# seg_display_arbiter

==> seg_display_arbiter/gate_families.png <==
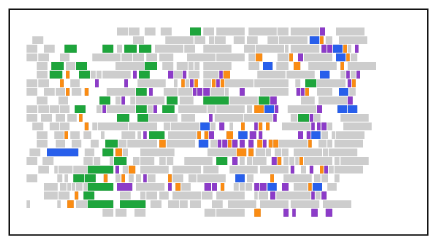

$ cat src/rtl/seg_display_arbiter.sv
// Round-robin owner of the shared two-digit seven-segment display.
// Four requesters compete; the winner is shown hex-decoded with digit multiplexing.
module seg_display_arbiter #(
  parameter int REFRESH_DIV = 1024,
  parameter int DWELL       = 25_000_000
) (
  input  logic        clk_50m,
  input  logic        reset,
  input  logic [3:0]  req,
  input  logic [31:0] data,
  output logic [3:0]  grant,
  output logic [1:0]  owner,
  output logic        busy,
  output logic [7:0]  digit_seg,
  output logic [1:0]  digit_cath,
  output logic        dbg_state
);

  // Handshake: req is a level held by each requester for as long as it wants the
  // display; grant is a registered one-hot answer and the requester owns the display
  // while its grant bit is high. Dropping req releases the display on the next edge.

  localparam int SCAN_W  = $clog2(REFRESH_DIV);
  localparam int DWELL_W = $clog2(DWELL);
  localparam logic [SCAN_W-1:0]  SCAN_MAX  = SCAN_W'(REFRESH_DIV - 1);
  localparam logic [DWELL_W-1:0] DWELL_MAX = DWELL_W'(DWELL - 1);

  typedef enum logic {
    ST_IDLE  = 1'b0,
    ST_GRANT = 1'b1
  } state_t;

  state_t             r_state;
  logic [3:0]         r_grant;
  logic [1:0]         r_owner;
  logic               r_busy;
  logic [DWELL_W-1:0] r_dwell;
  logic [7:0]         r_disp_data;
  logic [SCAN_W-1:0]  r_scan_cnt;
  logic               r_scan_sel;
  logic [7:0]         r_seg;
  logic [1:0]         r_cath;

  logic [1:0] w_winner;
  logic [1:0] w_idx;
  logic       w_found;
  logic [3:0] w_owner_oh;
  logic [3:0] w_others;
  logic [7:0] w_owner_data;
  logic [7:0] w_winner_data;
  logic [3:0] w_disp_nib;

  function automatic logic [7:0] hex_to_seg(input logic [3:0] nib);
    logic [7:0] seg;
    case (nib)
      4'h0: seg = 8'hFC;
      4'h1: seg = 8'h60;
      4'h2: seg = 8'hDA;
      4'h3: seg = 8'hF2;
      4'h4: seg = 8'h66;
      4'h5: seg = 8'hB6;
      4'h6: seg = 8'hBE;
      4'h7: seg = 8'hE0;
      4'h8: seg = 8'hFE;
      4'h9: seg = 8'hF6;
      4'hA: seg = 8'hEE;
      4'hB: seg = 8'h3E;
      4'hC: seg = 8'h9C;
      4'hD: seg = 8'h7A;
      4'hE: seg = 8'h9E;
      default: seg = 8'h8E;
    endcase
    return seg;
  endfunction

  // Search starts just after the last owner, so the previous owner is checked last.
  always_comb begin
    w_winner = r_owner;
    w_found  = 1'b0;
    w_idx    = r_owner;
    for (int i = 1; i <= 4; i++) begin
      w_idx = r_owner + 2'(i);
      if (!w_found && req[w_idx]) begin
        w_winner = w_idx;
        w_found  = 1'b1;
      end
    end
  end

  assign w_owner_oh    = 4'b0001 << r_owner;
  assign w_others      = req & ~w_owner_oh;
  assign w_owner_data  = data[{r_owner, 3'b000} +: 8];
  assign w_winner_data = data[{w_winner, 3'b000} +: 8];
  assign w_disp_nib    = r_scan_sel ? r_disp_data[7:4] : r_disp_data[3:0];

  always_ff @(posedge clk_50m or posedge reset) begin
    if (reset) begin
      r_state     <= ST_IDLE;
      r_grant     <= 4'b0000;
      r_owner     <= 2'd3;
      r_busy      <= 1'b0;
      r_dwell     <= '0;
      r_disp_data <= 8'h00;
      r_scan_cnt  <= '0;
      r_scan_sel  <= 1'b0;
      r_seg       <= 8'h00;
      r_cath      <= 2'b00;
    end else begin
      if (r_scan_cnt == SCAN_MAX) begin
        r_scan_cnt <= '0;
        r_scan_sel <= ~r_scan_sel;
      end else begin
        r_scan_cnt <= r_scan_cnt + 1'b1;
      end

      // Display lags the arbitration by one edge, so the gap cycle is blank.
      if (r_state == ST_GRANT) begin
        r_cath <= r_scan_sel ? 2'b10 : 2'b01;
        r_seg  <= hex_to_seg(w_disp_nib);
      end else begin
        r_cath <= 2'b00;
        r_seg  <= 8'h00;
      end

      case (r_state)
        ST_IDLE: begin
          if (req != 4'b0000) begin
            r_owner     <= w_winner;
            r_grant     <= 4'b0001 << w_winner;
            r_busy      <= 1'b1;
            r_dwell     <= '0;
            r_disp_data <= w_winner_data;
            r_state     <= ST_GRANT;
          end
        end
        ST_GRANT: begin
          r_disp_data <= w_owner_data;
          if (r_dwell != DWELL_MAX) begin
            r_dwell <= r_dwell + 1'b1;
          end
          if (!req[r_owner] || (r_dwell == DWELL_MAX && w_others != 4'b0000)) begin
            r_grant <= 4'b0000;
            r_busy  <= 1'b0;
            r_state <= ST_IDLE;
          end
        end
        default: begin
          r_state <= ST_IDLE;
        end
      endcase
    end
  end

  assign grant      = r_grant;
  assign owner      = r_owner;
  assign busy       = r_busy;
  assign digit_seg  = r_seg;
  assign digit_cath = r_cath;
  assign dbg_state  = (r_state == ST_GRANT);

endmodule

$ cat config.mk
export PLATFORM = sky130hd
export DESIGN_NAME = seg_display_arbiter
export DESIGN_NICKNAME = d
export VERILOG_FILES = /design/src/rtl/seg_display_arbiter.sv
export SDC_FILE = /design/constraint.sdc
export NUM_CORES = 1
export LEC_CHECK = 0
export CAP_MARGIN = 5
export CORE_ASPECT_RATIO = 0.5
export CORE_MARGIN = 5
export CORE_UTILIZATION = 50
export DETAILED_ROUTE_END_ITERATION = 8
export PLACE_DENSITY = 0.75
export SETUP_SLACK_MARGIN = 0.3
export SLEW_MARGIN = 40
export SYNTH_ARGS = -nofsm -noshare
export SYNTH_HDL_FRONTEND = slang
export SYNTH_SLANG_ARGS = --single-unit
$ cat constraint.sdc
create_clock -name clk_50m -period 9.7 [get_ports clk_50m]
set_input_delay 1.94 -clock clk_50m [delete_from_list [all_inputs] [get_ports clk_50m]]
set_output_delay 1.94 -clock clk_50m [all_outputs]
set_load 0.005 [all_outputs]
# fuzz_iter_sequencer

==> src/rtl/fuzz_iter_sequencer.sv <==
// Fuzzing iteration controller: watches tohost for pass, enforces the cycle watchdog,
// freezes the DUT, reports coverage, drives memory reload and sequences the core reset.
module fuzz_iter_sequencer #(
  parameter int RESET_HOLD = 10,
  parameter int COV_W      = 64,
  parameter int CNT_W      = 64
) (
  input  logic             clock,
  input  logic             reset,
  input  logic [63:0]      tohost,
  input  logic             fuzz_en,
  input  logic [CNT_W-1:0] max_cycles,
  input  logic [COV_W-1:0] cov_sum,
  output logic             core_reset,
  output logic             dut_clk_en,
  output logic             tohost_mask,
  output logic             cov_valid,
  output logic [COV_W-1:0] cov_data,
  input  logic             cov_ready,
  input  logic             cov_reload,
  output logic             load_req,
  input  logic             load_done,
  output logic             pass_pulse,
  output logic             finished,
  output logic             failed,
  output logic [CNT_W-1:0] cycle_cnt,
  output logic [31:0]      iter_cnt
);

  localparam int HOLD_W = (RESET_HOLD > 1) ? $clog2(RESET_HOLD) : 1;
  localparam logic [HOLD_W-1:0] HOLD_LAST = HOLD_W'(RESET_HOLD - 1);

  typedef enum logic [2:0] {
    INIT,
    RUN,
    QUIESCE,
    REPORT,
    LOAD,
    HOLD,
    DONE,
    FAIL
  } state_t;

  state_t            state;
  state_t            state_next;
  logic [HOLD_W-1:0] hold_cnt;
  logic              hold_done;
  logic              timeout;
  logic              run_pass;
  logic              enter_hold;
  logic              unused_tohost_hi;

  // Only bit 0 of tohost carries meaning; the upper bits are deliberately dropped.
  assign unused_tohost_hi = ^tohost[63:1];

  // Timeout is checked before pass so a watchdog expiry wins over a simultaneous pass.
  always_comb begin
    hold_done  = (hold_cnt == HOLD_LAST);
    timeout    = (max_cycles != '0) && (cycle_cnt >= max_cycles);
    run_pass   = (state == RUN) && !timeout && tohost[0];
    enter_hold = (state_next == HOLD) && (state != HOLD);
  end

  always_comb begin
    state_next  = state;
    core_reset  = 1'b0;
    dut_clk_en  = 1'b1;
    tohost_mask = 1'b0;
    cov_valid   = 1'b0;
    load_req    = 1'b0;
    finished    = 1'b0;
    failed      = 1'b0;
    case (state)
      INIT: begin
        core_reset = 1'b1;
        if (hold_done) state_next = RUN;
      end
      HOLD: begin
        core_reset  = 1'b1;
        tohost_mask = 1'b1;
        if (hold_done) state_next = RUN;
      end
      RUN: begin
        if (timeout)        state_next = FAIL;
        else if (tohost[0]) state_next = fuzz_en ? QUIESCE : DONE;
      end
      QUIESCE: begin
        dut_clk_en  = 1'b0;
        tohost_mask = 1'b1;
        state_next  = REPORT;
      end
      REPORT: begin
        dut_clk_en  = 1'b0;
        tohost_mask = 1'b1;
        cov_valid   = 1'b1;
        if (cov_ready) state_next = cov_reload ? LOAD : HOLD;
      end
      LOAD: begin
        core_reset  = 1'b1;
        dut_clk_en  = 1'b0;
        tohost_mask = 1'b1;
        load_req    = 1'b1;
        if (load_done) state_next = HOLD;
      end
      DONE: begin
        dut_clk_en = 1'b0;
        finished   = 1'b1;
      end
      FAIL: begin
        dut_clk_en = 1'b0;
        failed     = 1'b1;
      end
      default: state_next = INIT;
    endcase
  end

  always_ff @(posedge clock) begin
    if (reset) begin
      state <= INIT;
    end else begin
      state <= state_next;
    end
  end

  // The reset hold counter only runs in INIT/HOLD and restarts from zero on every entry.
  always_ff @(posedge clock) begin
    if (reset) begin
      hold_cnt <= '0;
    end else if ((state == INIT) || (state == HOLD)) begin
      hold_cnt <= hold_done ? '0 : hold_cnt + HOLD_W'(1);
    end else begin
      hold_cnt <= '0;
    end
  end

  // cycle_cnt freezes on the timeout edge so FAIL reports the exact expiry count.
  always_ff @(posedge clock) begin
    if (reset) begin
      cycle_cnt <= '0;
    end else if (enter_hold) begin
      cycle_cnt <= '0;
    end else if ((state == RUN) && !timeout && (cycle_cnt != '1)) begin
      cycle_cnt <= cycle_cnt + CNT_W'(1);
    end
  end

  always_ff @(posedge clock) begin
    if (reset) begin
      iter_cnt <= '0;
    end else if ((state == HOLD) && hold_done) begin
      iter_cnt <= iter_cnt + 32'd1;
    end
  end

  always_ff @(posedge clock) begin
    if (reset) begin
      pass_pulse <= 1'b0;
      cov_data   <= '0;
    end else begin
      pass_pulse <= run_pass;
      if (run_pass) cov_data <= cov_sum;
    end
  end

endmodule

==> config.mk <==
export PLATFORM = sky130hd
export DESIGN_NAME = fuzz_iter_sequencer
export DESIGN_NICKNAME = d
export VERILOG_FILES = /design/src/rtl/fuzz_iter_sequencer.sv
export SDC_FILE = /design/constraint.sdc
export NUM_CORES = 1
export LEC_CHECK = 0
export CORE_MARGIN = 3
export CORE_UTILIZATION = 48
export DETAILED_ROUTE_END_ITERATION = 6
export PLACE_DENSITY = 0.87
export REMOVE_ABC_BUFFERS = 1
export SYNTH_ARGS = -nofsm -noshare
export SYNTH_HDL_FRONTEND = slang
export SYNTH_SLANG_ARGS = --single-unit
export TNS_END_PERCENT = 30
==> constraint.sdc <==
create_clock -name clock -period 7.6 [get_ports clock]
set_input_delay 1.9 -clock clock [delete_from_list [all_inputs] [get_ports clock]]
set_output_delay 1.9 -clock clock [all_outputs]
set_load 0.02 [all_outputs]
# pdm_pair_gen

**config.mk**
```make
export PLATFORM = sky130hd
export DESIGN_NAME = pdm_pair_gen
export DESIGN_NICKNAME = d
export VERILOG_FILES = /design/src/rtl/pdm_pkg.sv /design/src/rtl/sd_mod1.sv /design/src/rtl/pdm_pair_gen.sv
export SDC_FILE = /design/constraint.sdc
export NUM_CORES = 1
export LEC_CHECK = 0
export CORE_ASPECT_RATIO = 0.9
export CORE_MARGIN = 8
export CORE_UTILIZATION = 40
export CTS_CLUSTER_DIAMETER = 150
export DETAILED_ROUTE_END_ITERATION = 10
export HOLD_SLACK_MARGIN = 0.1
export PLACE_DENSITY_LB_ADDON = 0.08
export SLEW_MARGIN = 0
export SYNTH_ARGS = -nofsm -noshare
export SYNTH_HDL_FRONTEND = slang
export SYNTH_SLANG_ARGS = --single-unit
export TNS_END_PERCENT = 100
```
**constraint.sdc**
```tcl
create_clock -name clk -period 4.46 [get_ports clk]
set_clock_uncertainty 0.2 [all_clocks]
set_input_delay 0.892 -clock clk [delete_from_list [all_inputs] [get_ports clk]]
set_output_delay 0.892 -clock clk [all_outputs]
set_load 0.005 [all_outputs]
```
**src/rtl/pdm_pkg.sv**
```systemverilog
// pdm_pkg: shared state encoding and constants for the PDM pair generator.
// LFSR constants are only consumed when PDM_PAIR_GEN_DITHER_EN is defined.
package pdm_pkg;

    typedef enum logic [1:0] {
        IDLE  = 2'd0,
        PRIME = 2'd1,
        RUN   = 2'd2
    } pdm_state_e;

    localparam int PDM_PCM_W   = 16;
    localparam int PDM_MAX_LAG = 255;

    localparam logic [15:0] LFSR_SEED = 16'hACE1;
    // Fibonacci taps 16,14,13,11 expressed as bit positions 15,13,12,10
    localparam logic [15:0] LFSR_TAPS = 16'hB400;

    function automatic logic lfsr_fb(input logic [15:0] s);
        return ^(s & LFSR_TAPS);
    endfunction

endpackage

```
**src/rtl/sd_mod1.sv**
```systemverilog
// sd_mod1: first-order sigma-delta modulator, signed PCM in, one bit per step.
// Define PDM_PAIR_GEN_DITHER_EN to add an LFSR carry-in that breaks idle tones.
module sd_mod1
    import pdm_pkg::*;
#(
    parameter int PCM_W = PDM_PCM_W
) (
    input  logic                    clk,
    input  logic                    rst_n,
    input  logic                    clr,
    input  logic                    step,
    input  logic signed [PCM_W-1:0] pcm,
    output logic                    pdm_bit
);

    logic [PCM_W-1:0] acc_q;
    logic [PCM_W-1:0] u;
    logic [PCM_W:0]   sum;
    logic             cin;

    // Two's complement to offset binary: flipping the MSB adds 2^(PCM_W-1)
    assign u = {~pcm[PCM_W-1], pcm[PCM_W-2:0]};

`ifdef PDM_PAIR_GEN_DITHER_EN
    logic [15:0] lfsr_q;

    always_ff @(posedge clk or negedge rst_n) begin
        if (!rst_n) begin
            lfsr_q <= LFSR_SEED;
        end else if (clr) begin
            lfsr_q <= LFSR_SEED;
        end else if (step) begin
            lfsr_q <= {lfsr_q[14:0], lfsr_fb(lfsr_q)};
        end
    end

    assign cin = lfsr_q[0];
`else
    assign cin = 1'b0;
`endif

    assign sum     = {1'b0, acc_q} + {1'b0, u} + {{PCM_W{1'b0}}, cin};
    assign pdm_bit = sum[PCM_W];

    always_ff @(posedge clk or negedge rst_n) begin
        if (!rst_n) begin
            acc_q <= '0;
        end else if (clr) begin
            acc_q <= '0;
        end else if (step) begin
            acc_q <= sum[PCM_W-1:0];
        end
    end

endmodule

```
**src/rtl/pdm_pair_gen.sv**
```systemverilog
// pdm_pair_gen: PCM-to-PDM stimulus source driving a lagged data_1/data_2 pair.
// Optional modulator dither is enabled by defining PDM_PAIR_GEN_DITHER_EN.
//
// state | meaning
// IDLE  | en low; outputs 0, hold empty, pcm_ready low
// PRIME | waiting for the first sample to land in the hold
// RUN   | one modulator bit per clock, sample swap every osr_eff bits
module pdm_pair_gen
    import pdm_pkg::*;
#(
    parameter int PCM_W   = PDM_PCM_W,
    parameter int MAX_LAG = PDM_MAX_LAG
) (
    input  logic                    clk,
    input  logic                    rst_n,
    input  logic                    en,
    input  logic signed [PCM_W-1:0] pcm_in,
    input  logic                    pcm_valid,
    output logic                    pcm_ready,
    input  logic [7:0]              osr,
    input  logic [7:0]              lag_mag,
    input  logic                    lag_dir,
    output logic                    data_1,
    output logic                    data_2,
    output logic                    pdm_valid,
    output logic                    underrun
);

    localparam int LAG_IW = $clog2(MAX_LAG + 1);

    pdm_state_e state_q, state_d;

    logic signed [PCM_W-1:0] hold_q;
    logic signed [PCM_W-1:0] act_q;
    logic                    hold_full_q;
    logic [7:0]              div_cnt_q;
    logic [7:0]              osr_last;
    logic [MAX_LAG-1:0]      hist_q;
    logic [MAX_LAG:0]        hist_all;
    logic [LAG_IW-1:0]       lag_eff;

    logic prime_entry;
    logic start_run;
    logic run_cyc;
    logic boundary;
    logic move;
    logic xfer;
    logic mod_bit;
    logic lag_bit;

    always_ff @(posedge clk or negedge rst_n) begin
        if (!rst_n) begin
            state_q <= IDLE;
        end else begin
            state_q <= state_d;
        end
    end

    always_comb begin
        state_d = state_q;
        if (!en) begin
            state_d = IDLE;
        end else begin
            case (state_q)
                IDLE:    state_d = PRIME;
                PRIME:   if (hold_full_q) state_d = RUN;
                RUN:     state_d = RUN;
                default: state_d = IDLE;
            endcase
        end
    end

    assign prime_entry = (state_q == IDLE) && en;
    assign start_run   = (state_q == PRIME) && en && hold_full_q;
    assign run_cyc     = (state_q == RUN) && en;

    assign osr_last = (osr == 8'd0) ? 8'd0 : osr - 8'd1;
    assign boundary = run_cyc && (div_cnt_q == osr_last);
    assign move     = start_run || (boundary && hold_full_q);

    assign pcm_ready = (state_q != IDLE) && !hold_full_q;
    assign xfer      = pcm_valid && pcm_ready;

    // xfer needs an empty hold and move needs a full one, so they never collide
    always_ff @(posedge clk or negedge rst_n) begin
        if (!rst_n) begin
            hold_full_q <= 1'b0;
            hold_q      <= '0;
            act_q       <= '0;
        end else begin
            if (!en) begin
                hold_full_q <= 1'b0;
            end else if (xfer) begin
                hold_full_q <= 1'b1;
            end else if (move) begin
                hold_full_q <= 1'b0;
            end
            if (xfer) begin
                hold_q <= pcm_in;
            end
            if (move) begin
                act_q <= hold_q;
            end
        end
    end

    always_ff @(posedge clk or negedge rst_n) begin
        if (!rst_n) begin
            div_cnt_q <= 8'd0;
            underrun  <= 1'b0;
        end else begin
            if (prime_entry || start_run) begin
                div_cnt_q <= 8'd0;
            end else if (run_cyc) begin
                div_cnt_q <= boundary ? 8'd0 : div_cnt_q + 8'd1;
            end
            if (prime_entry) begin
                underrun <= 1'b0;
            end else if (boundary && !hold_full_q) begin
                underrun <= 1'b1;
            end
        end
    end

    sd_mod1 #(
        .PCM_W (PCM_W)
    ) u_mod (
        .clk     (clk),
        .rst_n   (rst_n),
        .clr     (prime_entry),
        .step    (run_cyc),
        .pcm     (act_q),
        .pdm_bit (mod_bit)
    );

    // hist_all[k] is the modulator bit from k cycles ago, k = 0 being this cycle
    assign hist_all = {hist_q, mod_bit};

    always_ff @(posedge clk or negedge rst_n) begin
        if (!rst_n) begin
            hist_q <= '0;
        end else if (prime_entry) begin
            hist_q <= '0;
        end else if (run_cyc) begin
            hist_q <= hist_all[MAX_LAG-1:0];
        end
    end

    always_comb begin
        lag_eff = LAG_IW'(MAX_LAG);
        if (int'(lag_mag) < MAX_LAG) begin
            lag_eff = LAG_IW'(lag_mag);
        end
    end

    assign lag_bit = hist_all[lag_eff];

    always_ff @(posedge clk or negedge rst_n) begin
        if (!rst_n) begin
            data_1    <= 1'b0;
            data_2    <= 1'b0;
            pdm_valid <= 1'b0;
        end else if (run_cyc) begin
            data_1    <= lag_dir ? lag_bit : mod_bit;
            data_2    <= lag_dir ? mod_bit : lag_bit;
            pdm_valid <= 1'b1;
        end else begin
            data_1    <= 1'b0;
            data_2    <= 1'b0;
            pdm_valid <= 1'b0;
        end
    end

endmodule

```
# input_conditioner

**src/rtl/input_conditioner.sv**
```systemverilog
// -----------------------------------------------------------------------------
// input_conditioner
//   Front end for the sensor/arm FSM pair. Every raw pad input is brought into
//   the clk domain through a two-flop synchroniser. It is then debounced by its
//   own four-state FSM and counter. The block produces a clean level and
//   one-cycle rise/fall pulses. Channel mapping: ch0 -> C1, ch1 -> C2, ch2 -> I.
//
// Ports
//   clk         in   1     system clock, rising edge
//   rst_n       in   1     asynchronous active-low reset, clears every flop
//   ena         in   1     1 = FSMs/counters advance, 0 = hold (pulses forced 0)
//   raw_in      in   N_CH  asynchronous raw inputs
//   level_out   out  N_CH  debounced level per channel (registered)
//   rise_pulse  out  N_CH  one-cycle pulse on an accepted 0->1 (registered)
//   fall_pulse  out  N_CH  one-cycle pulse on an accepted 1->0 (registered)
// -----------------------------------------------------------------------------
module input_conditioner #(
  parameter int N_CH            = 3,
  parameter int DEBOUNCE_CYCLES = 16   // legal range 1..255
) (
  input  logic            clk,
  input  logic            rst_n,
  input  logic            ena,
  input  logic [N_CH-1:0] raw_in,
  output logic [N_CH-1:0] level_out,
  output logic [N_CH-1:0] rise_pulse,
  output logic [N_CH-1:0] fall_pulse
);

  localparam int CNT_W = (DEBOUNCE_CYCLES > 1) ? $clog2(DEBOUNCE_CYCLES) : 1;
  localparam logic [CNT_W-1:0] CNT_MAX  = CNT_W'(DEBOUNCE_CYCLES - 1);
  localparam logic [CNT_W-1:0] CNT_ZERO = {CNT_W{1'b0}};
  localparam logic [CNT_W-1:0] CNT_ONE  = CNT_W'(1);

  // Encoding chosen so that bit 1 of the state equals the debounced level.
  typedef enum logic [1:0] {
    ST_LOW    = 2'b00,
    ST_PEND_H = 2'b01,
    ST_HIGH   = 2'b11,
    ST_PEND_L = 2'b10
  } state_t;

  logic [N_CH-1:0]  r_sync1;
  logic [N_CH-1:0]  r_sync2;
  state_t           r_state     [N_CH];
  state_t           w_state_nxt [N_CH];
  logic [CNT_W-1:0] r_cnt       [N_CH];
  logic [CNT_W-1:0] w_cnt_nxt   [N_CH];
  logic [N_CH-1:0]  w_rise_nxt;
  logic [N_CH-1:0]  w_fall_nxt;
  logic [N_CH-1:0]  w_level_nxt;
  logic [N_CH-1:0]  r_level;
  logic [N_CH-1:0]  r_rise;
  logic [N_CH-1:0]  r_fall;

  // Two-flop synchroniser; it runs whether or not ena is asserted.
  always_ff @(posedge clk or negedge rst_n) begin
    if (!rst_n) begin
      r_sync1 <= {N_CH{1'b0}};
      r_sync2 <= {N_CH{1'b0}};
    end else begin
      r_sync1 <= raw_in;
      r_sync2 <= r_sync1;
    end
  end

  // Per-channel debounce next-state, counter and pulse decode.
  always_comb begin
    w_rise_nxt  = {N_CH{1'b0}};
    w_fall_nxt  = {N_CH{1'b0}};
    w_level_nxt = {N_CH{1'b0}};
    for (int ch = 0; ch < N_CH; ch++) begin
      w_state_nxt[ch] = r_state[ch];
      w_cnt_nxt[ch]   = r_cnt[ch];
      if (ena) begin
        case (r_state[ch])
          ST_LOW: begin
            if (r_sync2[ch]) begin
              w_state_nxt[ch] = ST_PEND_H;
              w_cnt_nxt[ch]   = CNT_ZERO;
            end else begin
              w_state_nxt[ch] = ST_LOW;
            end
          end
          ST_PEND_H: begin
            if (!r_sync2[ch]) begin
              w_state_nxt[ch] = ST_LOW;
              w_cnt_nxt[ch]   = CNT_ZERO;
            end else if (r_cnt[ch] == CNT_MAX) begin
              w_state_nxt[ch] = ST_HIGH;
              w_cnt_nxt[ch]   = CNT_ZERO;
              w_rise_nxt[ch]  = 1'b1;
            end else begin
              w_cnt_nxt[ch]   = r_cnt[ch] + CNT_ONE;
            end
          end
          ST_HIGH: begin
            if (!r_sync2[ch]) begin
              w_state_nxt[ch] = ST_PEND_L;
              w_cnt_nxt[ch]   = CNT_ZERO;
            end else begin
              w_state_nxt[ch] = ST_HIGH;
            end
          end
          ST_PEND_L: begin
            if (r_sync2[ch]) begin
              w_state_nxt[ch] = ST_HIGH;
              w_cnt_nxt[ch]   = CNT_ZERO;
            end else if (r_cnt[ch] == CNT_MAX) begin
              w_state_nxt[ch] = ST_LOW;
              w_cnt_nxt[ch]   = CNT_ZERO;
              w_fall_nxt[ch]  = 1'b1;
            end else begin
              w_cnt_nxt[ch]   = r_cnt[ch] + CNT_ONE;
            end
          end
          default: begin
            w_state_nxt[ch] = ST_LOW;
            w_cnt_nxt[ch]   = CNT_ZERO;
          end
        endcase
      end else begin
        w_state_nxt[ch] = r_state[ch];
        w_cnt_nxt[ch]   = r_cnt[ch];
      end
      w_level_nxt[ch] = w_state_nxt[ch][1];
    end
  end

  // State, counter and registered outputs.
  always_ff @(posedge clk or negedge rst_n) begin
    if (!rst_n) begin
      for (int ch = 0; ch < N_CH; ch++) begin
        r_state[ch] <= ST_LOW;
        r_cnt[ch]   <= CNT_ZERO;
      end
      r_level <= {N_CH{1'b0}};
      r_rise  <= {N_CH{1'b0}};
      r_fall  <= {N_CH{1'b0}};
    end else begin
      for (int ch = 0; ch < N_CH; ch++) begin
        r_state[ch] <= w_state_nxt[ch];
        r_cnt[ch]   <= w_cnt_nxt[ch];
      end
      r_level <= w_level_nxt;
      r_rise  <= w_rise_nxt;
      r_fall  <= w_fall_nxt;
    end
  end

  assign level_out  = r_level;
  assign rise_pulse = r_rise;
  assign fall_pulse = r_fall;

endmodule

```
**config.mk**
```make
export PLATFORM = sky130hd
export DESIGN_NAME = input_conditioner
export DESIGN_NICKNAME = d
export VERILOG_FILES = /design/src/rtl/input_conditioner.sv
export SDC_FILE = /design/constraint.sdc
export NUM_CORES = 1
export LEC_CHECK = 0
export CAP_MARGIN = 20
export CORE_MARGIN = 4
export CORE_UTILIZATION = 50
export DETAILED_ROUTE_END_ITERATION = 16
export HOLD_SLACK_MARGIN = 0.15
export PLACE_DENSITY = 0.71
export SLEW_MARGIN = 20
export SYNTH_ARGS = -nofsm -noshare
export SYNTH_HDL_FRONTEND = slang
export SYNTH_SLANG_ARGS = --single-unit
```
**constraint.sdc**
```tcl
create_clock -name clk -period 4.3 [get_ports clk]
set_clock_uncertainty 0.1 [all_clocks]
set_input_delay 0.86 -clock clk [delete_from_list [all_inputs] [get_ports clk]]
set_output_delay 0.86 -clock clk [all_outputs]
set_load 0.03 [all_outputs]
```

==> layout pictures side by side <==
M2 wires.
(a)
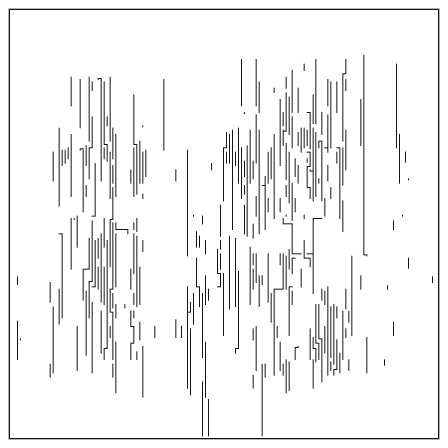
(b)
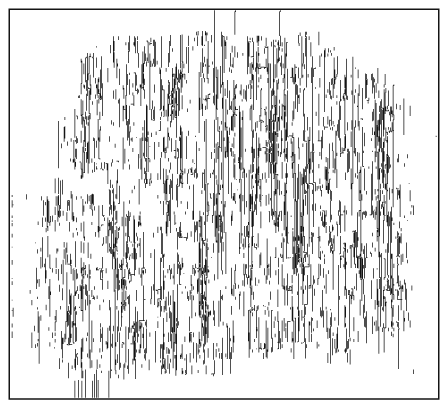
(c)
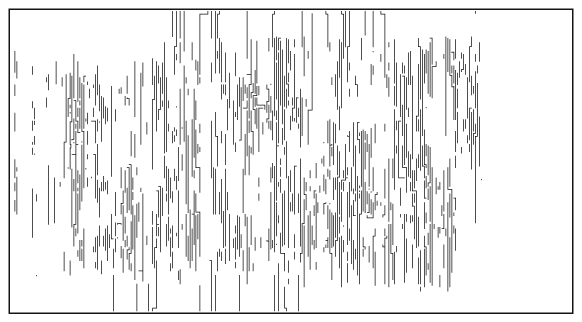
(d)
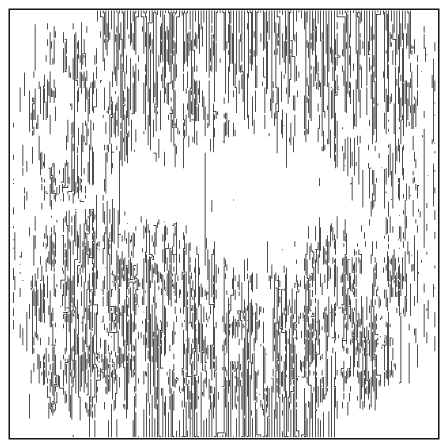
fuzz_iter_sequencer is (d).
input_conditioner is (a).
seg_display_arbiter is (c).
pdm_pair_gen is (b).

Key to (d):
main direction: vertical
wire length on this layer: 13600 um

==> input_conditioner/cell_classes.png <==
Scale bar: 20 um. Fill, decap, tap and diode cells in gray.
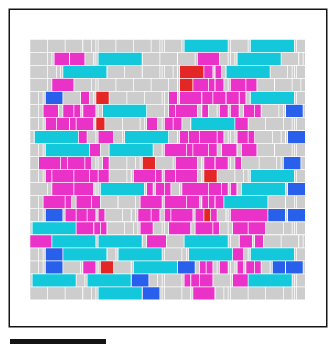
| color | class | cells |
|---|---|---|
| red | clock drivers and dummy loads | 8 |
| blue | other buffers and delay cells | 15 |
| magenta | all other logic | 126 |
| cyan | flops | 30 |
row cnt: 20
Non-Filler Cell Area, Final: 1900 um2
Seq/total area: 0.394
fin util: 0.609

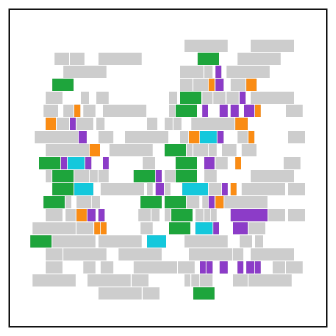
(input_conditioner/gate_families.png)
| color | family | cells | most used |
|---|---|---|---|
| cyan | multiplexers | 6 | mux2i_1 |
| orange | NOR gates | 15 | nor2_1 |
| purple | NAND gates | 29 | nand2_1 |
| green | adder and majority cells | 18 | ha_1 |
Final Non-Filler Cells: 223
Comb area share: 0.448
Top cell excl fill/tap: dfrtp_1

==> summary.txt, input_conditioner <==
run metrics: outcome=finished clean, worst slew pin tran=approximately 0.80 ns, first-pass GRT wire length=5290 um, CP Buf/Inv Count=1, Registers, synthesis=30, worst path arrival time=roughly 2.8 ns, and-or/or-and share of the synthesized area=0.174, Hold EP=r_sync2[0], initial antenna violation count=0, Final Hold Viols=0, Power Total=about 0.78 mW, final net count=slightly above 200, Avg Vias per Cell=~5.5, setup violators final=0, metal3 WL=approximately 110 um, Final GP Congestion=approximately 0.8, min cycle time layout=around 2.6 ns, RSZ-0062 raised after global routing=false, area share, top type=0.447, HPWL after detailed placement=about 2200 um, Latency at later pin=0.33 ns, DRT Pass-1 Iters=4, mux cell area share after synthesis=0.0402, CP max stage cell=clkdlybuf4s50_1, critical path's top delay family=buffers and inverters, max layer used=met4, CTS tree=yes, routing usage on met2=0.265, biggest area cells=dfrtp_1 45%, ha_1 13%, nand2_1 3.8%
-- input_conditioner: sequential cells by signal, indices dropped and copies added, names as in the netlist --
register / count
r_sync2: 3
r_cnt: 12
r_sync1: 3
r_state: 3
rise_pulse: 3
level_out: 3
fall_pulse: 3
-- input_conditioner: area by class of cell --
class,count,area [um2]
sequential,30,751
fill,270,1220
timing repair buffer,15,148
clock buffer,7,55.1
tap,44,55.1
clock inverter,1,5.00
multi-input combinational,116,853
inverter,10,37.5
-- input_conditioner: where the power goes --
group	switching (mW)	internal, mW
combinational	0.140	0.113
clock	0.0948	0.0791
sequential	0.0420	0.314
total	0.277	0.506
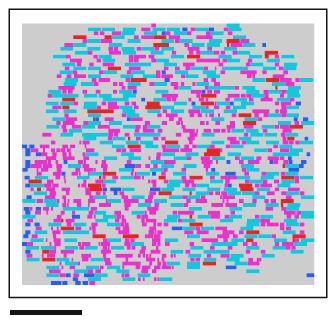
(pdm_pair_gen/cell_classes.png)
Scale bar: 50 um. Fill, decap, tap and diode cells in gray.
| color | class | cells |
|---|---|---|
| magenta | all other logic | 757 |
| cyan | flops | 318 |
| red | clock drivers and dummy loads | 62 |
| blue | other buffers and delay cells | 71 |
Non-Filler Cell Area, Final: 17100 um2
Seq/total area: 0.465

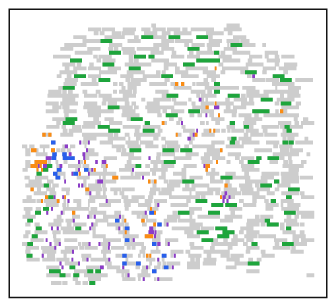
(pdm_pair_gen/gate_families.png)
| color | family | cells | most used |
|---|---|---|---|
| green | multiplexers | 103 | mux4_2 |
| purple | NAND gates | 98 | nand2_1 |
| orange | NOR gates | 52 | nor2_1 |
| blue | XOR/XNOR gates | 22 | xnor2_1 |
Top cell excl fill/tap: dfrtp_1
Comb area share: 0.384

==> summary.txt, pdm_pair_gen <==
run metrics: Combinational Power Share=0.275, vias in the first global route=roughly 10000, Final Hold Viols=0, crit path launch=lag_mag[2], cycle use final=0.767, Internal Power=5.81 mW, IO Port Bufs=between 40 and 50, outcome=finished clean, Synth top cell by count=dfrtp_1, Cell variety after synth=approximately 67, sw frac=0.320, biggest area cells=dfrtp_1 53%, a22o_1 15%, mux4_2 8.7%, cts hold-fix bufs=0, top cell category=sequential cells, Buffers, non-clock=about 71, and-or/or-and share of the synthesized area=0.221, sequential power share=0.372, M1 GR Usage=0.255, CP endpoint=data_1, total gr overflow=0, most flop-heavy register=hist_q, nature of the critical path startpoint=primary input, final wirelength=34500 um
-- pdm_pair_gen: per-stage QoR --
step	setup slack, ns	util	power, mW
after global routing	0.812	0.460	9.07
after CTS	1.02	0.460	8.68
after floorplan	1.22	-	4.98
after detailed placement	0.448	0.428	5.60
after global placement	0.498	0.428	5.59
final	1.04	0.460	8.55
-- pdm_pair_gen: routing by layer --
metal	up-vias	wire (um)
met5	-	0
met3	40	1530
met4	0	524
li1	4580	-
met1	5102	18100
met2	195	14400
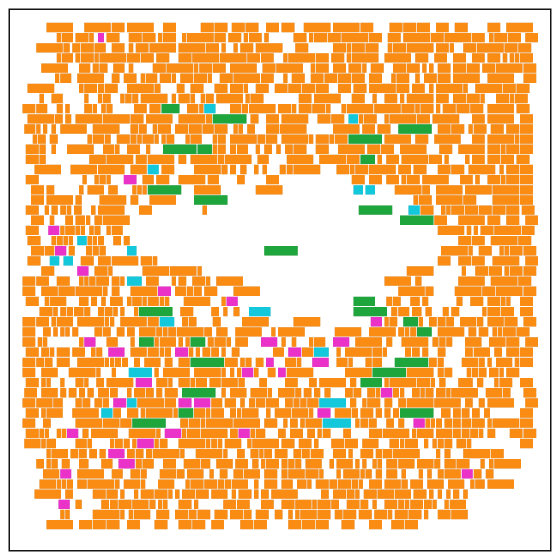
(fuzz_iter_sequencer/drive_strength.png)
| color | size | cells |
|---|---|---|
| green | drive 6 and up | 27 |
| cyan | drive 3 to 4 | 19 |
| magenta | drive 2 | 34 |
| orange | drive 1 or less | 1296 |
Final WS setup: 1.89 ns
Buffers, non-clock: 309
Area growth, synth to finish: 40.0%
Non-Filler Cell Area, Final: 12900 um2

==> summary.txt, fuzz_iter_sequencer <==
run metrics: Clock-cell share=0.0458, Final Hold Viols=0, Die W=approximately 140 um, Cell variety after synth=59, outcome=finished clean, max layer used=met4, Power Total=1.89 mW, Logic inverters=roughly 68, Pwr per Cell Area=approximately 150 nW/um2, Layout non-clock buf frac=0.237, Hold Path Depth=1, metal3 WL=2060 um, Worst setup EP type=flip-flop, final slew viol count=0, cycle use final=0.752, first-pass GRT wire length=between 40000 and 50000 um
==> fuzz_iter_sequencer: worst max path at each step <==
stage / endpoint / start / slack, ns / cells after the start
after floorplan: cov_data[0] / max_cycles[54] / 1.23 / 11
after global placement: cov_data[24] / max_cycles[60] / 1.54 / 9
final: cov_data[41] / max_cycles[30] / 1.89 / 13
after detailed placement: cov_data[4] / max_cycles[60] / 1.55 / 9
after global routing: cov_data[41] / max_cycles[60] / 1.62 / 9
after CTS: cov_data[4] / max_cycles[60] / 1.99 / 9
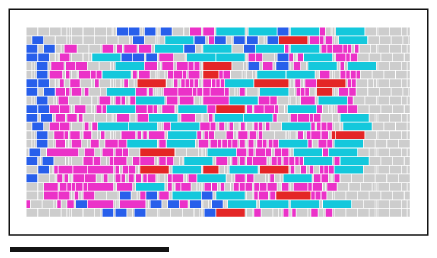
(seg_display_arbiter/cell_classes.png)
Scale bar: 50 um. Fill, decap, tap and diode cells in gray.
| color | class | cells |
|---|---|---|
| magenta | all other logic | 305 |
| cyan | flops | 61 |
| red | clock drivers and dummy loads | 16 |
| blue | other buffers and delay cells | 55 |
row cnt: 22
Core ar.: 7240 um2
Seq/total area: 0.330

Notes on seg_display_arbiter/gate_families.png above:
| color | family | cells | most used |
|---|---|---|---|
| green | multiplexers | 35 | mux2i_1 |
| purple | NAND gates | 71 | nand2_1 |
| orange | NOR gates | 51 | nor2_1 |
| blue | XOR/XNOR gates | 17 | xor2_1 |
Final Non-Filler Cells: 533
Top cell excl fill/tap: dfrtp_1

==> summary.txt, seg_display_arbiter <==
run metrics: outcome=finished clean, mapped cell area=3680 um2, HPWL after detailed placement=5820 um, Mapped Cells=approximately 390, Yosys Warn Count=0, Synth top cell by count=dfrtp_1, comb pwr=0.650 mW, Die ar.=9280 um2, Comb area share=0.433, total setup buffers inserted after CTS=0, setup TNS=0 ns, Ant. Diodes=0, biggest regs=r_dwell: 25 flops, r_scan_cnt: 10 flops, r_disp_data: 8 flops, IO Port Bufs=~54, Synth Area per Inst=between 9 and 10 um2, final antenna-violating net count=0, clock buffers=13, cts hold-fix bufs=0, Buffers, non-clock=55, crit-path cells=clkdlybuf4s50_1, mux4_2, nand2b_4, a21o_1, xnor2_4, mux2_2, mux2i_1, o21ai_1, Reg area=~1500 um2, Area growth, synth to finish=25.7%, DRT Pass-1 Iters=4, initial core utilization=0.509, CTS Buf Count=9, Cell variety after synth=~54, Worst setup EP type=flip-flop, Fillers=about 570, M1 GR Usage=0.233
## seg_display_arbiter: kinds of logic (layout without fill, tap and decap cells)
logic type | after synthesis | count (layout) | share of synthesized area
AND/OR/NAND/NOR | 140 | 140 | 0.182
multiplexers | 35 | 35 | 0.116
other | 1 | 1 | 0.00102
flip-flops | 61 | 61 | 0.415
AND-OR/OR-AND | 83 | 83 | 0.156
adder cells (fa/ha/maj) | 12 | 12 | 0.0408
buffers and inverters | 36 | 88 | 0.0435
XOR/XNOR | 17 | 17 | 0.0455

# alu_multicycle

## config.mk

```make
export PLATFORM = sky130hd
export DESIGN_NAME = alu_multicycle
export DESIGN_NICKNAME = d
export VERILOG_FILES = /design/src/rtl/alu_multicycle.sv
export SDC_FILE = /design/constraint.sdc
export NUM_CORES = 1
export LEC_CHECK = 0
export ABC_AREA = 1
export CAP_MARGIN = 20
export CORE_MARGIN = 2
export CORE_UTILIZATION = 60
export DETAILED_ROUTE_END_ITERATION = 8
export GPL_ROUTABILITY_DRIVEN = 0
export GPL_TIMING_DRIVEN = 0
export PLACE_DENSITY = 0.83
export SYNTH_ARGS = -nofsm -noshare
export SYNTH_HDL_FRONTEND = slang
export SYNTH_SLANG_ARGS = --single-unit
```

## constraint.sdc

```tcl
create_clock -name clk_i -period 3.57 [get_ports clk_i]
set_clock_uncertainty 0.15 [all_clocks]
set_input_delay 0.714 -clock clk_i [delete_from_list [all_inputs] [get_ports clk_i]]
set_output_delay 0.714 -clock clk_i [all_outputs]
set_load 0.1 [all_outputs]
```

## src/rtl/alu_multicycle.sv

```systemverilog
// Multi-cycle ALU: single-cycle arithmetic/logic, iterative one-bit-per-cycle shifts.
// Define ALU_FAST_SHIFT_EN to replace the iterative shifter with a single-cycle barrel shifter.
module alu_multicycle #(
  parameter int unsigned WIDTH = 32
) (
  input  logic             clk_i,
  input  logic             rst_i,
  input  logic             start_i,
  input  logic [3:0]       alu_control_i,
  input  logic [WIDTH-1:0] src_a_i,
  input  logic [WIDTH-1:0] src_b_i,
  output logic             busy_o,
  output logic             done_o,
  output logic [WIDTH-1:0] result_o,
  output logic             zero_o
);

  localparam int unsigned SW = $clog2(WIDTH);

  typedef enum logic [1:0] {StIdle, StShift, StDone} state_e;

  state_e           state_q;
  logic             done_q;
  logic             zero_q;
  logic [WIDTH-1:0] result_q;
  logic [WIDTH-1:0] comb_res;
  logic [SW-1:0]    shamt;

  assign shamt = src_b_i[SW-1:0];

  always_comb begin
    comb_res = '0;
    case (alu_control_i)
      4'h0: comb_res = src_a_i + src_b_i;
      4'h1: comb_res = src_a_i - src_b_i;
      4'h3: comb_res = {{(WIDTH-1){1'b0}}, $signed(src_a_i) < $signed(src_b_i)};
      4'h4: comb_res = {{(WIDTH-1){1'b0}}, src_a_i < src_b_i};
      4'h7: comb_res = src_a_i | src_b_i;
      4'h8: comb_res = src_a_i ^ src_b_i;
      4'h9: comb_res = src_a_i & src_b_i;
`ifdef ALU_FAST_SHIFT_EN
      4'h2: comb_res = src_a_i << shamt;
      4'h5: comb_res = src_a_i >> shamt;
      4'h6: comb_res = $unsigned($signed(src_a_i) >>> shamt);
`else
      // Only reached with a zero shift amount; non-zero amounts go through StShift.
      4'h2, 4'h5, 4'h6: comb_res = src_a_i;
`endif
      default: comb_res = '0;
    endcase
  end

`ifdef ALU_FAST_SHIFT_EN

  assign busy_o = 1'b0;

  always_ff @(posedge clk_i or posedge rst_i) begin
    if (rst_i) begin
      state_q  <= StIdle;
      done_q   <= 1'b0;
      result_q <= '0;
      zero_q   <= 1'b1;
    end else if (start_i) begin
      state_q  <= StDone;
      done_q   <= 1'b1;
      result_q <= comb_res;
      zero_q   <= (comb_res == '0);
    end else begin
      state_q  <= StIdle;
      done_q   <= 1'b0;
    end
  end

`else

  logic             busy_q;
  logic [3:0]       op_q;
  logic [WIDTH-1:0] work_q;
  logic [WIDTH-1:0] step_res;
  logic [SW-1:0]    cnt_q;
  logic             is_shift;

  assign busy_o   = busy_q;
  assign is_shift = (alu_control_i == 4'h2) || (alu_control_i == 4'h5) ||
                    (alu_control_i == 4'h6);

  always_comb begin
    step_res = '0;
    case (op_q)
      4'h2:    step_res = {work_q[WIDTH-2:0], 1'b0};
      4'h5:    step_res = {1'b0, work_q[WIDTH-1:1]};
      default: step_res = {work_q[WIDTH-1], work_q[WIDTH-1:1]};
    endcase
  end

  always_ff @(posedge clk_i or posedge rst_i) begin
    if (rst_i) begin
      state_q  <= StIdle;
      busy_q   <= 1'b0;
      done_q   <= 1'b0;
      result_q <= '0;
      zero_q   <= 1'b1;
      op_q     <= '0;
      work_q   <= '0;
      cnt_q    <= '0;
    end else begin
      case (state_q)
        StShift: begin
          work_q <= step_res;
          cnt_q  <= cnt_q - 1'b1;
          if (cnt_q == SW'(1)) begin
            state_q  <= StDone;
            busy_q   <= 1'b0;
            done_q   <= 1'b1;
            result_q <= step_res;
            zero_q   <= (step_res == '0);
          end
        end
        // StIdle and StDone accept identically, giving back-to-back issue from StDone.
        default: begin
          if (start_i) begin
            if (is_shift && (shamt != '0)) begin
              state_q <= StShift;
              busy_q  <= 1'b1;
              done_q  <= 1'b0;
              op_q    <= alu_control_i;
              work_q  <= src_a_i;
              cnt_q   <= shamt;
            end else begin
              state_q  <= StDone;
              done_q   <= 1'b1;
              result_q <= comb_res;
              zero_q   <= (comb_res == '0);
            end
          end else begin
            state_q <= StIdle;
            done_q  <= 1'b0;
          end
        end
      endcase
    end
  end

`endif

  assign done_o   = done_q;
  assign result_o = result_q;
  assign zero_o   = zero_q;

endmodule

```

# uart_alu_top

### config.mk
export PLATFORM = sky130hd
export DESIGN_NAME = uart_alu_top
export DESIGN_NICKNAME = d
export VERILOG_FILES = /design/src/rtl/uart_alu_pkg.sv /design/src/rtl/uart_alu_uart.sv /design/src/rtl/uart_alu_top.sv
export SDC_FILE = /design/constraint.sdc
export NUM_CORES = 2
export LEC_CHECK = 0
export ABC_AREA = 1
export CORE_ASPECT_RATIO = 0.75
export CORE_MARGIN = 2
export CORE_UTILIZATION = 60
export CTS_CLUSTER_SIZE = 8
export DETAILED_ROUTE_END_ITERATION = 8
export DONT_BUFFER_PORTS = 1
export PLACE_DENSITY = 0.75
export SLEW_MARGIN = 20
export SYNTH_ARGS = -nofsm -noshare
export SYNTH_HDL_FRONTEND = slang
export SYNTH_HIERARCHICAL = 1
export SYNTH_SLANG_ARGS = --single-unit
### constraint.sdc
create_clock -name clk -period 18.2 [get_ports clk]
set_input_delay 1.82 -clock clk [delete_from_list [all_inputs] [get_ports clk]]
set_output_delay 1.82 -clock clk [all_outputs]
set_load 0.05 [all_outputs]
### src/rtl/uart_alu_pkg.sv
// Shared definitions for the UART ALU: opcodes, header size and packet FSM states.
package uart_alu_pkg;

  localparam logic [7:0]  OP_ECHO   = 8'hEC;
  localparam logic [7:0]  OP_ADD    = 8'hA0;
  localparam logic [7:0]  OP_MUL    = 8'hA1;
  // Packet length on the wire counts the header too.
  localparam logic [15:0] HDR_BYTES = 16'd4;

  typedef enum logic [2:0] {
    ST_OPCODE,
    ST_RSVD,
    ST_LEN_LO,
    ST_LEN_HI,
    ST_PAYLOAD,
    ST_RESULT_TX
  } state_e;

endpackage

### src/rtl/uart_alu_uart.sv
// 8N1 UART core with AXI-stream style byte interfaces.
// Bit time is prescale_i*8 clocks. Synchronous active-high reset.
// Ports:
//   clk_i, rst_i                 clock, reset (active-high, synchronous)
//   s_axis_*                     byte to transmit (valid/ready)
//   m_axis_*                     received byte (valid/ready, 1-deep)
//   rxd_i / txd_o                serial lines, idle high
//   rx_frame_error_o             1-cycle pulse: stop bit sampled low
//   rx_overrun_error_o           1-cycle pulse: new byte overwrote an untaken one
//   prescale_i                   clocks per bit / 8
module uart_alu_uart #(
  parameter int DATA_WIDTH_P = 8
) (
  input  logic                    clk_i,
  input  logic                    rst_i,
  input  logic [DATA_WIDTH_P-1:0] s_axis_tdata_i,
  input  logic                    s_axis_tvalid_i,
  output logic                    s_axis_tready_o,
  output logic [DATA_WIDTH_P-1:0] m_axis_tdata_o,
  output logic                    m_axis_tvalid_o,
  input  logic                    m_axis_tready_i,
  input  logic                    rxd_i,
  output logic                    txd_o,
  output logic                    rx_frame_error_o,
  output logic                    rx_overrun_error_o,
  input  logic [15:0]             prescale_i
);

  localparam int BW = $clog2(DATA_WIDTH_P + 2);

  logic [18:0] bit_len, half_len;
  assign bit_len  = {prescale_i, 3'b000};
  assign half_len = {1'b0, prescale_i, 2'b00};

  // ---------------- transmitter ----------------
  logic [DATA_WIDTH_P:0]   tx_sh_q;   // {stop, data}, shifted out LSB first
  logic [BW-1:0]           tx_bit_q;
  logic [18:0]             tx_cnt_q;
  logic                    tx_busy_q, txd_q;

  always_ff @(posedge clk_i) begin
    if (rst_i) begin
      tx_sh_q   <= '0;
      tx_bit_q  <= '0;
      tx_cnt_q  <= '0;
      tx_busy_q <= 1'b0;
      txd_q     <= 1'b1;
    end else if (!tx_busy_q) begin
      if (s_axis_tvalid_i) begin
        tx_sh_q   <= {1'b1, s_axis_tdata_i};
        txd_q     <= 1'b0;                      // start bit
        tx_bit_q  <= BW'(DATA_WIDTH_P + 1);
        tx_cnt_q  <= bit_len - 19'd1;
        tx_busy_q <= 1'b1;
      end
    end else if (tx_cnt_q != '0) begin
      tx_cnt_q <= tx_cnt_q - 19'd1;
    end else if (tx_bit_q != '0) begin
      txd_q    <= tx_sh_q[0];
      tx_sh_q  <= tx_sh_q >> 1;
      tx_bit_q <= tx_bit_q - 1'b1;
      tx_cnt_q <= bit_len - 19'd1;
    end else begin
      tx_busy_q <= 1'b0;                        // full stop bit elapsed
    end
  end

  assign s_axis_tready_o = !tx_busy_q;
  assign txd_o           = txd_q;

  // ---------------- receiver ----------------
  logic                    rx_s1_q, rx_s2_q, rx_busy_q, rx_vld_q, rx_ferr_q, rx_oerr_q;
  logic [BW-1:0]           rx_bit_q;   // 0 = start check, 1..DW = data, DW+1 = stop
  logic [18:0]             rx_cnt_q;
  logic [DATA_WIDTH_P-1:0] rx_sh_q, rx_data_q;

  always_ff @(posedge clk_i) begin
    if (rst_i) begin
      rx_s1_q   <= 1'b1;
      rx_s2_q   <= 1'b1;
      rx_busy_q <= 1'b0;
      rx_vld_q  <= 1'b0;
      rx_ferr_q <= 1'b0;
      rx_oerr_q <= 1'b0;
      rx_bit_q  <= '0;
      rx_cnt_q  <= '0;
      rx_sh_q   <= '0;
      rx_data_q <= '0;
    end else begin
      rx_s1_q   <= rxd_i;
      rx_s2_q   <= rx_s1_q;
      rx_ferr_q <= 1'b0;
      rx_oerr_q <= 1'b0;
      if (rx_vld_q && m_axis_tready_i) rx_vld_q <= 1'b0;
      if (!rx_busy_q) begin
        if (!rx_s2_q) begin
          // Falling edge: next sample lands mid start bit.
          rx_busy_q <= 1'b1;
          rx_bit_q  <= '0;
          rx_cnt_q  <= half_len - 19'd1;
        end
      end else if (rx_cnt_q != '0) begin
        rx_cnt_q <= rx_cnt_q - 19'd1;
      end else begin
        rx_cnt_q <= bit_len - 19'd1;
        rx_bit_q <= rx_bit_q + 1'b1;
        if (rx_bit_q == '0) begin
          if (rx_s2_q) rx_busy_q <= 1'b0;       // glitch, not a start bit
        end else if (rx_bit_q <= BW'(DATA_WIDTH_P)) begin
          rx_sh_q <= {rx_s2_q, rx_sh_q[DATA_WIDTH_P-1:1]};
        end else begin
          rx_busy_q <= 1'b0;
          rx_data_q <= rx_sh_q;
          rx_vld_q  <= 1'b1;
          rx_oerr_q <= rx_vld_q && !m_axis_tready_i;
          rx_ferr_q <= !rx_s2_q;
        end
      end
    end
  end

  assign m_axis_tdata_o     = rx_data_q;
  assign m_axis_tvalid_o    = rx_vld_q;
  assign rx_frame_error_o   = rx_ferr_q;
  assign rx_overrun_error_o = rx_oerr_q;

endmodule

### src/rtl/uart_alu_top.sv
// UART ALU top: parses command packets from rx_i and answers on tx_o.
// Packet: opcode, reserved, len_lo, len_hi, payload (len includes the header).
// ECHO retransmits payload; ADD/MUL fold 32-bit LE operands and send a 4-byte LE result.
// Ports:
//   clk   system clock
//   rst   synchronous active-low reset
//   rx_i  UART serial in (idle high)
//   tx_o  UART serial out (idle high)
module uart_alu_top
  import uart_alu_pkg::*;
#(
  parameter int DATA_WIDTH_P = 8,
  parameter int PRESCALE_P   = 30
) (
  input  logic clk,
  input  logic rst,
  input  logic rx_i,
  output logic tx_o
);

  state_e      state_q, state_d;
  logic [7:0]  op_q, op_d, len_lo_q, len_lo_d, hold_q, hold_d;
  logic        hold_vld_q, hold_vld_d, have_acc_q, have_acc_d;
  logic [15:0] plen_q, plen_d, cnt_q, cnt_d;
  logic [31:0] acc_q, acc_d, opnd_q, opnd_d;
  logic [1:0]  tx_idx_q, tx_idx_d;

  logic [DATA_WIDTH_P-1:0] rx_data, tx_data;
  logic        rx_vld, rx_rdy, rx_fire, tx_vld, tx_rdy, tx_fire;
  logic        unused_rx_ferr, unused_rx_oerr;
  logic [15:0] len_full;
  logic [31:0] opnd_full;
  logic        is_arith;

  uart_alu_uart #(.DATA_WIDTH_P(DATA_WIDTH_P)) u_uart (
    .clk_i              (clk),
    .rst_i              (~rst),
    .s_axis_tdata_i     (tx_data),
    .s_axis_tvalid_i    (tx_vld),
    .s_axis_tready_o    (tx_rdy),
    .m_axis_tdata_o     (rx_data),
    .m_axis_tvalid_o    (rx_vld),
    .m_axis_tready_i    (rx_rdy),
    .rxd_i              (rx_i),
    .txd_o              (tx_o),
    .rx_frame_error_o   (unused_rx_ferr),
    .rx_overrun_error_o (unused_rx_oerr),
    .prescale_i         (16'(PRESCALE_P))
  );

  // RX stalls while the echo byte waits, so echo never overwrites the holding reg.
  assign rx_rdy    = (state_q != ST_RESULT_TX) && !hold_vld_q;
  assign rx_fire   = rx_vld && rx_rdy;
  assign tx_vld    = (state_q == ST_RESULT_TX) || hold_vld_q;
  assign tx_fire   = tx_vld && tx_rdy;
  assign len_full  = {rx_data, len_lo_q};
  assign opnd_full = {rx_data, opnd_q[31:8]};   // LE bytes shift in from the top
  assign is_arith  = (op_q == OP_ADD) || (op_q == OP_MUL);

  always_comb begin
    tx_data = hold_q;
    if (state_q == ST_RESULT_TX) begin
      case (tx_idx_q)
        2'd0:    tx_data = acc_q[7:0];
        2'd1:    tx_data = acc_q[15:8];
        2'd2:    tx_data = acc_q[23:16];
        default: tx_data = acc_q[31:24];
      endcase
    end
  end

  always_comb begin
    state_d    = state_q;
    op_d       = op_q;
    len_lo_d   = len_lo_q;
    hold_d     = hold_q;
    hold_vld_d = hold_vld_q;
    have_acc_d = have_acc_q;
    plen_d     = plen_q;
    cnt_d      = cnt_q;
    acc_d      = acc_q;
    opnd_d     = opnd_q;
    tx_idx_d   = tx_idx_q;

    if (tx_fire && state_q != ST_RESULT_TX) hold_vld_d = 1'b0;

    case (state_q)
      ST_OPCODE: if (rx_fire) begin
        op_d    = rx_data;
        state_d = ST_RSVD;
      end
      ST_RSVD: if (rx_fire) state_d = ST_LEN_LO;
      ST_LEN_LO: if (rx_fire) begin
        len_lo_d = rx_data;
        state_d  = ST_LEN_HI;
      end
      ST_LEN_HI: if (rx_fire) begin
        cnt_d      = '0;
        have_acc_d = 1'b0;
        acc_d      = '0;
        if (len_full > HDR_BYTES) begin
          plen_d  = len_full - HDR_BYTES;
          state_d = ST_PAYLOAD;
        end else begin
          plen_d  = '0;
          state_d = ST_OPCODE;
        end
      end
      ST_PAYLOAD: if (rx_fire) begin
        cnt_d    = cnt_q + 16'd1;
        opnd_d   = opnd_full;
        tx_idx_d = '0;
        if (op_q == OP_ECHO) begin
          hold_d     = rx_data;
          hold_vld_d = 1'b1;
        end
        // Only complete operands fold in; a trailing partial one never does.
        if (is_arith && cnt_q[1:0] == 2'd3) begin
          have_acc_d = 1'b1;
          if (!have_acc_q)         acc_d = opnd_full;
          else if (op_q == OP_ADD) acc_d = acc_q + opnd_full;
          else                     acc_d = acc_q * opnd_full;
        end
        if (cnt_d == plen_q)
          state_d = (is_arith && have_acc_d) ? ST_RESULT_TX : ST_OPCODE;
      end
      ST_RESULT_TX: if (tx_fire) begin
        tx_idx_d = tx_idx_q + 2'd1;
        if (tx_idx_q == 2'd3) state_d = ST_OPCODE;
      end
      default: state_d = ST_OPCODE;
    endcase
  end

  always_ff @(posedge clk) begin
    if (!rst) begin
      state_q    <= ST_OPCODE;
      op_q       <= '0;
      len_lo_q   <= '0;
      hold_q     <= '0;
      hold_vld_q <= 1'b0;
      have_acc_q <= 1'b0;
      plen_q     <= '0;
      cnt_q      <= '0;
      acc_q      <= '0;
      opnd_q     <= '0;
      tx_idx_q   <= '0;
    end else begin
      state_q    <= state_d;
      op_q       <= op_d;
      len_lo_q   <= len_lo_d;
      hold_q     <= hold_d;
      hold_vld_q <= hold_vld_d;
      have_acc_q <= have_acc_d;
      plen_q     <= plen_d;
      cnt_q      <= cnt_d;
      acc_q      <= acc_d;
      opnd_q     <= opnd_d;
      tx_idx_q   <= tx_idx_d;
    end
  end

endmodule

# alu_divider

==> src/rtl/alu_divider.sv <==
// Sequential restoring divider beside the ALU: N- or 2N-bit dividend by an N-bit divisor,
// signed or unsigned, quotient in y, remainder in yhigh, with ALU-style flags.
module alu_divider #(
  parameter int N = 16
) (
  input  logic         clk,
  input  logic         reset,
  input  logic         start,
  input  logic [N-1:0] a,
  input  logic [N-1:0] ahigh,
  input  logic [N-1:0] b,
  input  logic         signed_op,
  input  logic         use32bit,
  output logic         busy,
  output logic         done,
  output logic [N-1:0] y,
  output logic [N-1:0] yhigh,
  output logic         zero,
  output logic         negative,
  output logic         overflow,
  output logic         divzero,
  output logic [2:0]   dbg_state
);

  // Handshake: start is sampled only while busy=0 (IDLE or DONE); busy stays high until
  // the single-cycle done pulse, and y/yhigh/flags are valid from that cycle until the next result.
  localparam int CW = $clog2(2 * N + 1);

  typedef enum logic [2:0] {
    S_IDLE = 3'd0,
    S_PREP = 3'd1,
    S_RUN  = 3'd2,
    S_FIX  = 3'd3,
    S_DONE = 3'd4
  } state_t;

  state_t         state_q, state_d;
  logic [N-1:0]   a_q, a_d, ahigh_q, ahigh_d, b_q, b_d;
  logic           sgn_q, sgn_d, w32_q, w32_d;
  logic [N:0]     rem_q, rem_d;
  logic [2*N-1:0] dvd_q, dvd_d;
  logic [N-1:0]   bmag_q, bmag_d;
  logic           dsign_q, dsign_d, bsign_q, bsign_d;
  logic [CW-1:0]  cnt_q, cnt_d;
  logic [N-1:0]   y_q, y_d, yhigh_q, yhigh_d;
  logic           zero_q, zero_d, neg_q, neg_d, ovf_q, ovf_d, dz_q, dz_d;

  logic           dsign_n, bsign_n;
  logic [N-1:0]   bmag_n, lo_mag;
  logic [2*N-1:0] full_val, full_mag, dvd_init;
  logic [3*N:0]   prep_step, run_step;
  logic [CW-1:0]  k_last;
  logic [2*N-1:0] qmag, qval, half;
  logic           qsign, ovf_n;
  logic [N-1:0]   rem_n, yq_n;

  // One restoring step: shift {rem,dvd} left, subtract the divisor if it fits, shift in the quotient bit.
  function automatic logic [3*N:0] div_step(input logic [N:0] rem, input logic [2*N-1:0] dvd,
                                            input logic [N-1:0] bmag);
    logic [N:0]     sh;
    logic [2*N-1:0] nd;
    sh = {rem[N-1:0], dvd[2*N-1]};
    nd = {dvd[2*N-2:0], 1'b0};
    if (sh >= {1'b0, bmag}) begin
      sh    = sh - {1'b0, bmag};
      nd[0] = 1'b1;
    end
    return {sh, nd};
  endfunction

  always_comb begin
    dsign_n   = sgn_q & (w32_q ? ahigh_q[N-1] : a_q[N-1]);
    bsign_n   = sgn_q & b_q[N-1];
    bmag_n    = bsign_n ? -b_q : b_q;
    full_val  = {ahigh_q, a_q};
    full_mag  = dsign_n ? -full_val : full_val;
    lo_mag    = dsign_n ? -a_q : a_q;
    dvd_init  = w32_q ? full_mag : {lo_mag, {N{1'b0}}};
    // PREP already performs the first step, so RUN needs only K-1 more edges.
    prep_step = div_step({(N+1){1'b0}}, dvd_init, bmag_n);
    run_step  = div_step(rem_q, dvd_q, bmag_q);
    k_last    = w32_q ? CW'(2 * N - 1) : CW'(N - 1);

    qmag      = w32_q ? dvd_q : {{N{1'b0}}, dvd_q[N-1:0]};
    qsign     = dsign_q ^ bsign_q;
    qval      = qsign ? -qmag : qmag;
    half      = {{N{1'b0}}, 1'b1, {(N-1){1'b0}}};
    ovf_n     = sgn_q ? (qsign ? (qmag > half) : (qmag >= half)) : (|qmag[2*N-1:N]);
    rem_n     = dsign_q ? -rem_q[N-1:0] : rem_q[N-1:0];
    yq_n      = qval[N-1:0];

    state_d = state_q;
    a_d     = a_q;     ahigh_d = ahigh_q; b_d = b_q;
    sgn_d   = sgn_q;   w32_d   = w32_q;
    rem_d   = rem_q;   dvd_d   = dvd_q;   bmag_d = bmag_q;
    dsign_d = dsign_q; bsign_d = bsign_q; cnt_d  = cnt_q;
    y_d     = y_q;     yhigh_d = yhigh_q;
    zero_d  = zero_q;  neg_d   = neg_q;   ovf_d  = ovf_q; dz_d = dz_q;

    case (state_q)
      S_IDLE, S_DONE: begin
        if (start) begin
          a_d     = a;
          ahigh_d = ahigh;
          b_d     = b;
          sgn_d   = signed_op;
          w32_d   = use32bit;
          state_d = S_PREP;
        end else begin
          state_d = S_IDLE;
        end
      end
      S_PREP: begin
        if (b_q == '0) begin
          y_d     = '1;
          yhigh_d = a_q;
          zero_d  = 1'b0;
          neg_d   = 1'b1;
          ovf_d   = 1'b1;
          dz_d    = 1'b1;
          state_d = S_DONE;
        end else begin
          {rem_d, dvd_d} = prep_step;
          bmag_d  = bmag_n;
          dsign_d = dsign_n;
          bsign_d = bsign_n;
          cnt_d   = CW'(1);
          state_d = S_RUN;
        end
      end
      S_RUN: begin
        {rem_d, dvd_d} = run_step;
        cnt_d = cnt_q + CW'(1);
        if (cnt_q == k_last) state_d = S_FIX;
      end
      S_FIX: begin
        y_d     = yq_n;
        yhigh_d = rem_n;
        zero_d  = (yq_n == '0);
        neg_d   = yq_n[N-1];
        ovf_d   = ovf_n;
        dz_d    = 1'b0;
        state_d = S_DONE;
      end
      default: state_d = S_IDLE;
    endcase
  end

  always_ff @(posedge clk) begin
    if (reset) begin
      state_q <= S_IDLE;
      a_q <= '0; ahigh_q <= '0; b_q <= '0;
      sgn_q <= 1'b0; w32_q <= 1'b0;
      rem_q <= '0; dvd_q <= '0; bmag_q <= '0;
      dsign_q <= 1'b0; bsign_q <= 1'b0; cnt_q <= '0;
      y_q <= '0; yhigh_q <= '0;
      zero_q <= 1'b0; neg_q <= 1'b0; ovf_q <= 1'b0; dz_q <= 1'b0;
    end else begin
      state_q <= state_d;
      a_q <= a_d; ahigh_q <= ahigh_d; b_q <= b_d;
      sgn_q <= sgn_d; w32_q <= w32_d;
      rem_q <= rem_d; dvd_q <= dvd_d; bmag_q <= bmag_d;
      dsign_q <= dsign_d; bsign_q <= bsign_d; cnt_q <= cnt_d;
      y_q <= y_d; yhigh_q <= yhigh_d;
      zero_q <= zero_d; neg_q <= neg_d; ovf_q <= ovf_d; dz_q <= dz_d;
    end
  end

  assign busy      = (state_q == S_PREP) || (state_q == S_RUN) || (state_q == S_FIX);
  assign done      = (state_q == S_DONE);
  assign y         = y_q;
  assign yhigh     = yhigh_q;
  assign zero      = zero_q;
  assign negative  = neg_q;
  assign overflow  = ovf_q;
  assign divzero   = dz_q;
  assign dbg_state = state_q;

endmodule

==> config.mk <==
export PLATFORM = sky130hd
export DESIGN_NAME = alu_divider
export DESIGN_NICKNAME = d
export VERILOG_FILES = /design/src/rtl/alu_divider.sv
export SDC_FILE = /design/constraint.sdc
export NUM_CORES = 1
export LEC_CHECK = 0
export CAP_MARGIN = 40
export CORE_ASPECT_RATIO = 1.5
export CORE_MARGIN = 2
export CORE_UTILIZATION = 40
export CTS_BUF_LIST = sky130_fd_sc_hd__clkbuf_4 sky130_fd_sc_hd__clkbuf_8
export DETAILED_ROUTE_END_ITERATION = 8
export SYNTH_ARGS = -nofsm -noshare
export SYNTH_HDL_FRONTEND = slang
export SYNTH_SLANG_ARGS = --single-unit
==> constraint.sdc <==
create_clock -name clk -period 4.9 [get_ports clk]
set_input_delay 0.49 -clock clk [delete_from_list [all_inputs] [get_ports clk]]
set_output_delay 0.49 -clock clk [all_outputs]
set_load 0.02 [all_outputs]
==> alu_multicycle/cell_classes.png <==
Scale bar: 50 um. Fill, decap, tap and diode cells in gray.
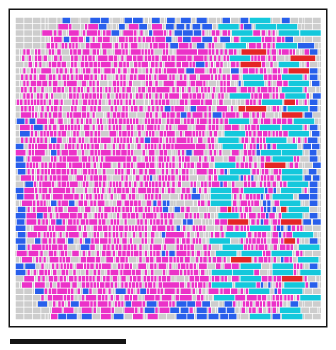
| color | class | cells |
|---|---|---|
| cyan | flops | 77 |
| blue | other buffers and delay cells | 177 |
| red | clock drivers and dummy loads | 16 |
| magenta | all other logic | 1652 |
fin util: 0.735
Core ar.: 17200 um2
row cnt: 48

==> summary.txt, alu_multicycle <==
run metrics: outcome=finished clean, max-slew headroom at the worst pin=0.330, Hold Path Depth=2, vias in the first global route=about 12000, Global Route met3 Usage=0.123, Crit Path Class=primary input to flip-flop, Mapped Cells=1797, Top cell excl fill/tap=nand2_1, first-iteration detailed-routing DRC count=~2000, M1 GR Usage=0.554, clk sinks=about 77, routing usage on met2=0.632, Reg clk slew, reported paths=0.06 ns, stages on the worst setup path=19, Reg area=between 1500 and 2000 um2, EDFF count, synth=0, min cycle time layout=3.45 ns, CTS tree=yes, Post-synth ARST share=1.00, tap cells=roughly 230, M1 wire length=14700 um, Power Total=~6.4 mW, Synth Seq Share=0.183, critical path's top delay family=simple AND/OR/NAND/NOR gates, Comb area share=0.579, Peak supply drop=0.704 mV
[alu_multicycle: power by group]
group / leakage, nW / switching (mW) / internal, mW
sequential: 0.942 / 0.209 / 1.24
clock: 0.162 / 0.360 / 0.651
combinational: 5.74 / 2.82 / 1.07
total: 6.85 / 3.39 / 2.97
[alu_multicycle: registers in the layout, summed over array words and instances (netlist names)]
name,flops
cnt_q,5
busy_o,1
work_q,32
state_q,2
op_q,4
zero_o,1
result_o,32
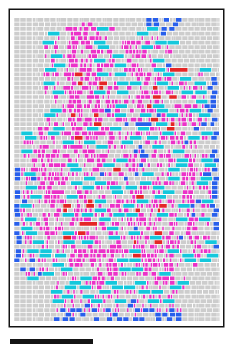
(alu_divider/cell_classes.png)
Scale bar: 50 um. Fill, decap, tap and diode cells in gray.
| color | class | cells |
|---|---|---|
| blue | other buffers and delay cells | 112 |
| magenta | all other logic | 941 |
| red | clock drivers and dummy loads | 32 |
| cyan | flops | 160 |
fin util: 0.474
Seq/total area: 0.301
Non-Filler Cell Area, Final: 10700 um2
row cnt: 67
Core ar.: 22500 um2

==> summary.txt, alu_divider <==
run metrics: HPWL after detailed placement=20800 um, Registers, synthesis=between 150 and 200, outcome=finished clean, Net Count, Synth=approximately 1300, area share, top type=0.349, Pwr top=sequential cells, leakage=between 3 and 4 nW, die height=190 um, worst path arrival time=approximately 4.6 ns, final antenna-violating net count=0, clock buffers=18, CP max stage cell=nor3_1, crit path launch=a_q[2], Hold EP=divzero, placed cell area=a little over 10000 um2, HP Class=flip-flop to flip-flop, path depth of the worst reg2reg path=14, flop count=approximately 160, seq pwr=roughly 1.6 mW, Clock-cell share=0.0377, R2R Path Start=a_q[2], max layer used=met4, Clock power frac=0.258, Crit Path Class=flip-flop to flip-flop, max-slew headroom at the worst pin=0.438, clk sinks=approximately 160
alu_divider: cells by family after synthesis:
| logic type | after synthesis |
|---|---|
| xor+xnor | 88 |
| simple gates | 476 |
| buf+inv | 118 |
| flops | 160 |
| mux | 23 |
| fa+ha+maj | 25 |
| compound gates | 297 |
alu_divider: registers in the layout, indices dropped and copies added (netlist names), 3 cells and up:
| name | flops |
|---|---|
| dvd_q | 32 |
| a_q | 16 |
| ahigh_q | 16 |
| b_q | 16 |
| bmag_q | 16 |
| rem_q | 16 |
| y | 16 |
| yhigh | 16 |
| cnt_q | 6 |
| dbg_state | 3 |
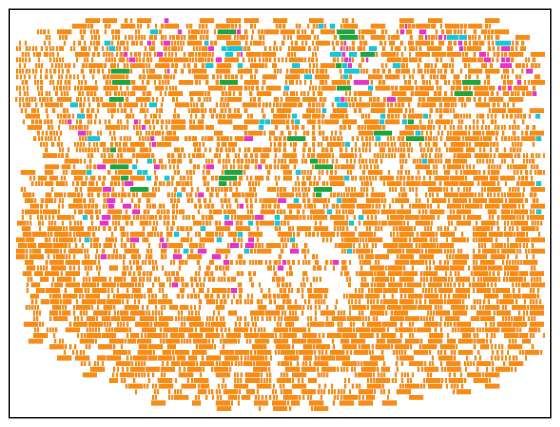
(uart_alu_top/drive_strength.png)
| color | size | cells |
|---|---|---|
| orange | drive 1 or less | 4039 |
| cyan | drive 3 to 4 | 78 |
| magenta | drive 2 | 83 |
| green | drive 6 and up | 27 |
Area growth, synth to finish: 3.75%
Final WS setup: 10.34 ns
Buffers, non-clock: 52
Non-Filler Cell Area, Final: 30900 um2

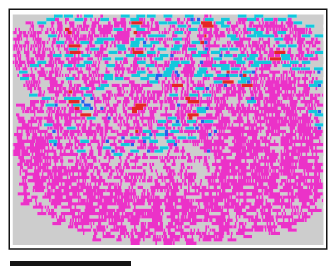
(uart_alu_top/cell_classes.png)
Scale bar: 100 um. Fill, decap, tap and diode cells in gray.
| color | class | cells |
|---|---|---|
| cyan | flops | 196 |
| magenta | all other logic | 3948 |
| blue | other buffers and delay cells | 52 |
| red | clock drivers and dummy loads | 31 |
Seq/total area: 0.127
fin util: 0.632
row cnt: 70
Core ar.: 48900 um2

==> summary.txt, uart_alu_top <==
run metrics: outcome=finished clean, cycle use final=0.432, Crit path required time=around 19 ns, DRT Pass-1 Iters=8, Worst R2R End=acc_q[30], placed cell area=30300 um2, stages on the worst setup path=24, Hold EP=u_uart/rx_s2_q, Logic inverters=967, die height=~200 um, Yosys Warn Count=6, RSZ-0062 raised after global routing=false, leakage=approximately 17 nW, final slew viol count=0, clk sinks=between 150 and 200, Fillers=~4500, crit-path cells=buf_4, nand2_1, fa_1, inv_1, fa_1, inv_1, fa_1, fa_1, inv_1, fa_1, fa_1, fa_1, fa_1, ha_1, nand2_1, nor3_1, nand4_1, nand3b_1, a21oi_1, nand3b_1, o21ai_0, nand2_1, nand2_1, a21oi_1, setup violators final=0, max FFs per register=32, first-pass GRT wire length=around 140000 um, initial core utilization=0.609, R2R Path Start=acc_q[5], vias in the first global route=~26000, IO Port Bufs=0
## uart_alu_top: where the power goes
part / total (mW) / leakage (nW) / switching (mW) / internal, mW
Clock: 0.372 / 0.260 / 0.193 / 0.179
Sequential: 0.439 / 1.58 / 0.00574 / 0.433
Combinational: 0.103 / 15.4 / 0.0702 / 0.0329
## uart_alu_top: per-layer routing
metal  vias up  GRT usage  routed length, um
li1      12700          -                  -
met1     12500      0.524              39200
met2      1344      0.497              34700
met3       170     0.0963              11200
met4         0     0.0890               2110
met5         -    0.00192                  0

# alu_bitserial_seq

==> alu_bitserial_seq/met2.png <==
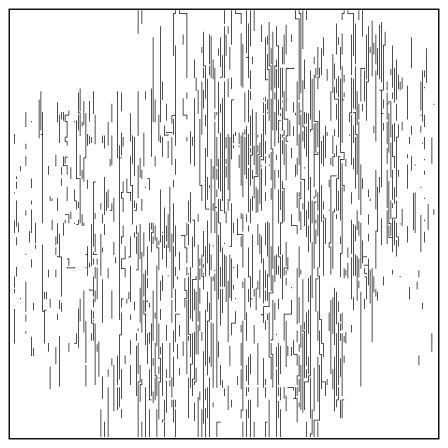

**src/rtl/alu_pkg.sv**
```systemverilog
// rtl/alu_pkg.sv - shared opcode constants, FSM states and opcode field positions for the serial ALU
package alu_pkg;

    localparam logic [3:0] OP_AND = 4'b0000;
    localparam logic [3:0] OP_OR  = 4'b0001;
    localparam logic [3:0] OP_XOR = 4'b0010;
    localparam logic [3:0] OP_ADD = 4'b0011;
    localparam logic [3:0] OP_SUB = 4'b0111;
    localparam logic [3:0] OP_SLT = 4'b0110;
    localparam logic [3:0] OP_NOR = 4'b1100;

    // opcode = {ainv, binv, opA, opB}
    localparam int AINV_POS = 3;
    localparam int BINV_POS = 2;
    localparam int OPA_POS  = 1;
    localparam int OPB_POS  = 0;

    typedef enum logic [1:0] {
        ST_IDLE = 2'd0,
        ST_RUN  = 2'd1,
        ST_DONE = 2'd2
    } state_t;

endpackage

```
**src/rtl/alu_serial_slice.sv**
```systemverilog
// rtl/alu_serial_slice.sv - combinational 1-bit ALU slice: operand inversion, logic ops, full adder, 4:1 select
module alu_serial_slice (
    input  logic       a_bit,
    input  logic       b_bit,
    input  logic       ainv,
    input  logic       binv,
    input  logic [1:0] op_sel,
    input  logic       less,
    input  logic       cin,
    output logic       res_bit,
    output logic       sum_bit,
    output logic       cout
);

    logic x, y;

    assign x       = a_bit ^ ainv;
    assign y       = b_bit ^ binv;
    assign sum_bit = x ^ y ^ cin;
    assign cout    = (x & y) | (x & cin) | (y & cin);

    always_comb begin
        res_bit = 1'b0;
        case (op_sel)
            2'b00:   res_bit = x & y;
            2'b01:   res_bit = x | y;
            2'b10:   res_bit = binv ? less : (x ^ y);
            default: res_bit = sum_bit;
        endcase
    end

endmodule

```
**src/rtl/alu_bitserial_seq.sv**
```systemverilog
// rtl/alu_bitserial_seq.sv - bit-serial ALU sequencer, LSB-first, one slice per clock
// SLT_OVF_FIX_EN: when defined, SLT uses MSB sum ^ overflow (signed-correct); otherwise the raw MSB sum.
module alu_bitserial_seq
    import alu_pkg::*;
#(
    parameter int WIDTH = 32
) (
    input  logic             clk,
    input  logic             reset,
    input  logic             in_valid,
    output logic             in_ready,
    input  logic [WIDTH-1:0] a,
    input  logic [WIDTH-1:0] b,
    input  logic [3:0]       opcode,
    output logic             out_valid,
    input  logic             out_ready,
    output logic [WIDTH-1:0] result,
    output logic             cout,
    output logic             overflow,
    output logic             zero
);

    localparam int IW = $clog2(WIDTH);
    localparam logic [IW-1:0] LAST = IW'(WIDTH - 1);

    state_t           state_q, state_d;
    logic [WIDTH-1:0] a_q, a_d, b_q, b_d, result_q, result_d;
    logic [3:0]       op_q, op_d;
    logic [IW-1:0]    i_q, i_d;
    logic             c_q, c_d, cout_q, cout_d, ovf_q, ovf_d;

    logic res_bit, sum_bit, carry_bit, ovf_bit, slt_bit, slt_mode;

    alu_serial_slice u_slice (
        .a_bit   (a_q[i_q]),
        .b_bit   (b_q[i_q]),
        .ainv    (op_q[AINV_POS]),
        .binv    (op_q[BINV_POS]),
        .op_sel  ({op_q[OPA_POS], op_q[OPB_POS]}),
        .less    (1'b0),
        .cin     (c_q),
        .res_bit (res_bit),
        .sum_bit (sum_bit),
        .cout    (carry_bit)
    );

    assign ovf_bit  = c_q ^ carry_bit;
    assign slt_mode = op_q[OPA_POS] & ~op_q[OPB_POS] & op_q[BINV_POS];
`ifdef SLT_OVF_FIX_EN
    assign slt_bit  = sum_bit ^ ovf_bit;
`else
    assign slt_bit  = sum_bit;
`endif

    always_comb begin
        state_d   = state_q;
        a_d       = a_q;
        b_d       = b_q;
        op_d      = op_q;
        i_d       = i_q;
        c_d       = c_q;
        result_d  = result_q;
        cout_d    = cout_q;
        ovf_d     = ovf_q;
        in_ready  = 1'b0;
        out_valid = 1'b0;
        case (state_q)
            ST_IDLE: begin
                in_ready = 1'b1;
                if (in_valid) begin
                    a_d     = a;
                    b_d     = b;
                    op_d    = opcode;
                    i_d     = '0;
                    c_d     = opcode[BINV_POS];
                    state_d = ST_RUN;
                end
            end
            ST_RUN: begin
                result_d[i_q] = res_bit;
                c_d           = carry_bit;
                i_d           = i_q + IW'(1);
                if (i_q == LAST) begin
                    cout_d = carry_bit;
                    ovf_d  = ovf_bit;
                    // less-than is only known once the MSB sum exists
                    if (slt_mode) begin
                        result_d[0] = slt_bit;
                    end
                    i_d     = '0;
                    state_d = ST_DONE;
                end
            end
            ST_DONE: begin
                out_valid = 1'b1;
                if (out_ready) begin
                    state_d = ST_IDLE;
                end
            end
            default: state_d = ST_IDLE;
        endcase
    end

    always_ff @(posedge clk or posedge reset) begin
        if (reset) begin
            state_q  <= ST_IDLE;
            a_q      <= '0;
            b_q      <= '0;
            op_q     <= '0;
            i_q      <= '0;
            c_q      <= 1'b0;
            result_q <= '0;
            cout_q   <= 1'b0;
            ovf_q    <= 1'b0;
        end else begin
            state_q  <= state_d;
            a_q      <= a_d;
            b_q      <= b_d;
            op_q     <= op_d;
            i_q      <= i_d;
            c_q      <= c_d;
            result_q <= result_d;
            cout_q   <= cout_d;
            ovf_q    <= ovf_d;
        end
    end

    assign result   = result_q;
    assign cout     = cout_q;
    assign overflow = ovf_q;
    assign zero     = (state_q == ST_DONE) && (result_q == '0);

endmodule

```
**config.mk**
```make
export PLATFORM = sky130hd
export DESIGN_NAME = alu_bitserial_seq
export DESIGN_NICKNAME = d
export VERILOG_FILES = /design/src/rtl/alu_pkg.sv /design/src/rtl/alu_serial_slice.sv /design/src/rtl/alu_bitserial_seq.sv
export SDC_FILE = /design/constraint.sdc
export NUM_CORES = 1
export LEC_CHECK = 0
export ABC_AREA = 0
export CORE_MARGIN = 1
export CORE_UTILIZATION = 50
export CTS_BUF_LIST = sky130_fd_sc_hd__clkbuf_2 sky130_fd_sc_hd__clkbuf_4 sky130_fd_sc_hd__clkbuf_8
export CTS_CLUSTER_SIZE = 40
export DETAILED_ROUTE_END_ITERATION = 8
export PLACE_DENSITY = 0.82
export SETUP_SLACK_MARGIN = 0.2
export SYNTH_ARGS = -nofsm -noshare
export SYNTH_HDL_FRONTEND = slang
export SYNTH_SLANG_ARGS = --single-unit
```
**constraint.sdc**
```tcl
create_clock -name clk -period 3.9 [get_ports clk]
set_input_delay 0.585 -clock clk [delete_from_list [all_inputs] [get_ports clk]]
set_output_delay 0.585 -clock clk [all_outputs]
set_load 0.01 [all_outputs]
```
# div_result_buffer

## src/rtl/div_pkg.sv

```systemverilog
// Shared types and constants for the divider result path.
// Result record, default width and nominal divider latency.
package div_pkg;

  localparam int DIV_TAMANYO = 32;
  localparam int DIV_DEPTH   = 8;
  localparam int DIV_LATENCY = 2 * DIV_TAMANYO;

  typedef struct packed {
    logic [DIV_TAMANYO-1:0] coc;
    logic [DIV_TAMANYO-1:0] res;
  } div_result_t;

  function automatic int div_cnt_width(input int depth);
    return $clog2(depth + 1);
  endfunction

endpackage

```

## src/rtl/div_fifo_sync.sv

```systemverilog
// Register-array FIFO for divider results.
// Full/empty come from the occupancy count, not pointer compare.
module div_fifo_sync
  import div_pkg::*;
#(
  parameter type T     = div_result_t,
  parameter int  DEPTH = DIV_DEPTH,
  localparam int CW    = div_cnt_width(DEPTH),
  localparam int AW    = $clog2(DEPTH)
) (
  input  logic          clk,
  input  logic          rst_n,
  input  logic          push,
  input  logic          pop,
  input  T              wdata,
  output T              rdata,
  output logic [CW-1:0] occupancy,
  output logic          full,
  output logic          empty
);

  logic [AW-1:0] wr_ptr_q, wr_ptr_d;
  logic [AW-1:0] rd_ptr_q, rd_ptr_d;
  logic [CW-1:0] occ_q, occ_d;
  T              mem_q [DEPTH];
  T              mem_d [DEPTH];
  logic          do_push;
  logic          do_pop;

  assign empty     = (occ_q == '0);
  assign full      = (occ_q == CW'(DEPTH));
  assign occupancy = occ_q;
  assign rdata     = empty ? T'('0) : mem_q[rd_ptr_q];

  // A pop in the same cycle frees the slot a full push needs.
  assign do_pop  = pop && !empty;
  assign do_push = push && (!full || do_pop);

  always_comb begin
    wr_ptr_d = wr_ptr_q;
    rd_ptr_d = rd_ptr_q;
    occ_d    = occ_q;
    mem_d    = mem_q;
    if (do_push) begin
      mem_d[wr_ptr_q] = wdata;
      wr_ptr_d        = wr_ptr_q + AW'(1);
    end
    if (do_pop) begin
      rd_ptr_d = rd_ptr_q + AW'(1);
    end
    unique case ({do_push, do_pop})
      2'b10:   occ_d = occ_q + CW'(1);
      2'b01:   occ_d = occ_q - CW'(1);
      default: occ_d = occ_q;
    endcase
  end

  always_ff @(posedge clk) begin
    if (!rst_n) begin
      wr_ptr_q <= '0;
      rd_ptr_q <= '0;
      occ_q    <= '0;
    end else begin
      wr_ptr_q <= wr_ptr_d;
      rd_ptr_q <= rd_ptr_d;
      occ_q    <= occ_d;
    end
  end

  always_ff @(posedge clk) begin
    mem_q <= mem_d;
  end

endmodule

```

## src/rtl/div_result_buffer.sv

```systemverilog
// Output stage behind the pipelined divider: result FIFO,
// valid/ready re-timing, issue credits and sticky error flags.
module div_result_buffer
  import div_pkg::*;
#(
  parameter int  tamanyo = DIV_TAMANYO,
  parameter int  DEPTH   = DIV_DEPTH,
  localparam int CW      = div_cnt_width(DEPTH)
) (
  input  logic               CLK,
  input  logic               RSTa,
  input  logic               issue,
  input  logic               div_done,
  input  logic [tamanyo-1:0] div_coc,
  input  logic [tamanyo-1:0] div_res,
  output logic               can_issue,
  output logic               out_valid,
  input  logic               out_ready,
  output logic [tamanyo-1:0] out_coc,
  output logic [tamanyo-1:0] out_res,
  output logic [CW-1:0]      occupancy,
  output logic               err_ovf,
  output logic               err_unf
);

  typedef struct packed {
    logic [tamanyo-1:0] coc;
    logic [tamanyo-1:0] res;
  } res_t;

  res_t          wdata;
  res_t          rdata;
  logic          full;
  logic          empty;
  logic          pop;
  logic [CW:0]   credit_sum;
  logic [CW-1:0] inflight_q, inflight_d;
  logic          err_ovf_q, err_ovf_d;
  logic          err_unf_q, err_unf_d;

  assign wdata = '{coc: div_coc, res: div_res};

  div_fifo_sync #(
    .T     (res_t),
    .DEPTH (DEPTH)
  ) u_fifo (
    .clk       (CLK),
    .rst_n     (RSTa),
    .push      (div_done),
    .pop       (pop),
    .wdata     (wdata),
    .rdata     (rdata),
    .occupancy (occupancy),
    .full      (full),
    .empty     (empty)
  );

  assign out_valid = !empty;
  assign out_coc   = rdata.coc;
  assign out_res   = rdata.res;
  assign pop       = out_valid && out_ready;

  // Credits come only from registered counters; held low in reset.
  assign credit_sum = {1'b0, occupancy} + {1'b0, inflight_q};
  assign can_issue  = RSTa && (credit_sum < (CW+1)'(DEPTH));

  always_comb begin
    inflight_d = inflight_q;
    unique case ({issue, div_done})
      2'b10: inflight_d = inflight_q + CW'(1);
      2'b01: begin
        if (inflight_q != '0) begin
          inflight_d = inflight_q - CW'(1);
        end
      end
      default: inflight_d = inflight_q;
    endcase
    err_ovf_d = err_ovf_q
              | (issue && !can_issue)
              | (div_done && full && !pop);
    err_unf_d = err_unf_q | (div_done && (inflight_q == '0));
  end

  always_ff @(posedge CLK) begin
    if (!RSTa) begin
      inflight_q <= '0;
      err_ovf_q  <= 1'b0;
      err_unf_q  <= 1'b0;
    end else begin
      inflight_q <= inflight_d;
      err_ovf_q  <= err_ovf_d;
      err_unf_q  <= err_unf_d;
    end
  end

  assign err_ovf = err_ovf_q;
  assign err_unf = err_unf_q;

endmodule

```

## config.mk

```make
export PLATFORM = sky130hd
export DESIGN_NAME = div_result_buffer
export DESIGN_NICKNAME = d
export VERILOG_FILES = /design/src/rtl/div_pkg.sv /design/src/rtl/div_fifo_sync.sv /design/src/rtl/div_result_buffer.sv
export SDC_FILE = /design/constraint.sdc
export NUM_CORES = 1
export LEC_CHECK = 0
export ABC_AREA = 1
export CAP_MARGIN = 5
export CORE_MARGIN = 8
export CORE_UTILIZATION = 28
export CTS_CLUSTER_SIZE = 16
export DETAILED_ROUTE_END_ITERATION = 16
export PLACE_DENSITY_LB_ADDON = 0.08
export SETUP_SLACK_MARGIN = 0.1
export SLEW_MARGIN = 20
export SYNTH_ARGS = -nofsm -noshare
export SYNTH_HDL_FRONTEND = slang
export SYNTH_SLANG_ARGS = --single-unit
export TNS_END_PERCENT = 30
```

## constraint.sdc

```tcl
create_clock -name CLK -period 5.4 [get_ports CLK]
set_clock_uncertainty 0.15 [all_clocks]
set_input_delay 1.08 -clock CLK [delete_from_list [all_inputs] [get_ports CLK]]
set_output_delay 1.08 -clock CLK [all_outputs]
set_load 0.01 [all_outputs]
```


## Gallery

Placement by cell class.
Plate I
Scale bar: 20 um. Fill, decap, tap and diode cells in gray.
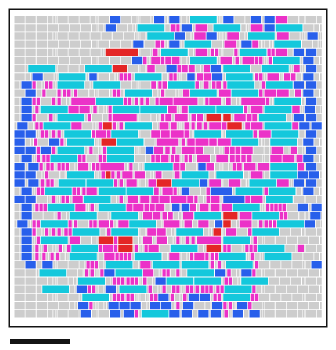
Plate II
Scale bar: 100 um. Fill, decap, tap and diode cells in gray.
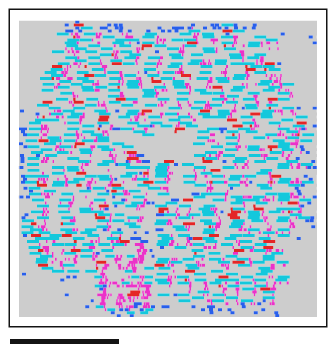
Plate II comes from div_result_buffer.
Plate I comes from alu_bitserial_seq.
- largest die: Plate II
- most sequential cells: Plate II

==> alu_bitserial_seq/final_clocks.png <==
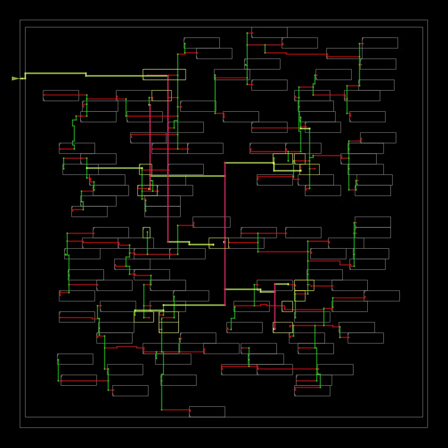
flop count: 110
Power Clock: 0.702 mW

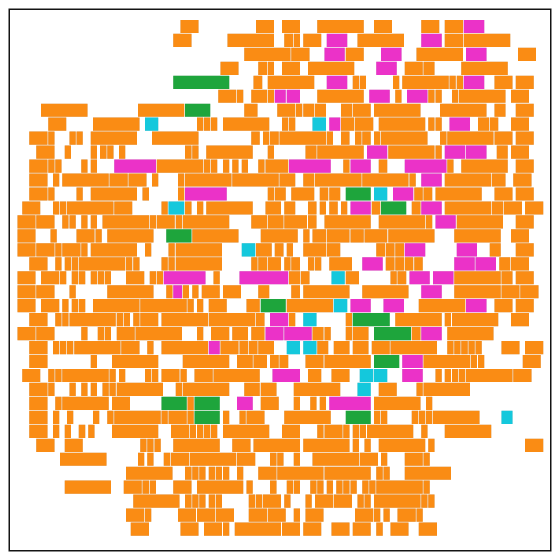
(alu_bitserial_seq/drive_strength.png)
| color | size | cells |
|---|---|---|
| orange | drive 1 or less | 581 |
| magenta | drive 2 | 52 |
| cyan | drive 3 to 4 | 14 |
| green | drive 6 and up | 13 |
Area growth, synth to finish: 27.0%
Final WS setup: 0.425 ns
Non-Filler Cell Area, Final: 6770 um2

## Picture notes: alu_bitserial_seq/met2.png
main direction: vertical
wire length on this layer: 6020 um
longest straight run: 43.2 um
share of all routed wire: 48%
nets with wire on the layer: 605
final wirelength: 12500 um
DR vias: 4248

==> summary.txt, alu_bitserial_seq <==
run metrics: Net Sw Power=between 2 and 2.5 mW, HP Class=flip-flop to flip-flop, Peak supply drop=~0.37 mV, top cell category=sequential cells, Dominant comb cell=simple AND/OR/NAND/NOR gates, mux cell area share after synthesis=0.140, Synth Area per Inst=about 9.6 um2, initial core utilization=0.516, Net Count, Synth=636, critical path's top delay family=multiplexers, Latency at later pin=roughly 0.37 ns, mi-comb count=~410, crit path launch=i_q[4], setup TNS=0 ns, worst-path fanout max=16, CP max stage cell=mux4_2, outcome=finished clean, largest area contributor in the netlist=dfrtp_1, Registers, synthesis=around 110, reg2reg setup slack=about 0.43 ns, Crit path required time=roughly 4.2 ns, Synth top cell by count=nand2_1, initial antenna violation count=0, EDFF count, synth=0, WL met2=around 6000 um, Worst R2R End=result[4]
[alu_bitserial_seq: per-stage QoR]
stage	hold slack, ns	cell area (um2)	setup slack (ns)	util
2_1_floorplan	0.440	5330	0.413	-
3_3_place_gp	0.453	6540	0.491	0.633
3_5_place_dp	0.462	6540	0.368	0.633
4_1_cts	0.485	6740	0.325	0.653
5_1_grt	0.511	6770	0.266	0.655
6_report	0.485	6770	0.425	0.655
[alu_bitserial_seq: sequential cells by signal (all words and copies together), names as in the netlist]
signal / count
result: 32
overflow: 1
state_q: 2
op_q: 4
b_q: 32
c_q: 1
cout: 1
a_q: 32
i_q: 5
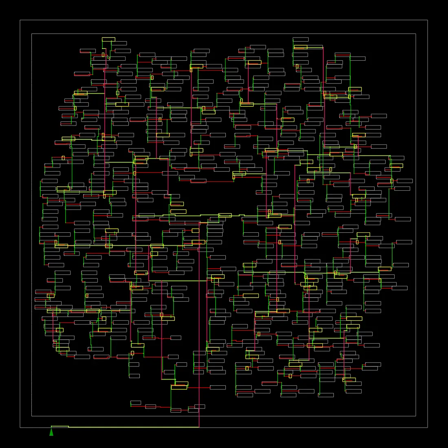
(div_result_buffer/final_clocks.png)
Latency at later pin: 0.61 ns
clock buffers: 82

==> summary.txt, div_result_buffer <==
run metrics: Yosys Warn Count=0, top cell category=sequential cells, final wirelength=57700 um, tool warnings=31, cycle use final=0.830, Die W=approximately 290 um, die height=roughly 290 um, initial core utilization=0.283, Synth Area per Inst=around 13 um2, post-CTS sizing=0, clk sinks=around 530, reg2reg setup slack=approximately 2.1 ns, Pwr top=sequential cells, WL met2=about 28000 um, MI comb area=4730 um2, outcome=finished clean, Fillers=between 7000 and 8000
[div_result_buffer: sequential cells by signal, indices dropped and copies added, names as in the netlist]
name / cells
err_unf: 1
u_fifo.rd_ptr_q: 3
u_fifo.mem_q: 512
inflight_q: 4
u_fifo.occupancy: 4
u_fifo.wr_ptr_q: 3
err_ovf: 1
[div_result_buffer: stage by stage]
stage	hold WS (ns)	power [mW]	instances	worst slack, ns
after floorplan	0.305	6.84	1665	0.341
after CTS	0.330	12.6	2812	0.770
after global routing	0.341	13.1	2814	0.691
after global placement	0.314	8.55	2702	1.33
after detailed placement	0.316	8.55	2702	1.34
final	0.322	12.3	2814	0.917

# lbdr_input_fifo

==> lbdr_input_fifo/drive_strength.png <==
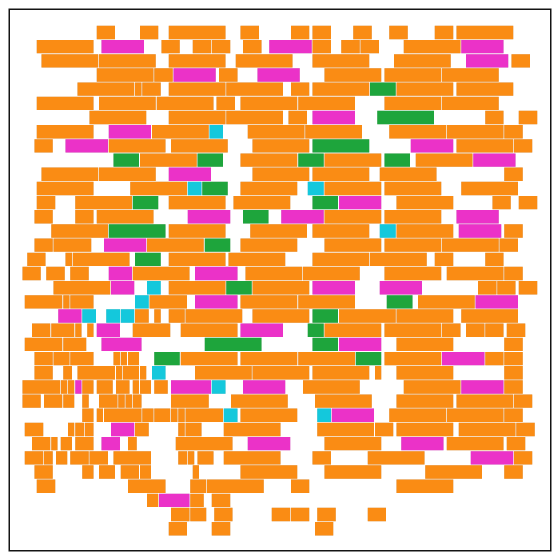

File: config.mk
export PLATFORM = sky130hd
export DESIGN_NAME = lbdr_input_fifo
export DESIGN_NICKNAME = d
export VERILOG_FILES = /design/src/rtl/noc_pkg.sv /design/src/rtl/lbdr_frame_checker.sv /design/src/rtl/lbdr_input_fifo.sv
export SDC_FILE = /design/constraint.sdc
export NUM_CORES = 1
export LEC_CHECK = 0
export CAP_MARGIN = 25
export CORE_MARGIN = 2
export CORE_UTILIZATION = 55
export CTS_BUF_LIST = sky130_fd_sc_hd__clkbuf_8
export CTS_CLUSTER_DIAMETER = 60
export DETAILED_ROUTE_END_ITERATION = 7
export PLACE_DENSITY = 0.82
export SKIP_CTS_REPAIR_TIMING = 1
export SYNTH_ARGS = -nofsm -noshare
export SYNTH_HDL_FRONTEND = slang
export SYNTH_HIERARCHICAL = 1
export SYNTH_SLANG_ARGS = --single-unit
export TNS_END_PERCENT = 20
File: constraint.sdc
create_clock -name clk -period 12.2 [get_ports clk]
set_input_delay 3.66 -clock clk [delete_from_list [all_inputs] [get_ports clk]]
set_output_delay 3.66 -clock clk [all_outputs]
set_load 0.01 [all_outputs]
File: src/rtl/noc_pkg.sv
`default_nettype none
// ============================================================================
//  Module   : noc_pkg
//  Purpose  : Shared NoC definitions. Flit type encodings, flit field
//             positions, the flit_id type and the write-side framing states.
//  Ports    : none (package)
//  Revision : 1.0 - initial release
// ============================================================================
package noc_pkg;

    typedef logic [2:0] flit_id_t;

    // One-hot flit type encodings carried in the flit_id field
    localparam flit_id_t HEADER = 3'b001;
    localparam flit_id_t BODY   = 3'b010;
    localparam flit_id_t TAIL   = 3'b100;

    // Flit field positions (header flits carry dst/src, all carry flit_id)
    localparam int FLIT_ID_MSB = 31;
    localparam int FLIT_ID_LSB = 29;
    localparam int DST_MSB     = 28;
    localparam int DST_LSB     = 25;
    localparam int SRC_MSB     = 24;
    localparam int SRC_LSB     = 21;

    typedef enum logic [0:0] {
        IDLE   = 1'b0,
        IN_PKT = 1'b1
    } frame_state_t;

endpackage : noc_pkg
`default_nettype wire

File: src/rtl/lbdr_frame_checker.sv
`default_nettype none
// ============================================================================
//  Module   : lbdr_frame_checker
//  Purpose  : Write-side packet framing monitor. Tracks whether the stream
//             is between packets or inside one and raises a sticky error on
//             any flit type that is illegal in the current state.
//  Ports    : clk        - router clock
//             rst        - synchronous active-high reset
//             wr_i       - a flit is being accepted into the FIFO
//             flit_id_i  - flit_id field of the accepted flit
//             proto_err_o- sticky framing error (registered)
//  Revision : 1.0 - initial release
// ============================================================================
module lbdr_frame_checker
    import noc_pkg::*;
(
    input  logic     clk,
    input  logic     rst,
    input  logic     wr_i,
    input  flit_id_t flit_id_i,
    output logic     proto_err_o
);

    frame_state_t state_q;
    logic         proto_err_q;

    always_ff @(posedge clk) begin
        if (rst) begin
            state_q     <= IDLE;
            proto_err_q <= 1'b0;
        end else if (wr_i) begin
            case (state_q)
                IDLE: begin
                    // Only a header may open a packet
                    if (flit_id_i == HEADER) begin
                        state_q <= IN_PKT;
                    end else begin
                        proto_err_q <= 1'b1;
                    end
                end
                IN_PKT: begin
                    if (flit_id_i == TAIL) begin
                        state_q <= IDLE;
                    end else if (flit_id_i != BODY) begin
                        // A stray header is treated as the start of a new
                        // packet, so the state stays IN_PKT.
                        proto_err_q <= 1'b1;
                    end
                end
                default: begin
                    state_q <= IDLE;
                end
            endcase
        end
    end

    assign proto_err_o = proto_err_q;

endmodule : lbdr_frame_checker
`default_nettype wire

File: src/rtl/lbdr_input_fifo.sv
`default_nettype none
// ============================================================================
//  Module   : lbdr_input_fifo
//  Purpose  : Per-input-port first-word-fall-through flit buffer feeding the
//             LBDR stage. Presents the head flit and its flit_id/dst_addr
//             fields, returns one credit per flit removed and flags write
//             overflow and framing errors.
//  Ports    : clk, rst          - clock, synchronous active-high reset
//             valid_in, rx_flit - incoming flit and its valid
//             read_en_{N,E,W,S,L}- output-port grants for the head flit
//             tx_flit           - head flit (combinational from storage)
//             empty, full       - occupancy flags
//             flit_id, dst_addr - head flit fields for LBDR
//             credit_out        - one-cycle pulse per flit removed
//             overflow_err      - sticky: write dropped while full
//             proto_err         - sticky: framing violation
//  Revision : 1.0 - initial release
// ============================================================================
module lbdr_input_fifo
    import noc_pkg::*;
#(
    parameter int DATA_WIDTH = 32,
    parameter int DEPTH      = 4
) (
    input  logic                  clk,
    input  logic                  rst,
    input  logic                  valid_in,
    input  logic [DATA_WIDTH-1:0] rx_flit,
    input  logic                  read_en_N,
    input  logic                  read_en_E,
    input  logic                  read_en_W,
    input  logic                  read_en_S,
    input  logic                  read_en_L,
    output logic [DATA_WIDTH-1:0] tx_flit,
    output logic                  empty,
    output logic                  full,
    output logic [2:0]            flit_id,
    output logic [3:0]            dst_addr,
    output logic                  credit_out,
    output logic                  overflow_err,
    output logic                  proto_err
);

    localparam int PTR_W = $clog2(DEPTH);
    localparam logic [PTR_W:0] C_DEPTH = (PTR_W+1)'(DEPTH);

    logic [DATA_WIDTH-1:0] mem_q [DEPTH];
    logic [PTR_W-1:0]      wr_ptr_q, wr_ptr_d;
    logic [PTR_W-1:0]      rd_ptr_q, rd_ptr_d;
    logic [PTR_W:0]        count_q,  count_d;
    logic                  credit_q;
    logic                  overflow_q;

    logic w_rd;
    logic w_wr;

    assign empty = (count_q == '0);
    assign full  = (count_q == C_DEPTH);

    // Any grant counts as a single read; grants while empty are ignored
    assign w_rd = (read_en_N | read_en_E | read_en_W | read_en_S | read_en_L) & ~empty;
    // A read in the same cycle frees the slot the write reuses
    assign w_wr = valid_in & (~full | w_rd);

    always_comb begin
        wr_ptr_d = wr_ptr_q;
        rd_ptr_d = rd_ptr_q;
        count_d  = count_q;
        if (w_wr) begin
            wr_ptr_d = wr_ptr_q + 1'b1;
        end
        if (w_rd) begin
            rd_ptr_d = rd_ptr_q + 1'b1;
        end
        case ({w_wr, w_rd})
            2'b10:   count_d = count_q + 1'b1;
            2'b01:   count_d = count_q - 1'b1;
            default: count_d = count_q;
        endcase
    end

    always_ff @(posedge clk) begin
        if (rst) begin
            wr_ptr_q   <= '0;
            rd_ptr_q   <= '0;
            count_q    <= '0;
            credit_q   <= 1'b0;
            overflow_q <= 1'b0;
        end else begin
            wr_ptr_q <= wr_ptr_d;
            rd_ptr_q <= rd_ptr_d;
            count_q  <= count_d;
            credit_q <= w_rd;
            if (valid_in && full && !w_rd) begin
                overflow_q <= 1'b1;
            end
        end
    end

    // Storage needs no reset: contents are only observed once count > 0
    always_ff @(posedge clk) begin
        if (!rst && w_wr) begin
            mem_q[wr_ptr_q] <= rx_flit;
        end
    end

    assign tx_flit      = mem_q[rd_ptr_q];
    assign flit_id      = tx_flit[FLIT_ID_MSB:FLIT_ID_LSB];
    assign dst_addr     = tx_flit[DST_MSB:DST_LSB];
    assign credit_out   = credit_q;
    assign overflow_err = overflow_q;

    lbdr_frame_checker u_frame_checker (
        .clk         (clk),
        .rst         (rst),
        .wr_i        (w_wr),
        .flit_id_i   (rx_flit[FLIT_ID_MSB:FLIT_ID_LSB]),
        .proto_err_o (proto_err)
    );

endmodule : lbdr_input_fifo
`default_nettype wire

# pong_frame_scheduler

## src/rtl/pong_frame_scheduler.sv

```systemverilog
// ---------------------------------------------------------------------------
// pong_frame_scheduler
//
// Holds the Pong scene (ball position and the two paddle heights) and decides
// when a new scene becomes visible. The CPU writes a shadow copy through a
// valid/ready port and then requests a commit; the shadow set is copied into
// the active set only at the start of vertical blanking, so a frame never
// shows a half-updated scene. The active set drives a 2-stage per-pixel
// arbiter (ball > left paddle > right paddle > background) that produces the
// colour for the VGA driver from its hCntr/vCntr counters.
//
// Ports
//   pxlClk          pixel clock
//   reset           synchronous, active-high
//   hCntr, vCntr    driver horizontal / vertical counters (14 bit)
//   wr_valid        CPU write request
//   wr_ready        write accepted when wr_valid & wr_ready
//   wr_addr         0=ballX, 1=ballY, 2=padL_Y, 3=padR_Y, 4..7 ignored
//   wr_data         register value (14 bit)
//   commit_req      one-cycle pulse: publish shadow at next vblank start
//   commit_pending  commit armed but not yet applied
//   frame_done      one-cycle pulse, high on the first cycle of the new scene
//   rgb_input       12-bit pixel colour, lags the counters by 2 cycles
// ---------------------------------------------------------------------------
module pong_frame_scheduler #(
    parameter int unsigned FRAME_WIDTH  = 1280,
    parameter int unsigned FRAME_HEIGHT = 960,
    parameter int unsigned BALL_SIZE    = 16,
    parameter int unsigned PAD_W        = 16,
    parameter int unsigned PAD_H        = 128,
    parameter int unsigned PAD_L_X      = 32,
    parameter int unsigned PAD_R_X      = 1232,
    parameter logic [11:0] BALL_RGB     = 12'hFFF,
    parameter logic [11:0] PAD_RGB      = 12'h0F0,
    parameter logic [11:0] BG_RGB       = 12'h000
) (
    input  logic        pxlClk,
    input  logic        reset,
    input  logic [13:0] hCntr,
    input  logic [13:0] vCntr,
    input  logic        wr_valid,
    output logic        wr_ready,
    input  logic [2:0]  wr_addr,
    input  logic [13:0] wr_data,
    input  logic        commit_req,
    output logic        commit_pending,
    output logic        frame_done,
    output logic [11:0] rgb_input
);

    localparam logic [13:0] FRAME_W_C    = 14'(FRAME_WIDTH);
    localparam logic [13:0] FRAME_H_C    = 14'(FRAME_HEIGHT);
    localparam logic [14:0] BALL_SIZE_C  = 15'(BALL_SIZE);
    localparam logic [14:0] PAD_H_C      = 15'(PAD_H);
    localparam logic [14:0] PAD_L_X_C    = 15'(PAD_L_X);
    localparam logic [14:0] PAD_L_END_C  = 15'(PAD_L_X + PAD_W);
    localparam logic [14:0] PAD_R_X_C    = 15'(PAD_R_X);
    localparam logic [14:0] PAD_R_END_C  = 15'(PAD_R_X + PAD_W);

    // Element 0 is ballX, 1 ballY, 2 padL_Y, 3 padR_Y.
    localparam logic [3:0][13:0] REG_RESET_C = {14'd416, 14'd416, 14'd472, 14'd632};

    typedef enum logic [1:0] {
        ST_IDLE    = 2'd0,
        ST_PENDING = 2'd1,
        ST_COMMIT  = 2'd2
    } state_t;

    state_t           state_r;
    state_t           state_next_s;
    logic             wr_ready_r;
    logic             commit_pending_r;
    logic             frame_done_r;
    logic [3:0][13:0] shadow_r;
    logic [3:0][13:0] active_r;
    logic             vblank_start_s;
    logic             wr_accept_s;

    logic [14:0]      h_ext_s;
    logic [14:0]      v_ext_s;
    logic [14:0]      ball_x_s;
    logic [14:0]      ball_y_s;
    logic [14:0]      pad_l_y_s;
    logic [14:0]      pad_r_y_s;
    logic             ball_hit_s;
    logic             pad_l_hit_s;
    logic             pad_r_hit_s;
    logic             pix_active_s;
    logic             ball_hit_r;
    logic             pad_l_hit_r;
    logic             pad_r_hit_r;
    logic             pix_active_r;
    logic [11:0]      pix_colour_s;
    logic [11:0]      rgb_r;

    assign vblank_start_s = (vCntr == FRAME_H_C) && (hCntr == 14'd0);
    // wr_ready_r is high exactly in IDLE, so it doubles as the write gate.
    assign wr_accept_s    = wr_valid && wr_ready_r;

    // Next-state logic for the commit scheduler
    always_comb begin
        state_next_s = state_r;
        case (state_r)
            ST_IDLE: begin
                if (commit_req) begin
                    state_next_s = ST_PENDING;
                end else begin
                    state_next_s = ST_IDLE;
                end
            end
            ST_PENDING: begin
                if (vblank_start_s) begin
                    state_next_s = ST_COMMIT;
                end else begin
                    state_next_s = ST_PENDING;
                end
            end
            ST_COMMIT: begin
                state_next_s = ST_IDLE;
            end
            default: begin
                state_next_s = ST_IDLE;
            end
        endcase
    end

    // State register; status outputs are registered from the next state so
    // they line up with the state they describe
    always_ff @(posedge pxlClk) begin
        if (reset) begin
            state_r          <= ST_IDLE;
            wr_ready_r       <= 1'b1;
            commit_pending_r <= 1'b0;
            frame_done_r     <= 1'b0;
        end else begin
            state_r          <= state_next_s;
            wr_ready_r       <= (state_next_s == ST_IDLE);
            commit_pending_r <= (state_next_s == ST_PENDING);
            frame_done_r     <= (state_next_s == ST_COMMIT);
        end
    end

    // Shadow register set, written by accepted CPU writes to addresses 0..3
    always_ff @(posedge pxlClk) begin
        if (reset) begin
            shadow_r <= REG_RESET_C;
        end else if (wr_accept_s && !wr_addr[2]) begin
            shadow_r[wr_addr[1:0]] <= wr_data;
        end
    end

    // Active register set, loaded on the edge that enters COMMIT so the new
    // scene is in place on the cycle frame_done is high
    always_ff @(posedge pxlClk) begin
        if (reset) begin
            active_r <= REG_RESET_C;
        end else if (state_next_s == ST_COMMIT) begin
            active_r <= shadow_r;
        end
    end

    // Hit tests run at 15 bits so position + size can never wrap back to 0.
    assign h_ext_s   = {1'b0, hCntr};
    assign v_ext_s   = {1'b0, vCntr};
    assign ball_x_s  = {1'b0, active_r[0]};
    assign ball_y_s  = {1'b0, active_r[1]};
    assign pad_l_y_s = {1'b0, active_r[2]};
    assign pad_r_y_s = {1'b0, active_r[3]};

    assign ball_hit_s   = (h_ext_s >= ball_x_s) && (h_ext_s < (ball_x_s + BALL_SIZE_C)) &&
                          (v_ext_s >= ball_y_s) && (v_ext_s < (ball_y_s + BALL_SIZE_C));
    assign pad_l_hit_s  = (h_ext_s >= PAD_L_X_C) && (h_ext_s < PAD_L_END_C) &&
                          (v_ext_s >= pad_l_y_s) && (v_ext_s < (pad_l_y_s + PAD_H_C));
    assign pad_r_hit_s  = (h_ext_s >= PAD_R_X_C) && (h_ext_s < PAD_R_END_C) &&
                          (v_ext_s >= pad_r_y_s) && (v_ext_s < (pad_r_y_s + PAD_H_C));
    assign pix_active_s = (hCntr < FRAME_W_C) && (vCntr < FRAME_H_C);

    // Pixel stage 1: register hit flags and the visible-area flag
    always_ff @(posedge pxlClk) begin
        if (reset) begin
            ball_hit_r   <= 1'b0;
            pad_l_hit_r  <= 1'b0;
            pad_r_hit_r  <= 1'b0;
            pix_active_r <= 1'b0;
        end else begin
            ball_hit_r   <= ball_hit_s;
            pad_l_hit_r  <= pad_l_hit_s;
            pad_r_hit_r  <= pad_r_hit_s;
            pix_active_r <= pix_active_s;
        end
    end

    // Fixed-priority colour select; blanking is forced to black
    always_comb begin
        pix_colour_s = BG_RGB;
        if (!pix_active_r) begin
            pix_colour_s = 12'h000;
        end else if (ball_hit_r) begin
            pix_colour_s = BALL_RGB;
        end else if (pad_l_hit_r) begin
            pix_colour_s = PAD_RGB;
        end else if (pad_r_hit_r) begin
            pix_colour_s = PAD_RGB;
        end else begin
            pix_colour_s = BG_RGB;
        end
    end

    // Pixel stage 2: registered colour output
    always_ff @(posedge pxlClk) begin
        if (reset) begin
            rgb_r <= 12'h000;
        end else begin
            rgb_r <= pix_colour_s;
        end
    end

    assign wr_ready       = wr_ready_r;
    assign commit_pending = commit_pending_r;
    assign frame_done     = frame_done_r;
    assign rgb_input      = rgb_r;

endmodule

```

## config.mk

```make
export PLATFORM = sky130hd
export DESIGN_NAME = pong_frame_scheduler
export DESIGN_NICKNAME = d
export VERILOG_FILES = /design/src/rtl/pong_frame_scheduler.sv
export SDC_FILE = /design/constraint.sdc
export NUM_CORES = 1
export LEC_CHECK = 0
export ABC_AREA = 1
export CAP_MARGIN = 20
export CORE_ASPECT_RATIO = 1.25
export CORE_MARGIN = 4
export CORE_UTILIZATION = 45
export DETAILED_ROUTE_END_ITERATION = 16
export PLACE_DENSITY_LB_ADDON = 0.1
export SLEW_MARGIN = 20
export SYNTH_ARGS = -nofsm -noshare
export SYNTH_HDL_FRONTEND = slang
export SYNTH_SLANG_ARGS = --single-unit
```

## constraint.sdc

```tcl
create_clock -name pxlClk -period 2 [get_ports pxlClk]
set_input_delay 0.6 -clock pxlClk [delete_from_list [all_inputs] [get_ports pxlClk]]
set_output_delay 0.6 -clock pxlClk [all_outputs]
set_load 0.005 [all_outputs]
```

# sync_fifo_flags

**src/rtl/sync_fifo_flags.sv**
```systemverilog
// Single-clock FIFO that uses all 2^ADDR_LENGTH entries. It provides an occupancy
// count, programmable almost-full/almost-empty thresholds, sticky overflow and
// underflow flags, a synchronous flush, and either a registered or a
// first-word-fall-through read port.
module sync_fifo_flags #(
  parameter int ADDR_LENGTH     = 4,
  parameter int WORD_LENGTH     = 8,
  parameter int ALMOST_FULL_TH  = 2**ADDR_LENGTH - 2,
  parameter int ALMOST_EMPTY_TH = 2,
  parameter bit FWFT            = 1'b0
) (
  input  logic                   clk,
  input  logic                   reset,
  input  logic                   flush,
  input  logic [WORD_LENGTH-1:0] data_in,
  input  logic                   write_en,
  input  logic                   read_en,
  output logic [WORD_LENGTH-1:0] data_out,
  output logic                   valid,
  output logic                   full,
  output logic                   empty,
  output logic                   almost_full,
  output logic                   almost_empty,
  output logic [ADDR_LENGTH:0]   count,
  output logic                   overflow,
  output logic                   underflow
);

  localparam int DEPTH = 2**ADDR_LENGTH;
  localparam logic [ADDR_LENGTH:0] DEPTH_C = (ADDR_LENGTH+1)'(DEPTH);
  localparam logic [ADDR_LENGTH:0] AF_TH   = (ADDR_LENGTH+1)'(ALMOST_FULL_TH);
  localparam logic [ADDR_LENGTH:0] AE_TH   = (ADDR_LENGTH+1)'(ALMOST_EMPTY_TH);

  logic [WORD_LENGTH-1:0] mem_q [DEPTH];
  logic [ADDR_LENGTH-1:0] rd_ptr_q, rd_ptr_d;
  logic [ADDR_LENGTH-1:0] wr_ptr_q, wr_ptr_d;
  logic [ADDR_LENGTH:0]   count_q, count_d;
  logic [WORD_LENGTH-1:0] dout_q, dout_d;
  logic                   valid_q, valid_d;
  logic                   ovf_q, ovf_d;
  logic                   unf_q, unf_d;
  logic                   rd_ok, wr_ok, mem_we;

  // The count is held in its own register, so full and empty need no extra
  // pointer wrap bit and every entry is usable.
  assign full         = (count_q == DEPTH_C);
  assign empty        = (count_q == '0);
  assign almost_full  = (count_q >= AF_TH);
  assign almost_empty = (count_q <= AE_TH);
  assign count        = count_q;
  assign overflow     = ovf_q;
  assign underflow    = unf_q;

  // A read frees a slot in the same cycle, so a full FIFO can still accept a
  // write when a read is also accepted.
  assign rd_ok  = read_en && !empty;
  assign wr_ok  = write_en && (!full || rd_ok);
  assign mem_we = wr_ok && !flush;

  // The FWFT port shows the head entry directly. The registered port shows the last popped word.
  assign data_out = FWFT ? mem_q[rd_ptr_q] : dout_q;
  assign valid    = FWFT ? !empty : valid_q;

  // Next-state logic. Flush discards any same-cycle request and leaves the error flags unchanged.
  always_comb begin
    rd_ptr_d = rd_ptr_q;
    wr_ptr_d = wr_ptr_q;
    count_d  = count_q;
    dout_d   = dout_q;
    valid_d  = 1'b0;
    ovf_d    = ovf_q;
    unf_d    = unf_q;
    if (flush) begin
      rd_ptr_d = '0;
      wr_ptr_d = '0;
      count_d  = '0;
    end else begin
      if (rd_ok) begin
        rd_ptr_d = rd_ptr_q + 1'b1;
        dout_d   = mem_q[rd_ptr_q];
        valid_d  = 1'b1;
      end
      if (wr_ok) wr_ptr_d = wr_ptr_q + 1'b1;
      if (wr_ok && !rd_ok)      count_d = count_q + 1'b1;
      else if (rd_ok && !wr_ok) count_d = count_q - 1'b1;
      if (write_en && !wr_ok) ovf_d = 1'b1;
      if (read_en && empty)   unf_d = 1'b1;
    end
  end

  // Control state. Reset has priority over everything else.
  always_ff @(posedge clk) begin
    if (reset) begin
      rd_ptr_q <= '0;
      wr_ptr_q <= '0;
      count_q  <= '0;
      dout_q   <= '0;
      valid_q  <= 1'b0;
      ovf_q    <= 1'b0;
      unf_q    <= 1'b0;
    end else begin
      rd_ptr_q <= rd_ptr_d;
      wr_ptr_q <= wr_ptr_d;
      count_q  <= count_d;
      dout_q   <= dout_d;
      valid_q  <= valid_d;
      ovf_q    <= ovf_d;
      unf_q    <= unf_d;
    end
  end

  // Storage array. It is never cleared. Reset and flush only move the pointers.
  always_ff @(posedge clk) begin
    if (!reset && mem_we) mem_q[wr_ptr_q] <= data_in;
  end

endmodule

```
**config.mk**
```make
export PLATFORM = sky130hd
export DESIGN_NAME = sync_fifo_flags
export DESIGN_NICKNAME = d
export VERILOG_FILES = /design/src/rtl/sync_fifo_flags.sv
export SDC_FILE = /design/constraint.sdc
export NUM_CORES = 1
export LEC_CHECK = 0
export CAP_MARGIN = 10
export CORE_MARGIN = 5
export CORE_UTILIZATION = 50
export CTS_CLUSTER_SIZE = 28
export DETAILED_ROUTE_END_ITERATION = 10
export PLACE_DENSITY = 0.7
export SETUP_SLACK_MARGIN = 0.3
export SYNTH_ARGS = -nofsm -noshare
export SYNTH_HDL_FRONTEND = slang
export SYNTH_SLANG_ARGS = --single-unit
```
**constraint.sdc**
```tcl
create_clock -name clk -period 3.4 [get_ports clk]
set_input_delay 0.34 -clock clk [delete_from_list [all_inputs] [get_ports clk]]
set_output_delay 0.34 -clock clk [all_outputs]
set_load 0.005 [all_outputs]
```

==> gallery <==
Placement by cell class.
panel A
Scale bar: 20 um. Fill, decap, tap and diode cells in gray.
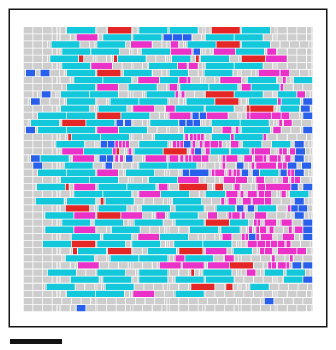
panel B
Scale bar: 20 um. Fill, decap, tap and diode cells in gray.
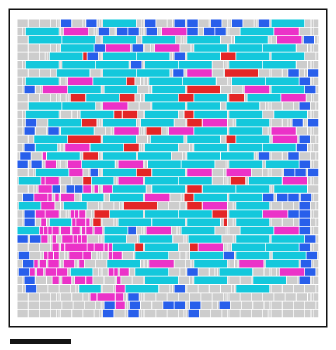
panel C
Scale bar: 50 um. Fill, decap, tap and diode cells in gray.
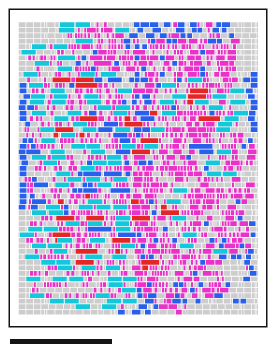
- most cells: panel C
- smallest die: panel B
| picture | from |
|---|---|
| panel C | pong_frame_scheduler |
| panel A | sync_fifo_flags |
| panel B | lbdr_input_fifo |

Key to panel B:
| color | class | cells |
|---|---|---|
| magenta | all other logic | 107 |
| red | clock drivers and dummy loads | 32 |
| cyan | flops | 141 |
| blue | other buffers and delay cells | 88 |

==> lbdr_input_fifo/final_clocks.png <==
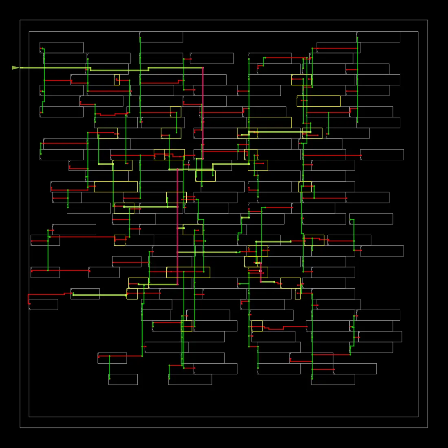
Power Clock: 0.391 mW
clock buffers: 17
CTS Buf Count: 17
flop count: 141
Latency at later pin: 0.41 ns

## Picture notes: lbdr_input_fifo/drive_strength.png
| color | size | cells |
|---|---|---|
| orange | drive 1 or less | 291 |
| cyan | drive 3 to 4 | 13 |
| green | drive 6 and up | 22 |
| magenta | drive 2 | 42 |
Final WS setup: 6.15 ns
Non-Filler Cell Area, Final: 6830 um2
Buffers, non-clock: 88
Area growth, synth to finish: 25.3%

==> summary.txt, lbdr_input_fifo <==
run metrics: initial core utilization=0.563, CP max stage cell=mux4_2, routing usage on met2=0.308, initial antenna violation count=0, reg2reg setup slack=approximately 9.7 ns, outcome=finished clean, max FFs per register=128, Post-synth top cells=128 x edfxtp_1, 32 x mux4_2, 13 x dfxtp_1, 11 x nor2_1, 8 x inv_1, DRT Pass-1 Iters=5, Synth Area per Inst=20.3 um2, Final GP Congestion=~0.8, Crit path required time=roughly 8.5 ns, setup violators final=0, min cycle time layout=about 6 ns, Final Skew=approximately 0.0066 ns, Synth top cell by count=edfxtp_1, total gr overflow=0, startpoint of the worst hold path=u_frame_checker/proto_err_o
## lbdr_input_fifo: worst max-delay path by stage
stage | slack [ns] | depth (start not counted) | from | to
detailed placement | 6.09 | 8 | read_en_W | count_q[1]
floorplan | 5.03 | 5 | valid_in | mem_q[1][0]
finish | 6.15 | 3 | flip-flop | tx_flit[31]
CTS | 6.05 | 3 | flip-flop | tx_flit[31]
global route | 5.96 | 3 | flip-flop | tx_flit[31]
global placement | 6.20 | 8 | read_en_W | count_q[1]
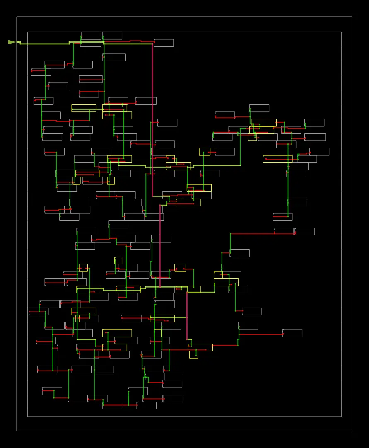
(pong_frame_scheduler/final_clocks.png)
Latency at later pin: 0.42 ns
Power Clock: 3.20 mW

==> summary.txt, pong_frame_scheduler <==
run metrics: clock buffers=18, first-iteration detailed-routing DRC count=between 200 and 300, gr busiest metal=met2, Die ar.=about 20000 um2, Post-synth top cells=283 x nand2_1, 196 x inv_1, 123 x dfxtp_1, 98 x nor2_1, 94 x ha_1, cts hold-fix bufs=0, mapped cell area=roughly 7800 um2, Crit path required time=approximately 2.3 ns, crit-path cells=clkdlybuf4s50_1, buf_4, ha_1, a21oi_1, nor2_1, nor2_1, nand2_1, nor2_1, nor2_1, nand3_1, nor2_1, routing usage on met2=0.398, WL met2=11100 um, yosys xor share=0.0291, yosys simple share=0.286, outcome=finished clean, CTS Buffer Depth=2, CP endpoint=ball_hit_r, Synth Area per Inst=6.79 um2, CTS tree=yes
pong_frame_scheduler: metrics by stage:
step / setup WS, ns / power (mW) / std cells / utilization / hold slack (ns)
finish: 0.0116 / 6.40 / 1541 / 0.622 / 0.443
global route: -0.115 / 6.64 / 1541 / 0.622 / 0.457
CTS: 0.00461 / 6.44 / 1532 / 0.604 / 0.442
detailed placement: -0.499 / 3.25 / 1489 / 0.553 / 0.443
global placement: -0.464 / 3.24 / 1489 / 0.553 / 0.437
floorplan: 0.191 / 2.88 / 1152 / - / 0.416
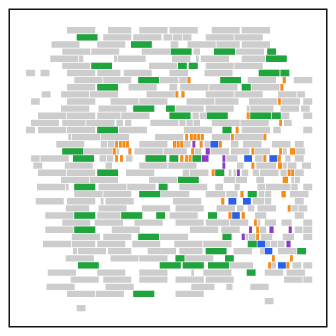
(sync_fifo_flags/gate_families.png)
| color | family | cells | most used |
|---|---|---|---|
| green | multiplexers | 53 | mux4_2 |
| blue | XOR/XNOR gates | 9 | xor2_1 |
| purple | NAND gates | 11 | nand2_1 |
| orange | NOR gates | 57 | nor2_1 |
Top cell excl fill/tap: edfxtp_1
Comb area share: 0.230

==> summary.txt, sync_fifo_flags <==
run metrics: yosys xor share=0.0129, most frequent cells in the layout=128 x edfxtp_1, 53 x nor2_1, 32 x mux4_2, 32 x clkdlybuf4s50_1, 26 x buf_4, max-cap violations=0, worst path arrival time=between 3 and 4 ns, crit-path max cell delay=0.63 ns, flop count=around 150, Clock power frac=0.422, Reg clk slew, reported paths=around 0.060 ns, Power Total=between 4 and 5 mW, R2R Path Start=count[3], Latency at later pin=~0.42 ns, IO Count=33, Crit path required time=3.74 ns, RSZ-0062 raised after global routing=false, mapped cell area=approximately 6000 um2, Layout non-clock buf frac=0.0731, top cell category=sequential cells, outcome=finished clean, CP endpoint=count[4], biggest area cells=edfxtp_1 63%, mux4_2 12%, dfxtp_1 7.9%
[sync_fifo_flags: state kept, by name (all words and copies together) (netlist names)]
| signal | flops |
|---|---|
| rd_ptr_q | 4 |
| mem_q | 128 |
| count | 5 |
| valid | 1 |
| overflow | 1 |
| data_out | 8 |
| underflow | 1 |
| wr_ptr_q | 4 |
[sync_fifo_flags: routing by layer]
layer  vias to the layer above  track usage  wire length [um]
met5                         -            0                 0
met4                         0       0.0581               163
met3                        16       0.0500               760
met2                       103        0.273              5690
met1                      1588        0.253              5500
li1                       1467            -                 -


==> layout pictures side by side <==
M2 wires.
image #1
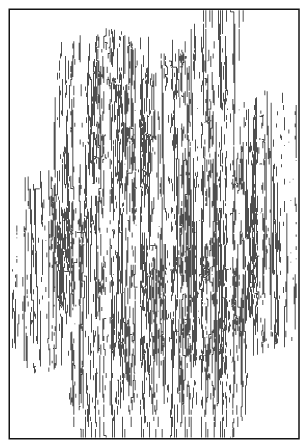
image #2
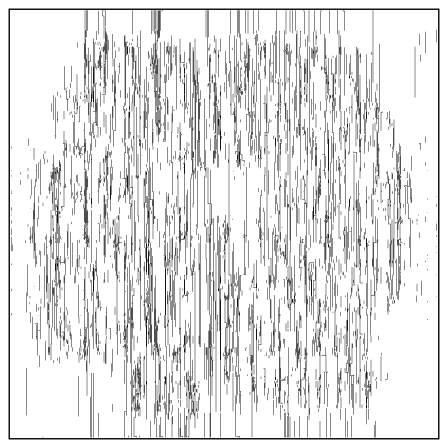
image #3
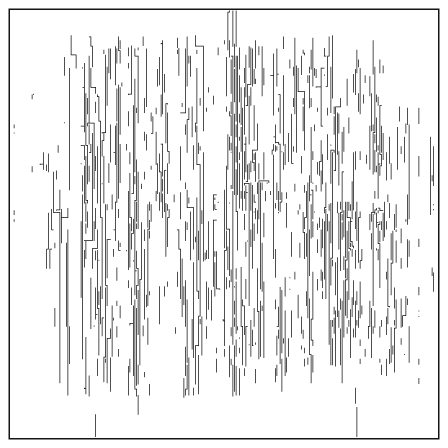
image #4
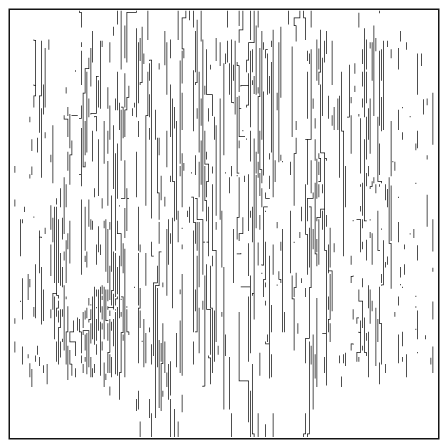
image #5
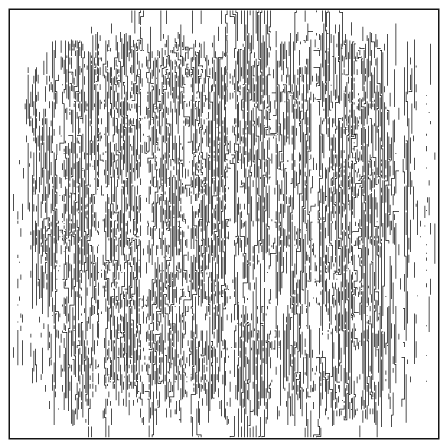
image #6
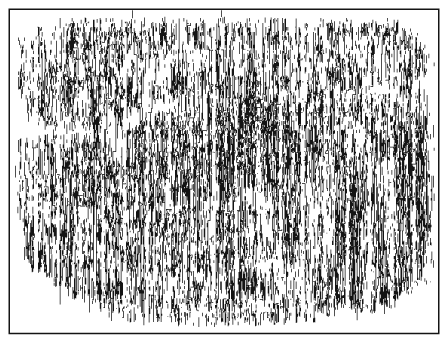
Image #1 comes from alu_divider.
Image #4 comes from lbdr_input_fifo.
Image #3 comes from sync_fifo_flags.
Image #6 comes from uart_alu_top.
Image #2 comes from div_result_buffer.
Image #5 comes from alu_multicycle.


## Gallery

Cells by drive strength.
shot_01.png
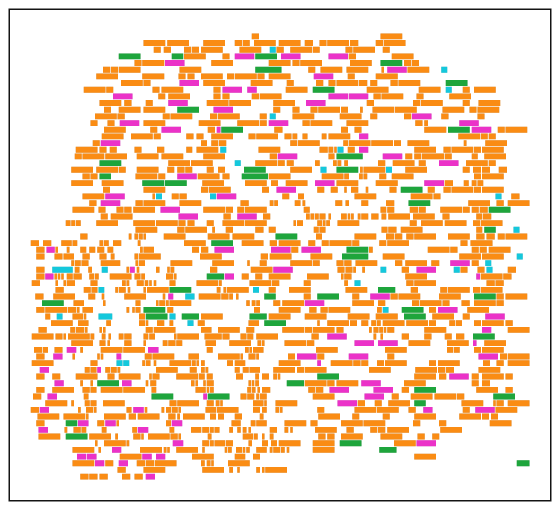
shot_02.png
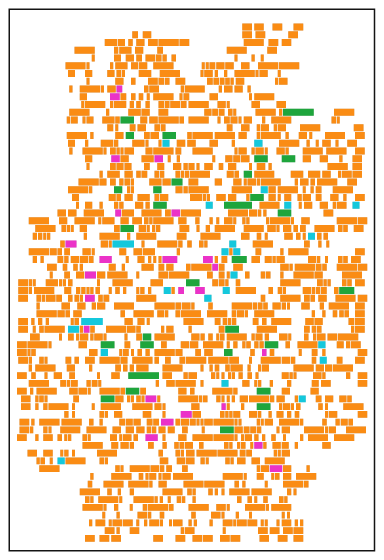
shot_03.png
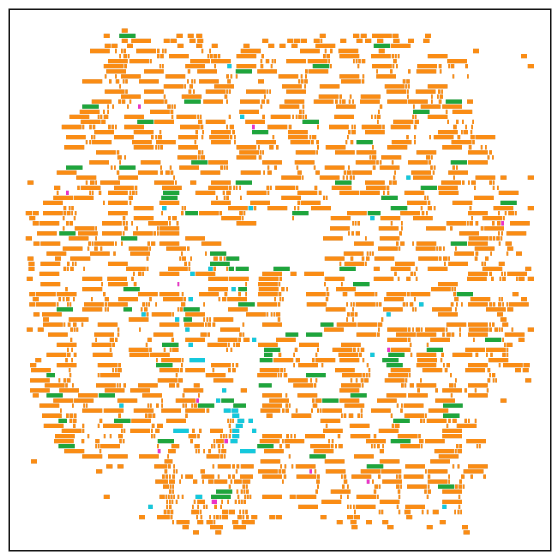
shot_04.png
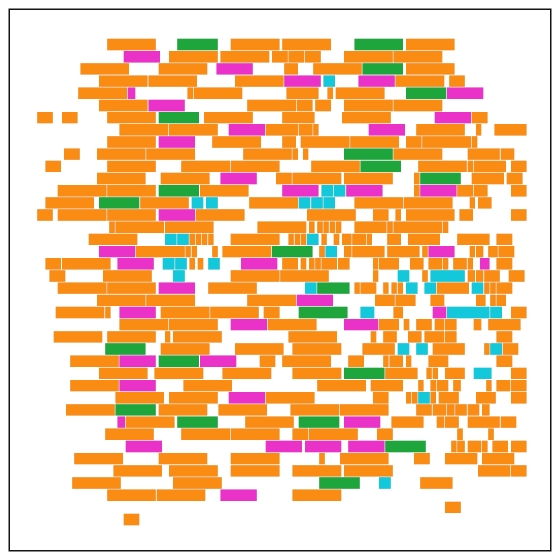
shot_05.png
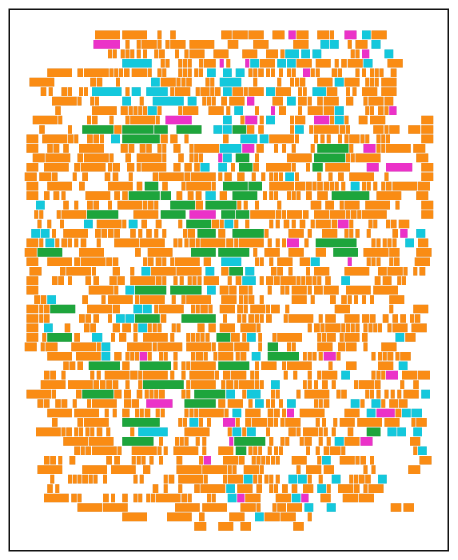
shot_06.png
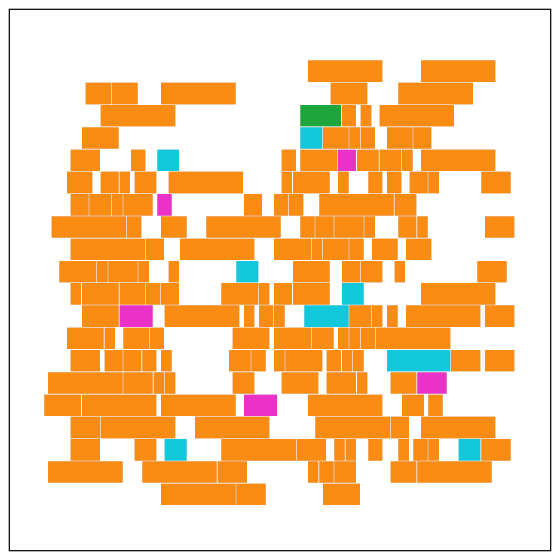
Of these, fewest cells: shot_06.png
Of these, most cells: shot_03.png
alu_divider: shot_02.png
sync_fifo_flags: shot_04.png
input_conditioner: shot_06.png
pong_frame_scheduler: shot_05.png
div_result_buffer: shot_03.png
pdm_pair_gen: shot_01.png

Key to shot_02.png:
| color | size | cells |
|---|---|---|
| orange | drive 1 or less | 1168 |
| magenta | drive 2 | 24 |
| green | drive 6 and up | 30 |
| cyan | drive 3 to 4 | 23 |

Power and IR drop assume default switching activity.
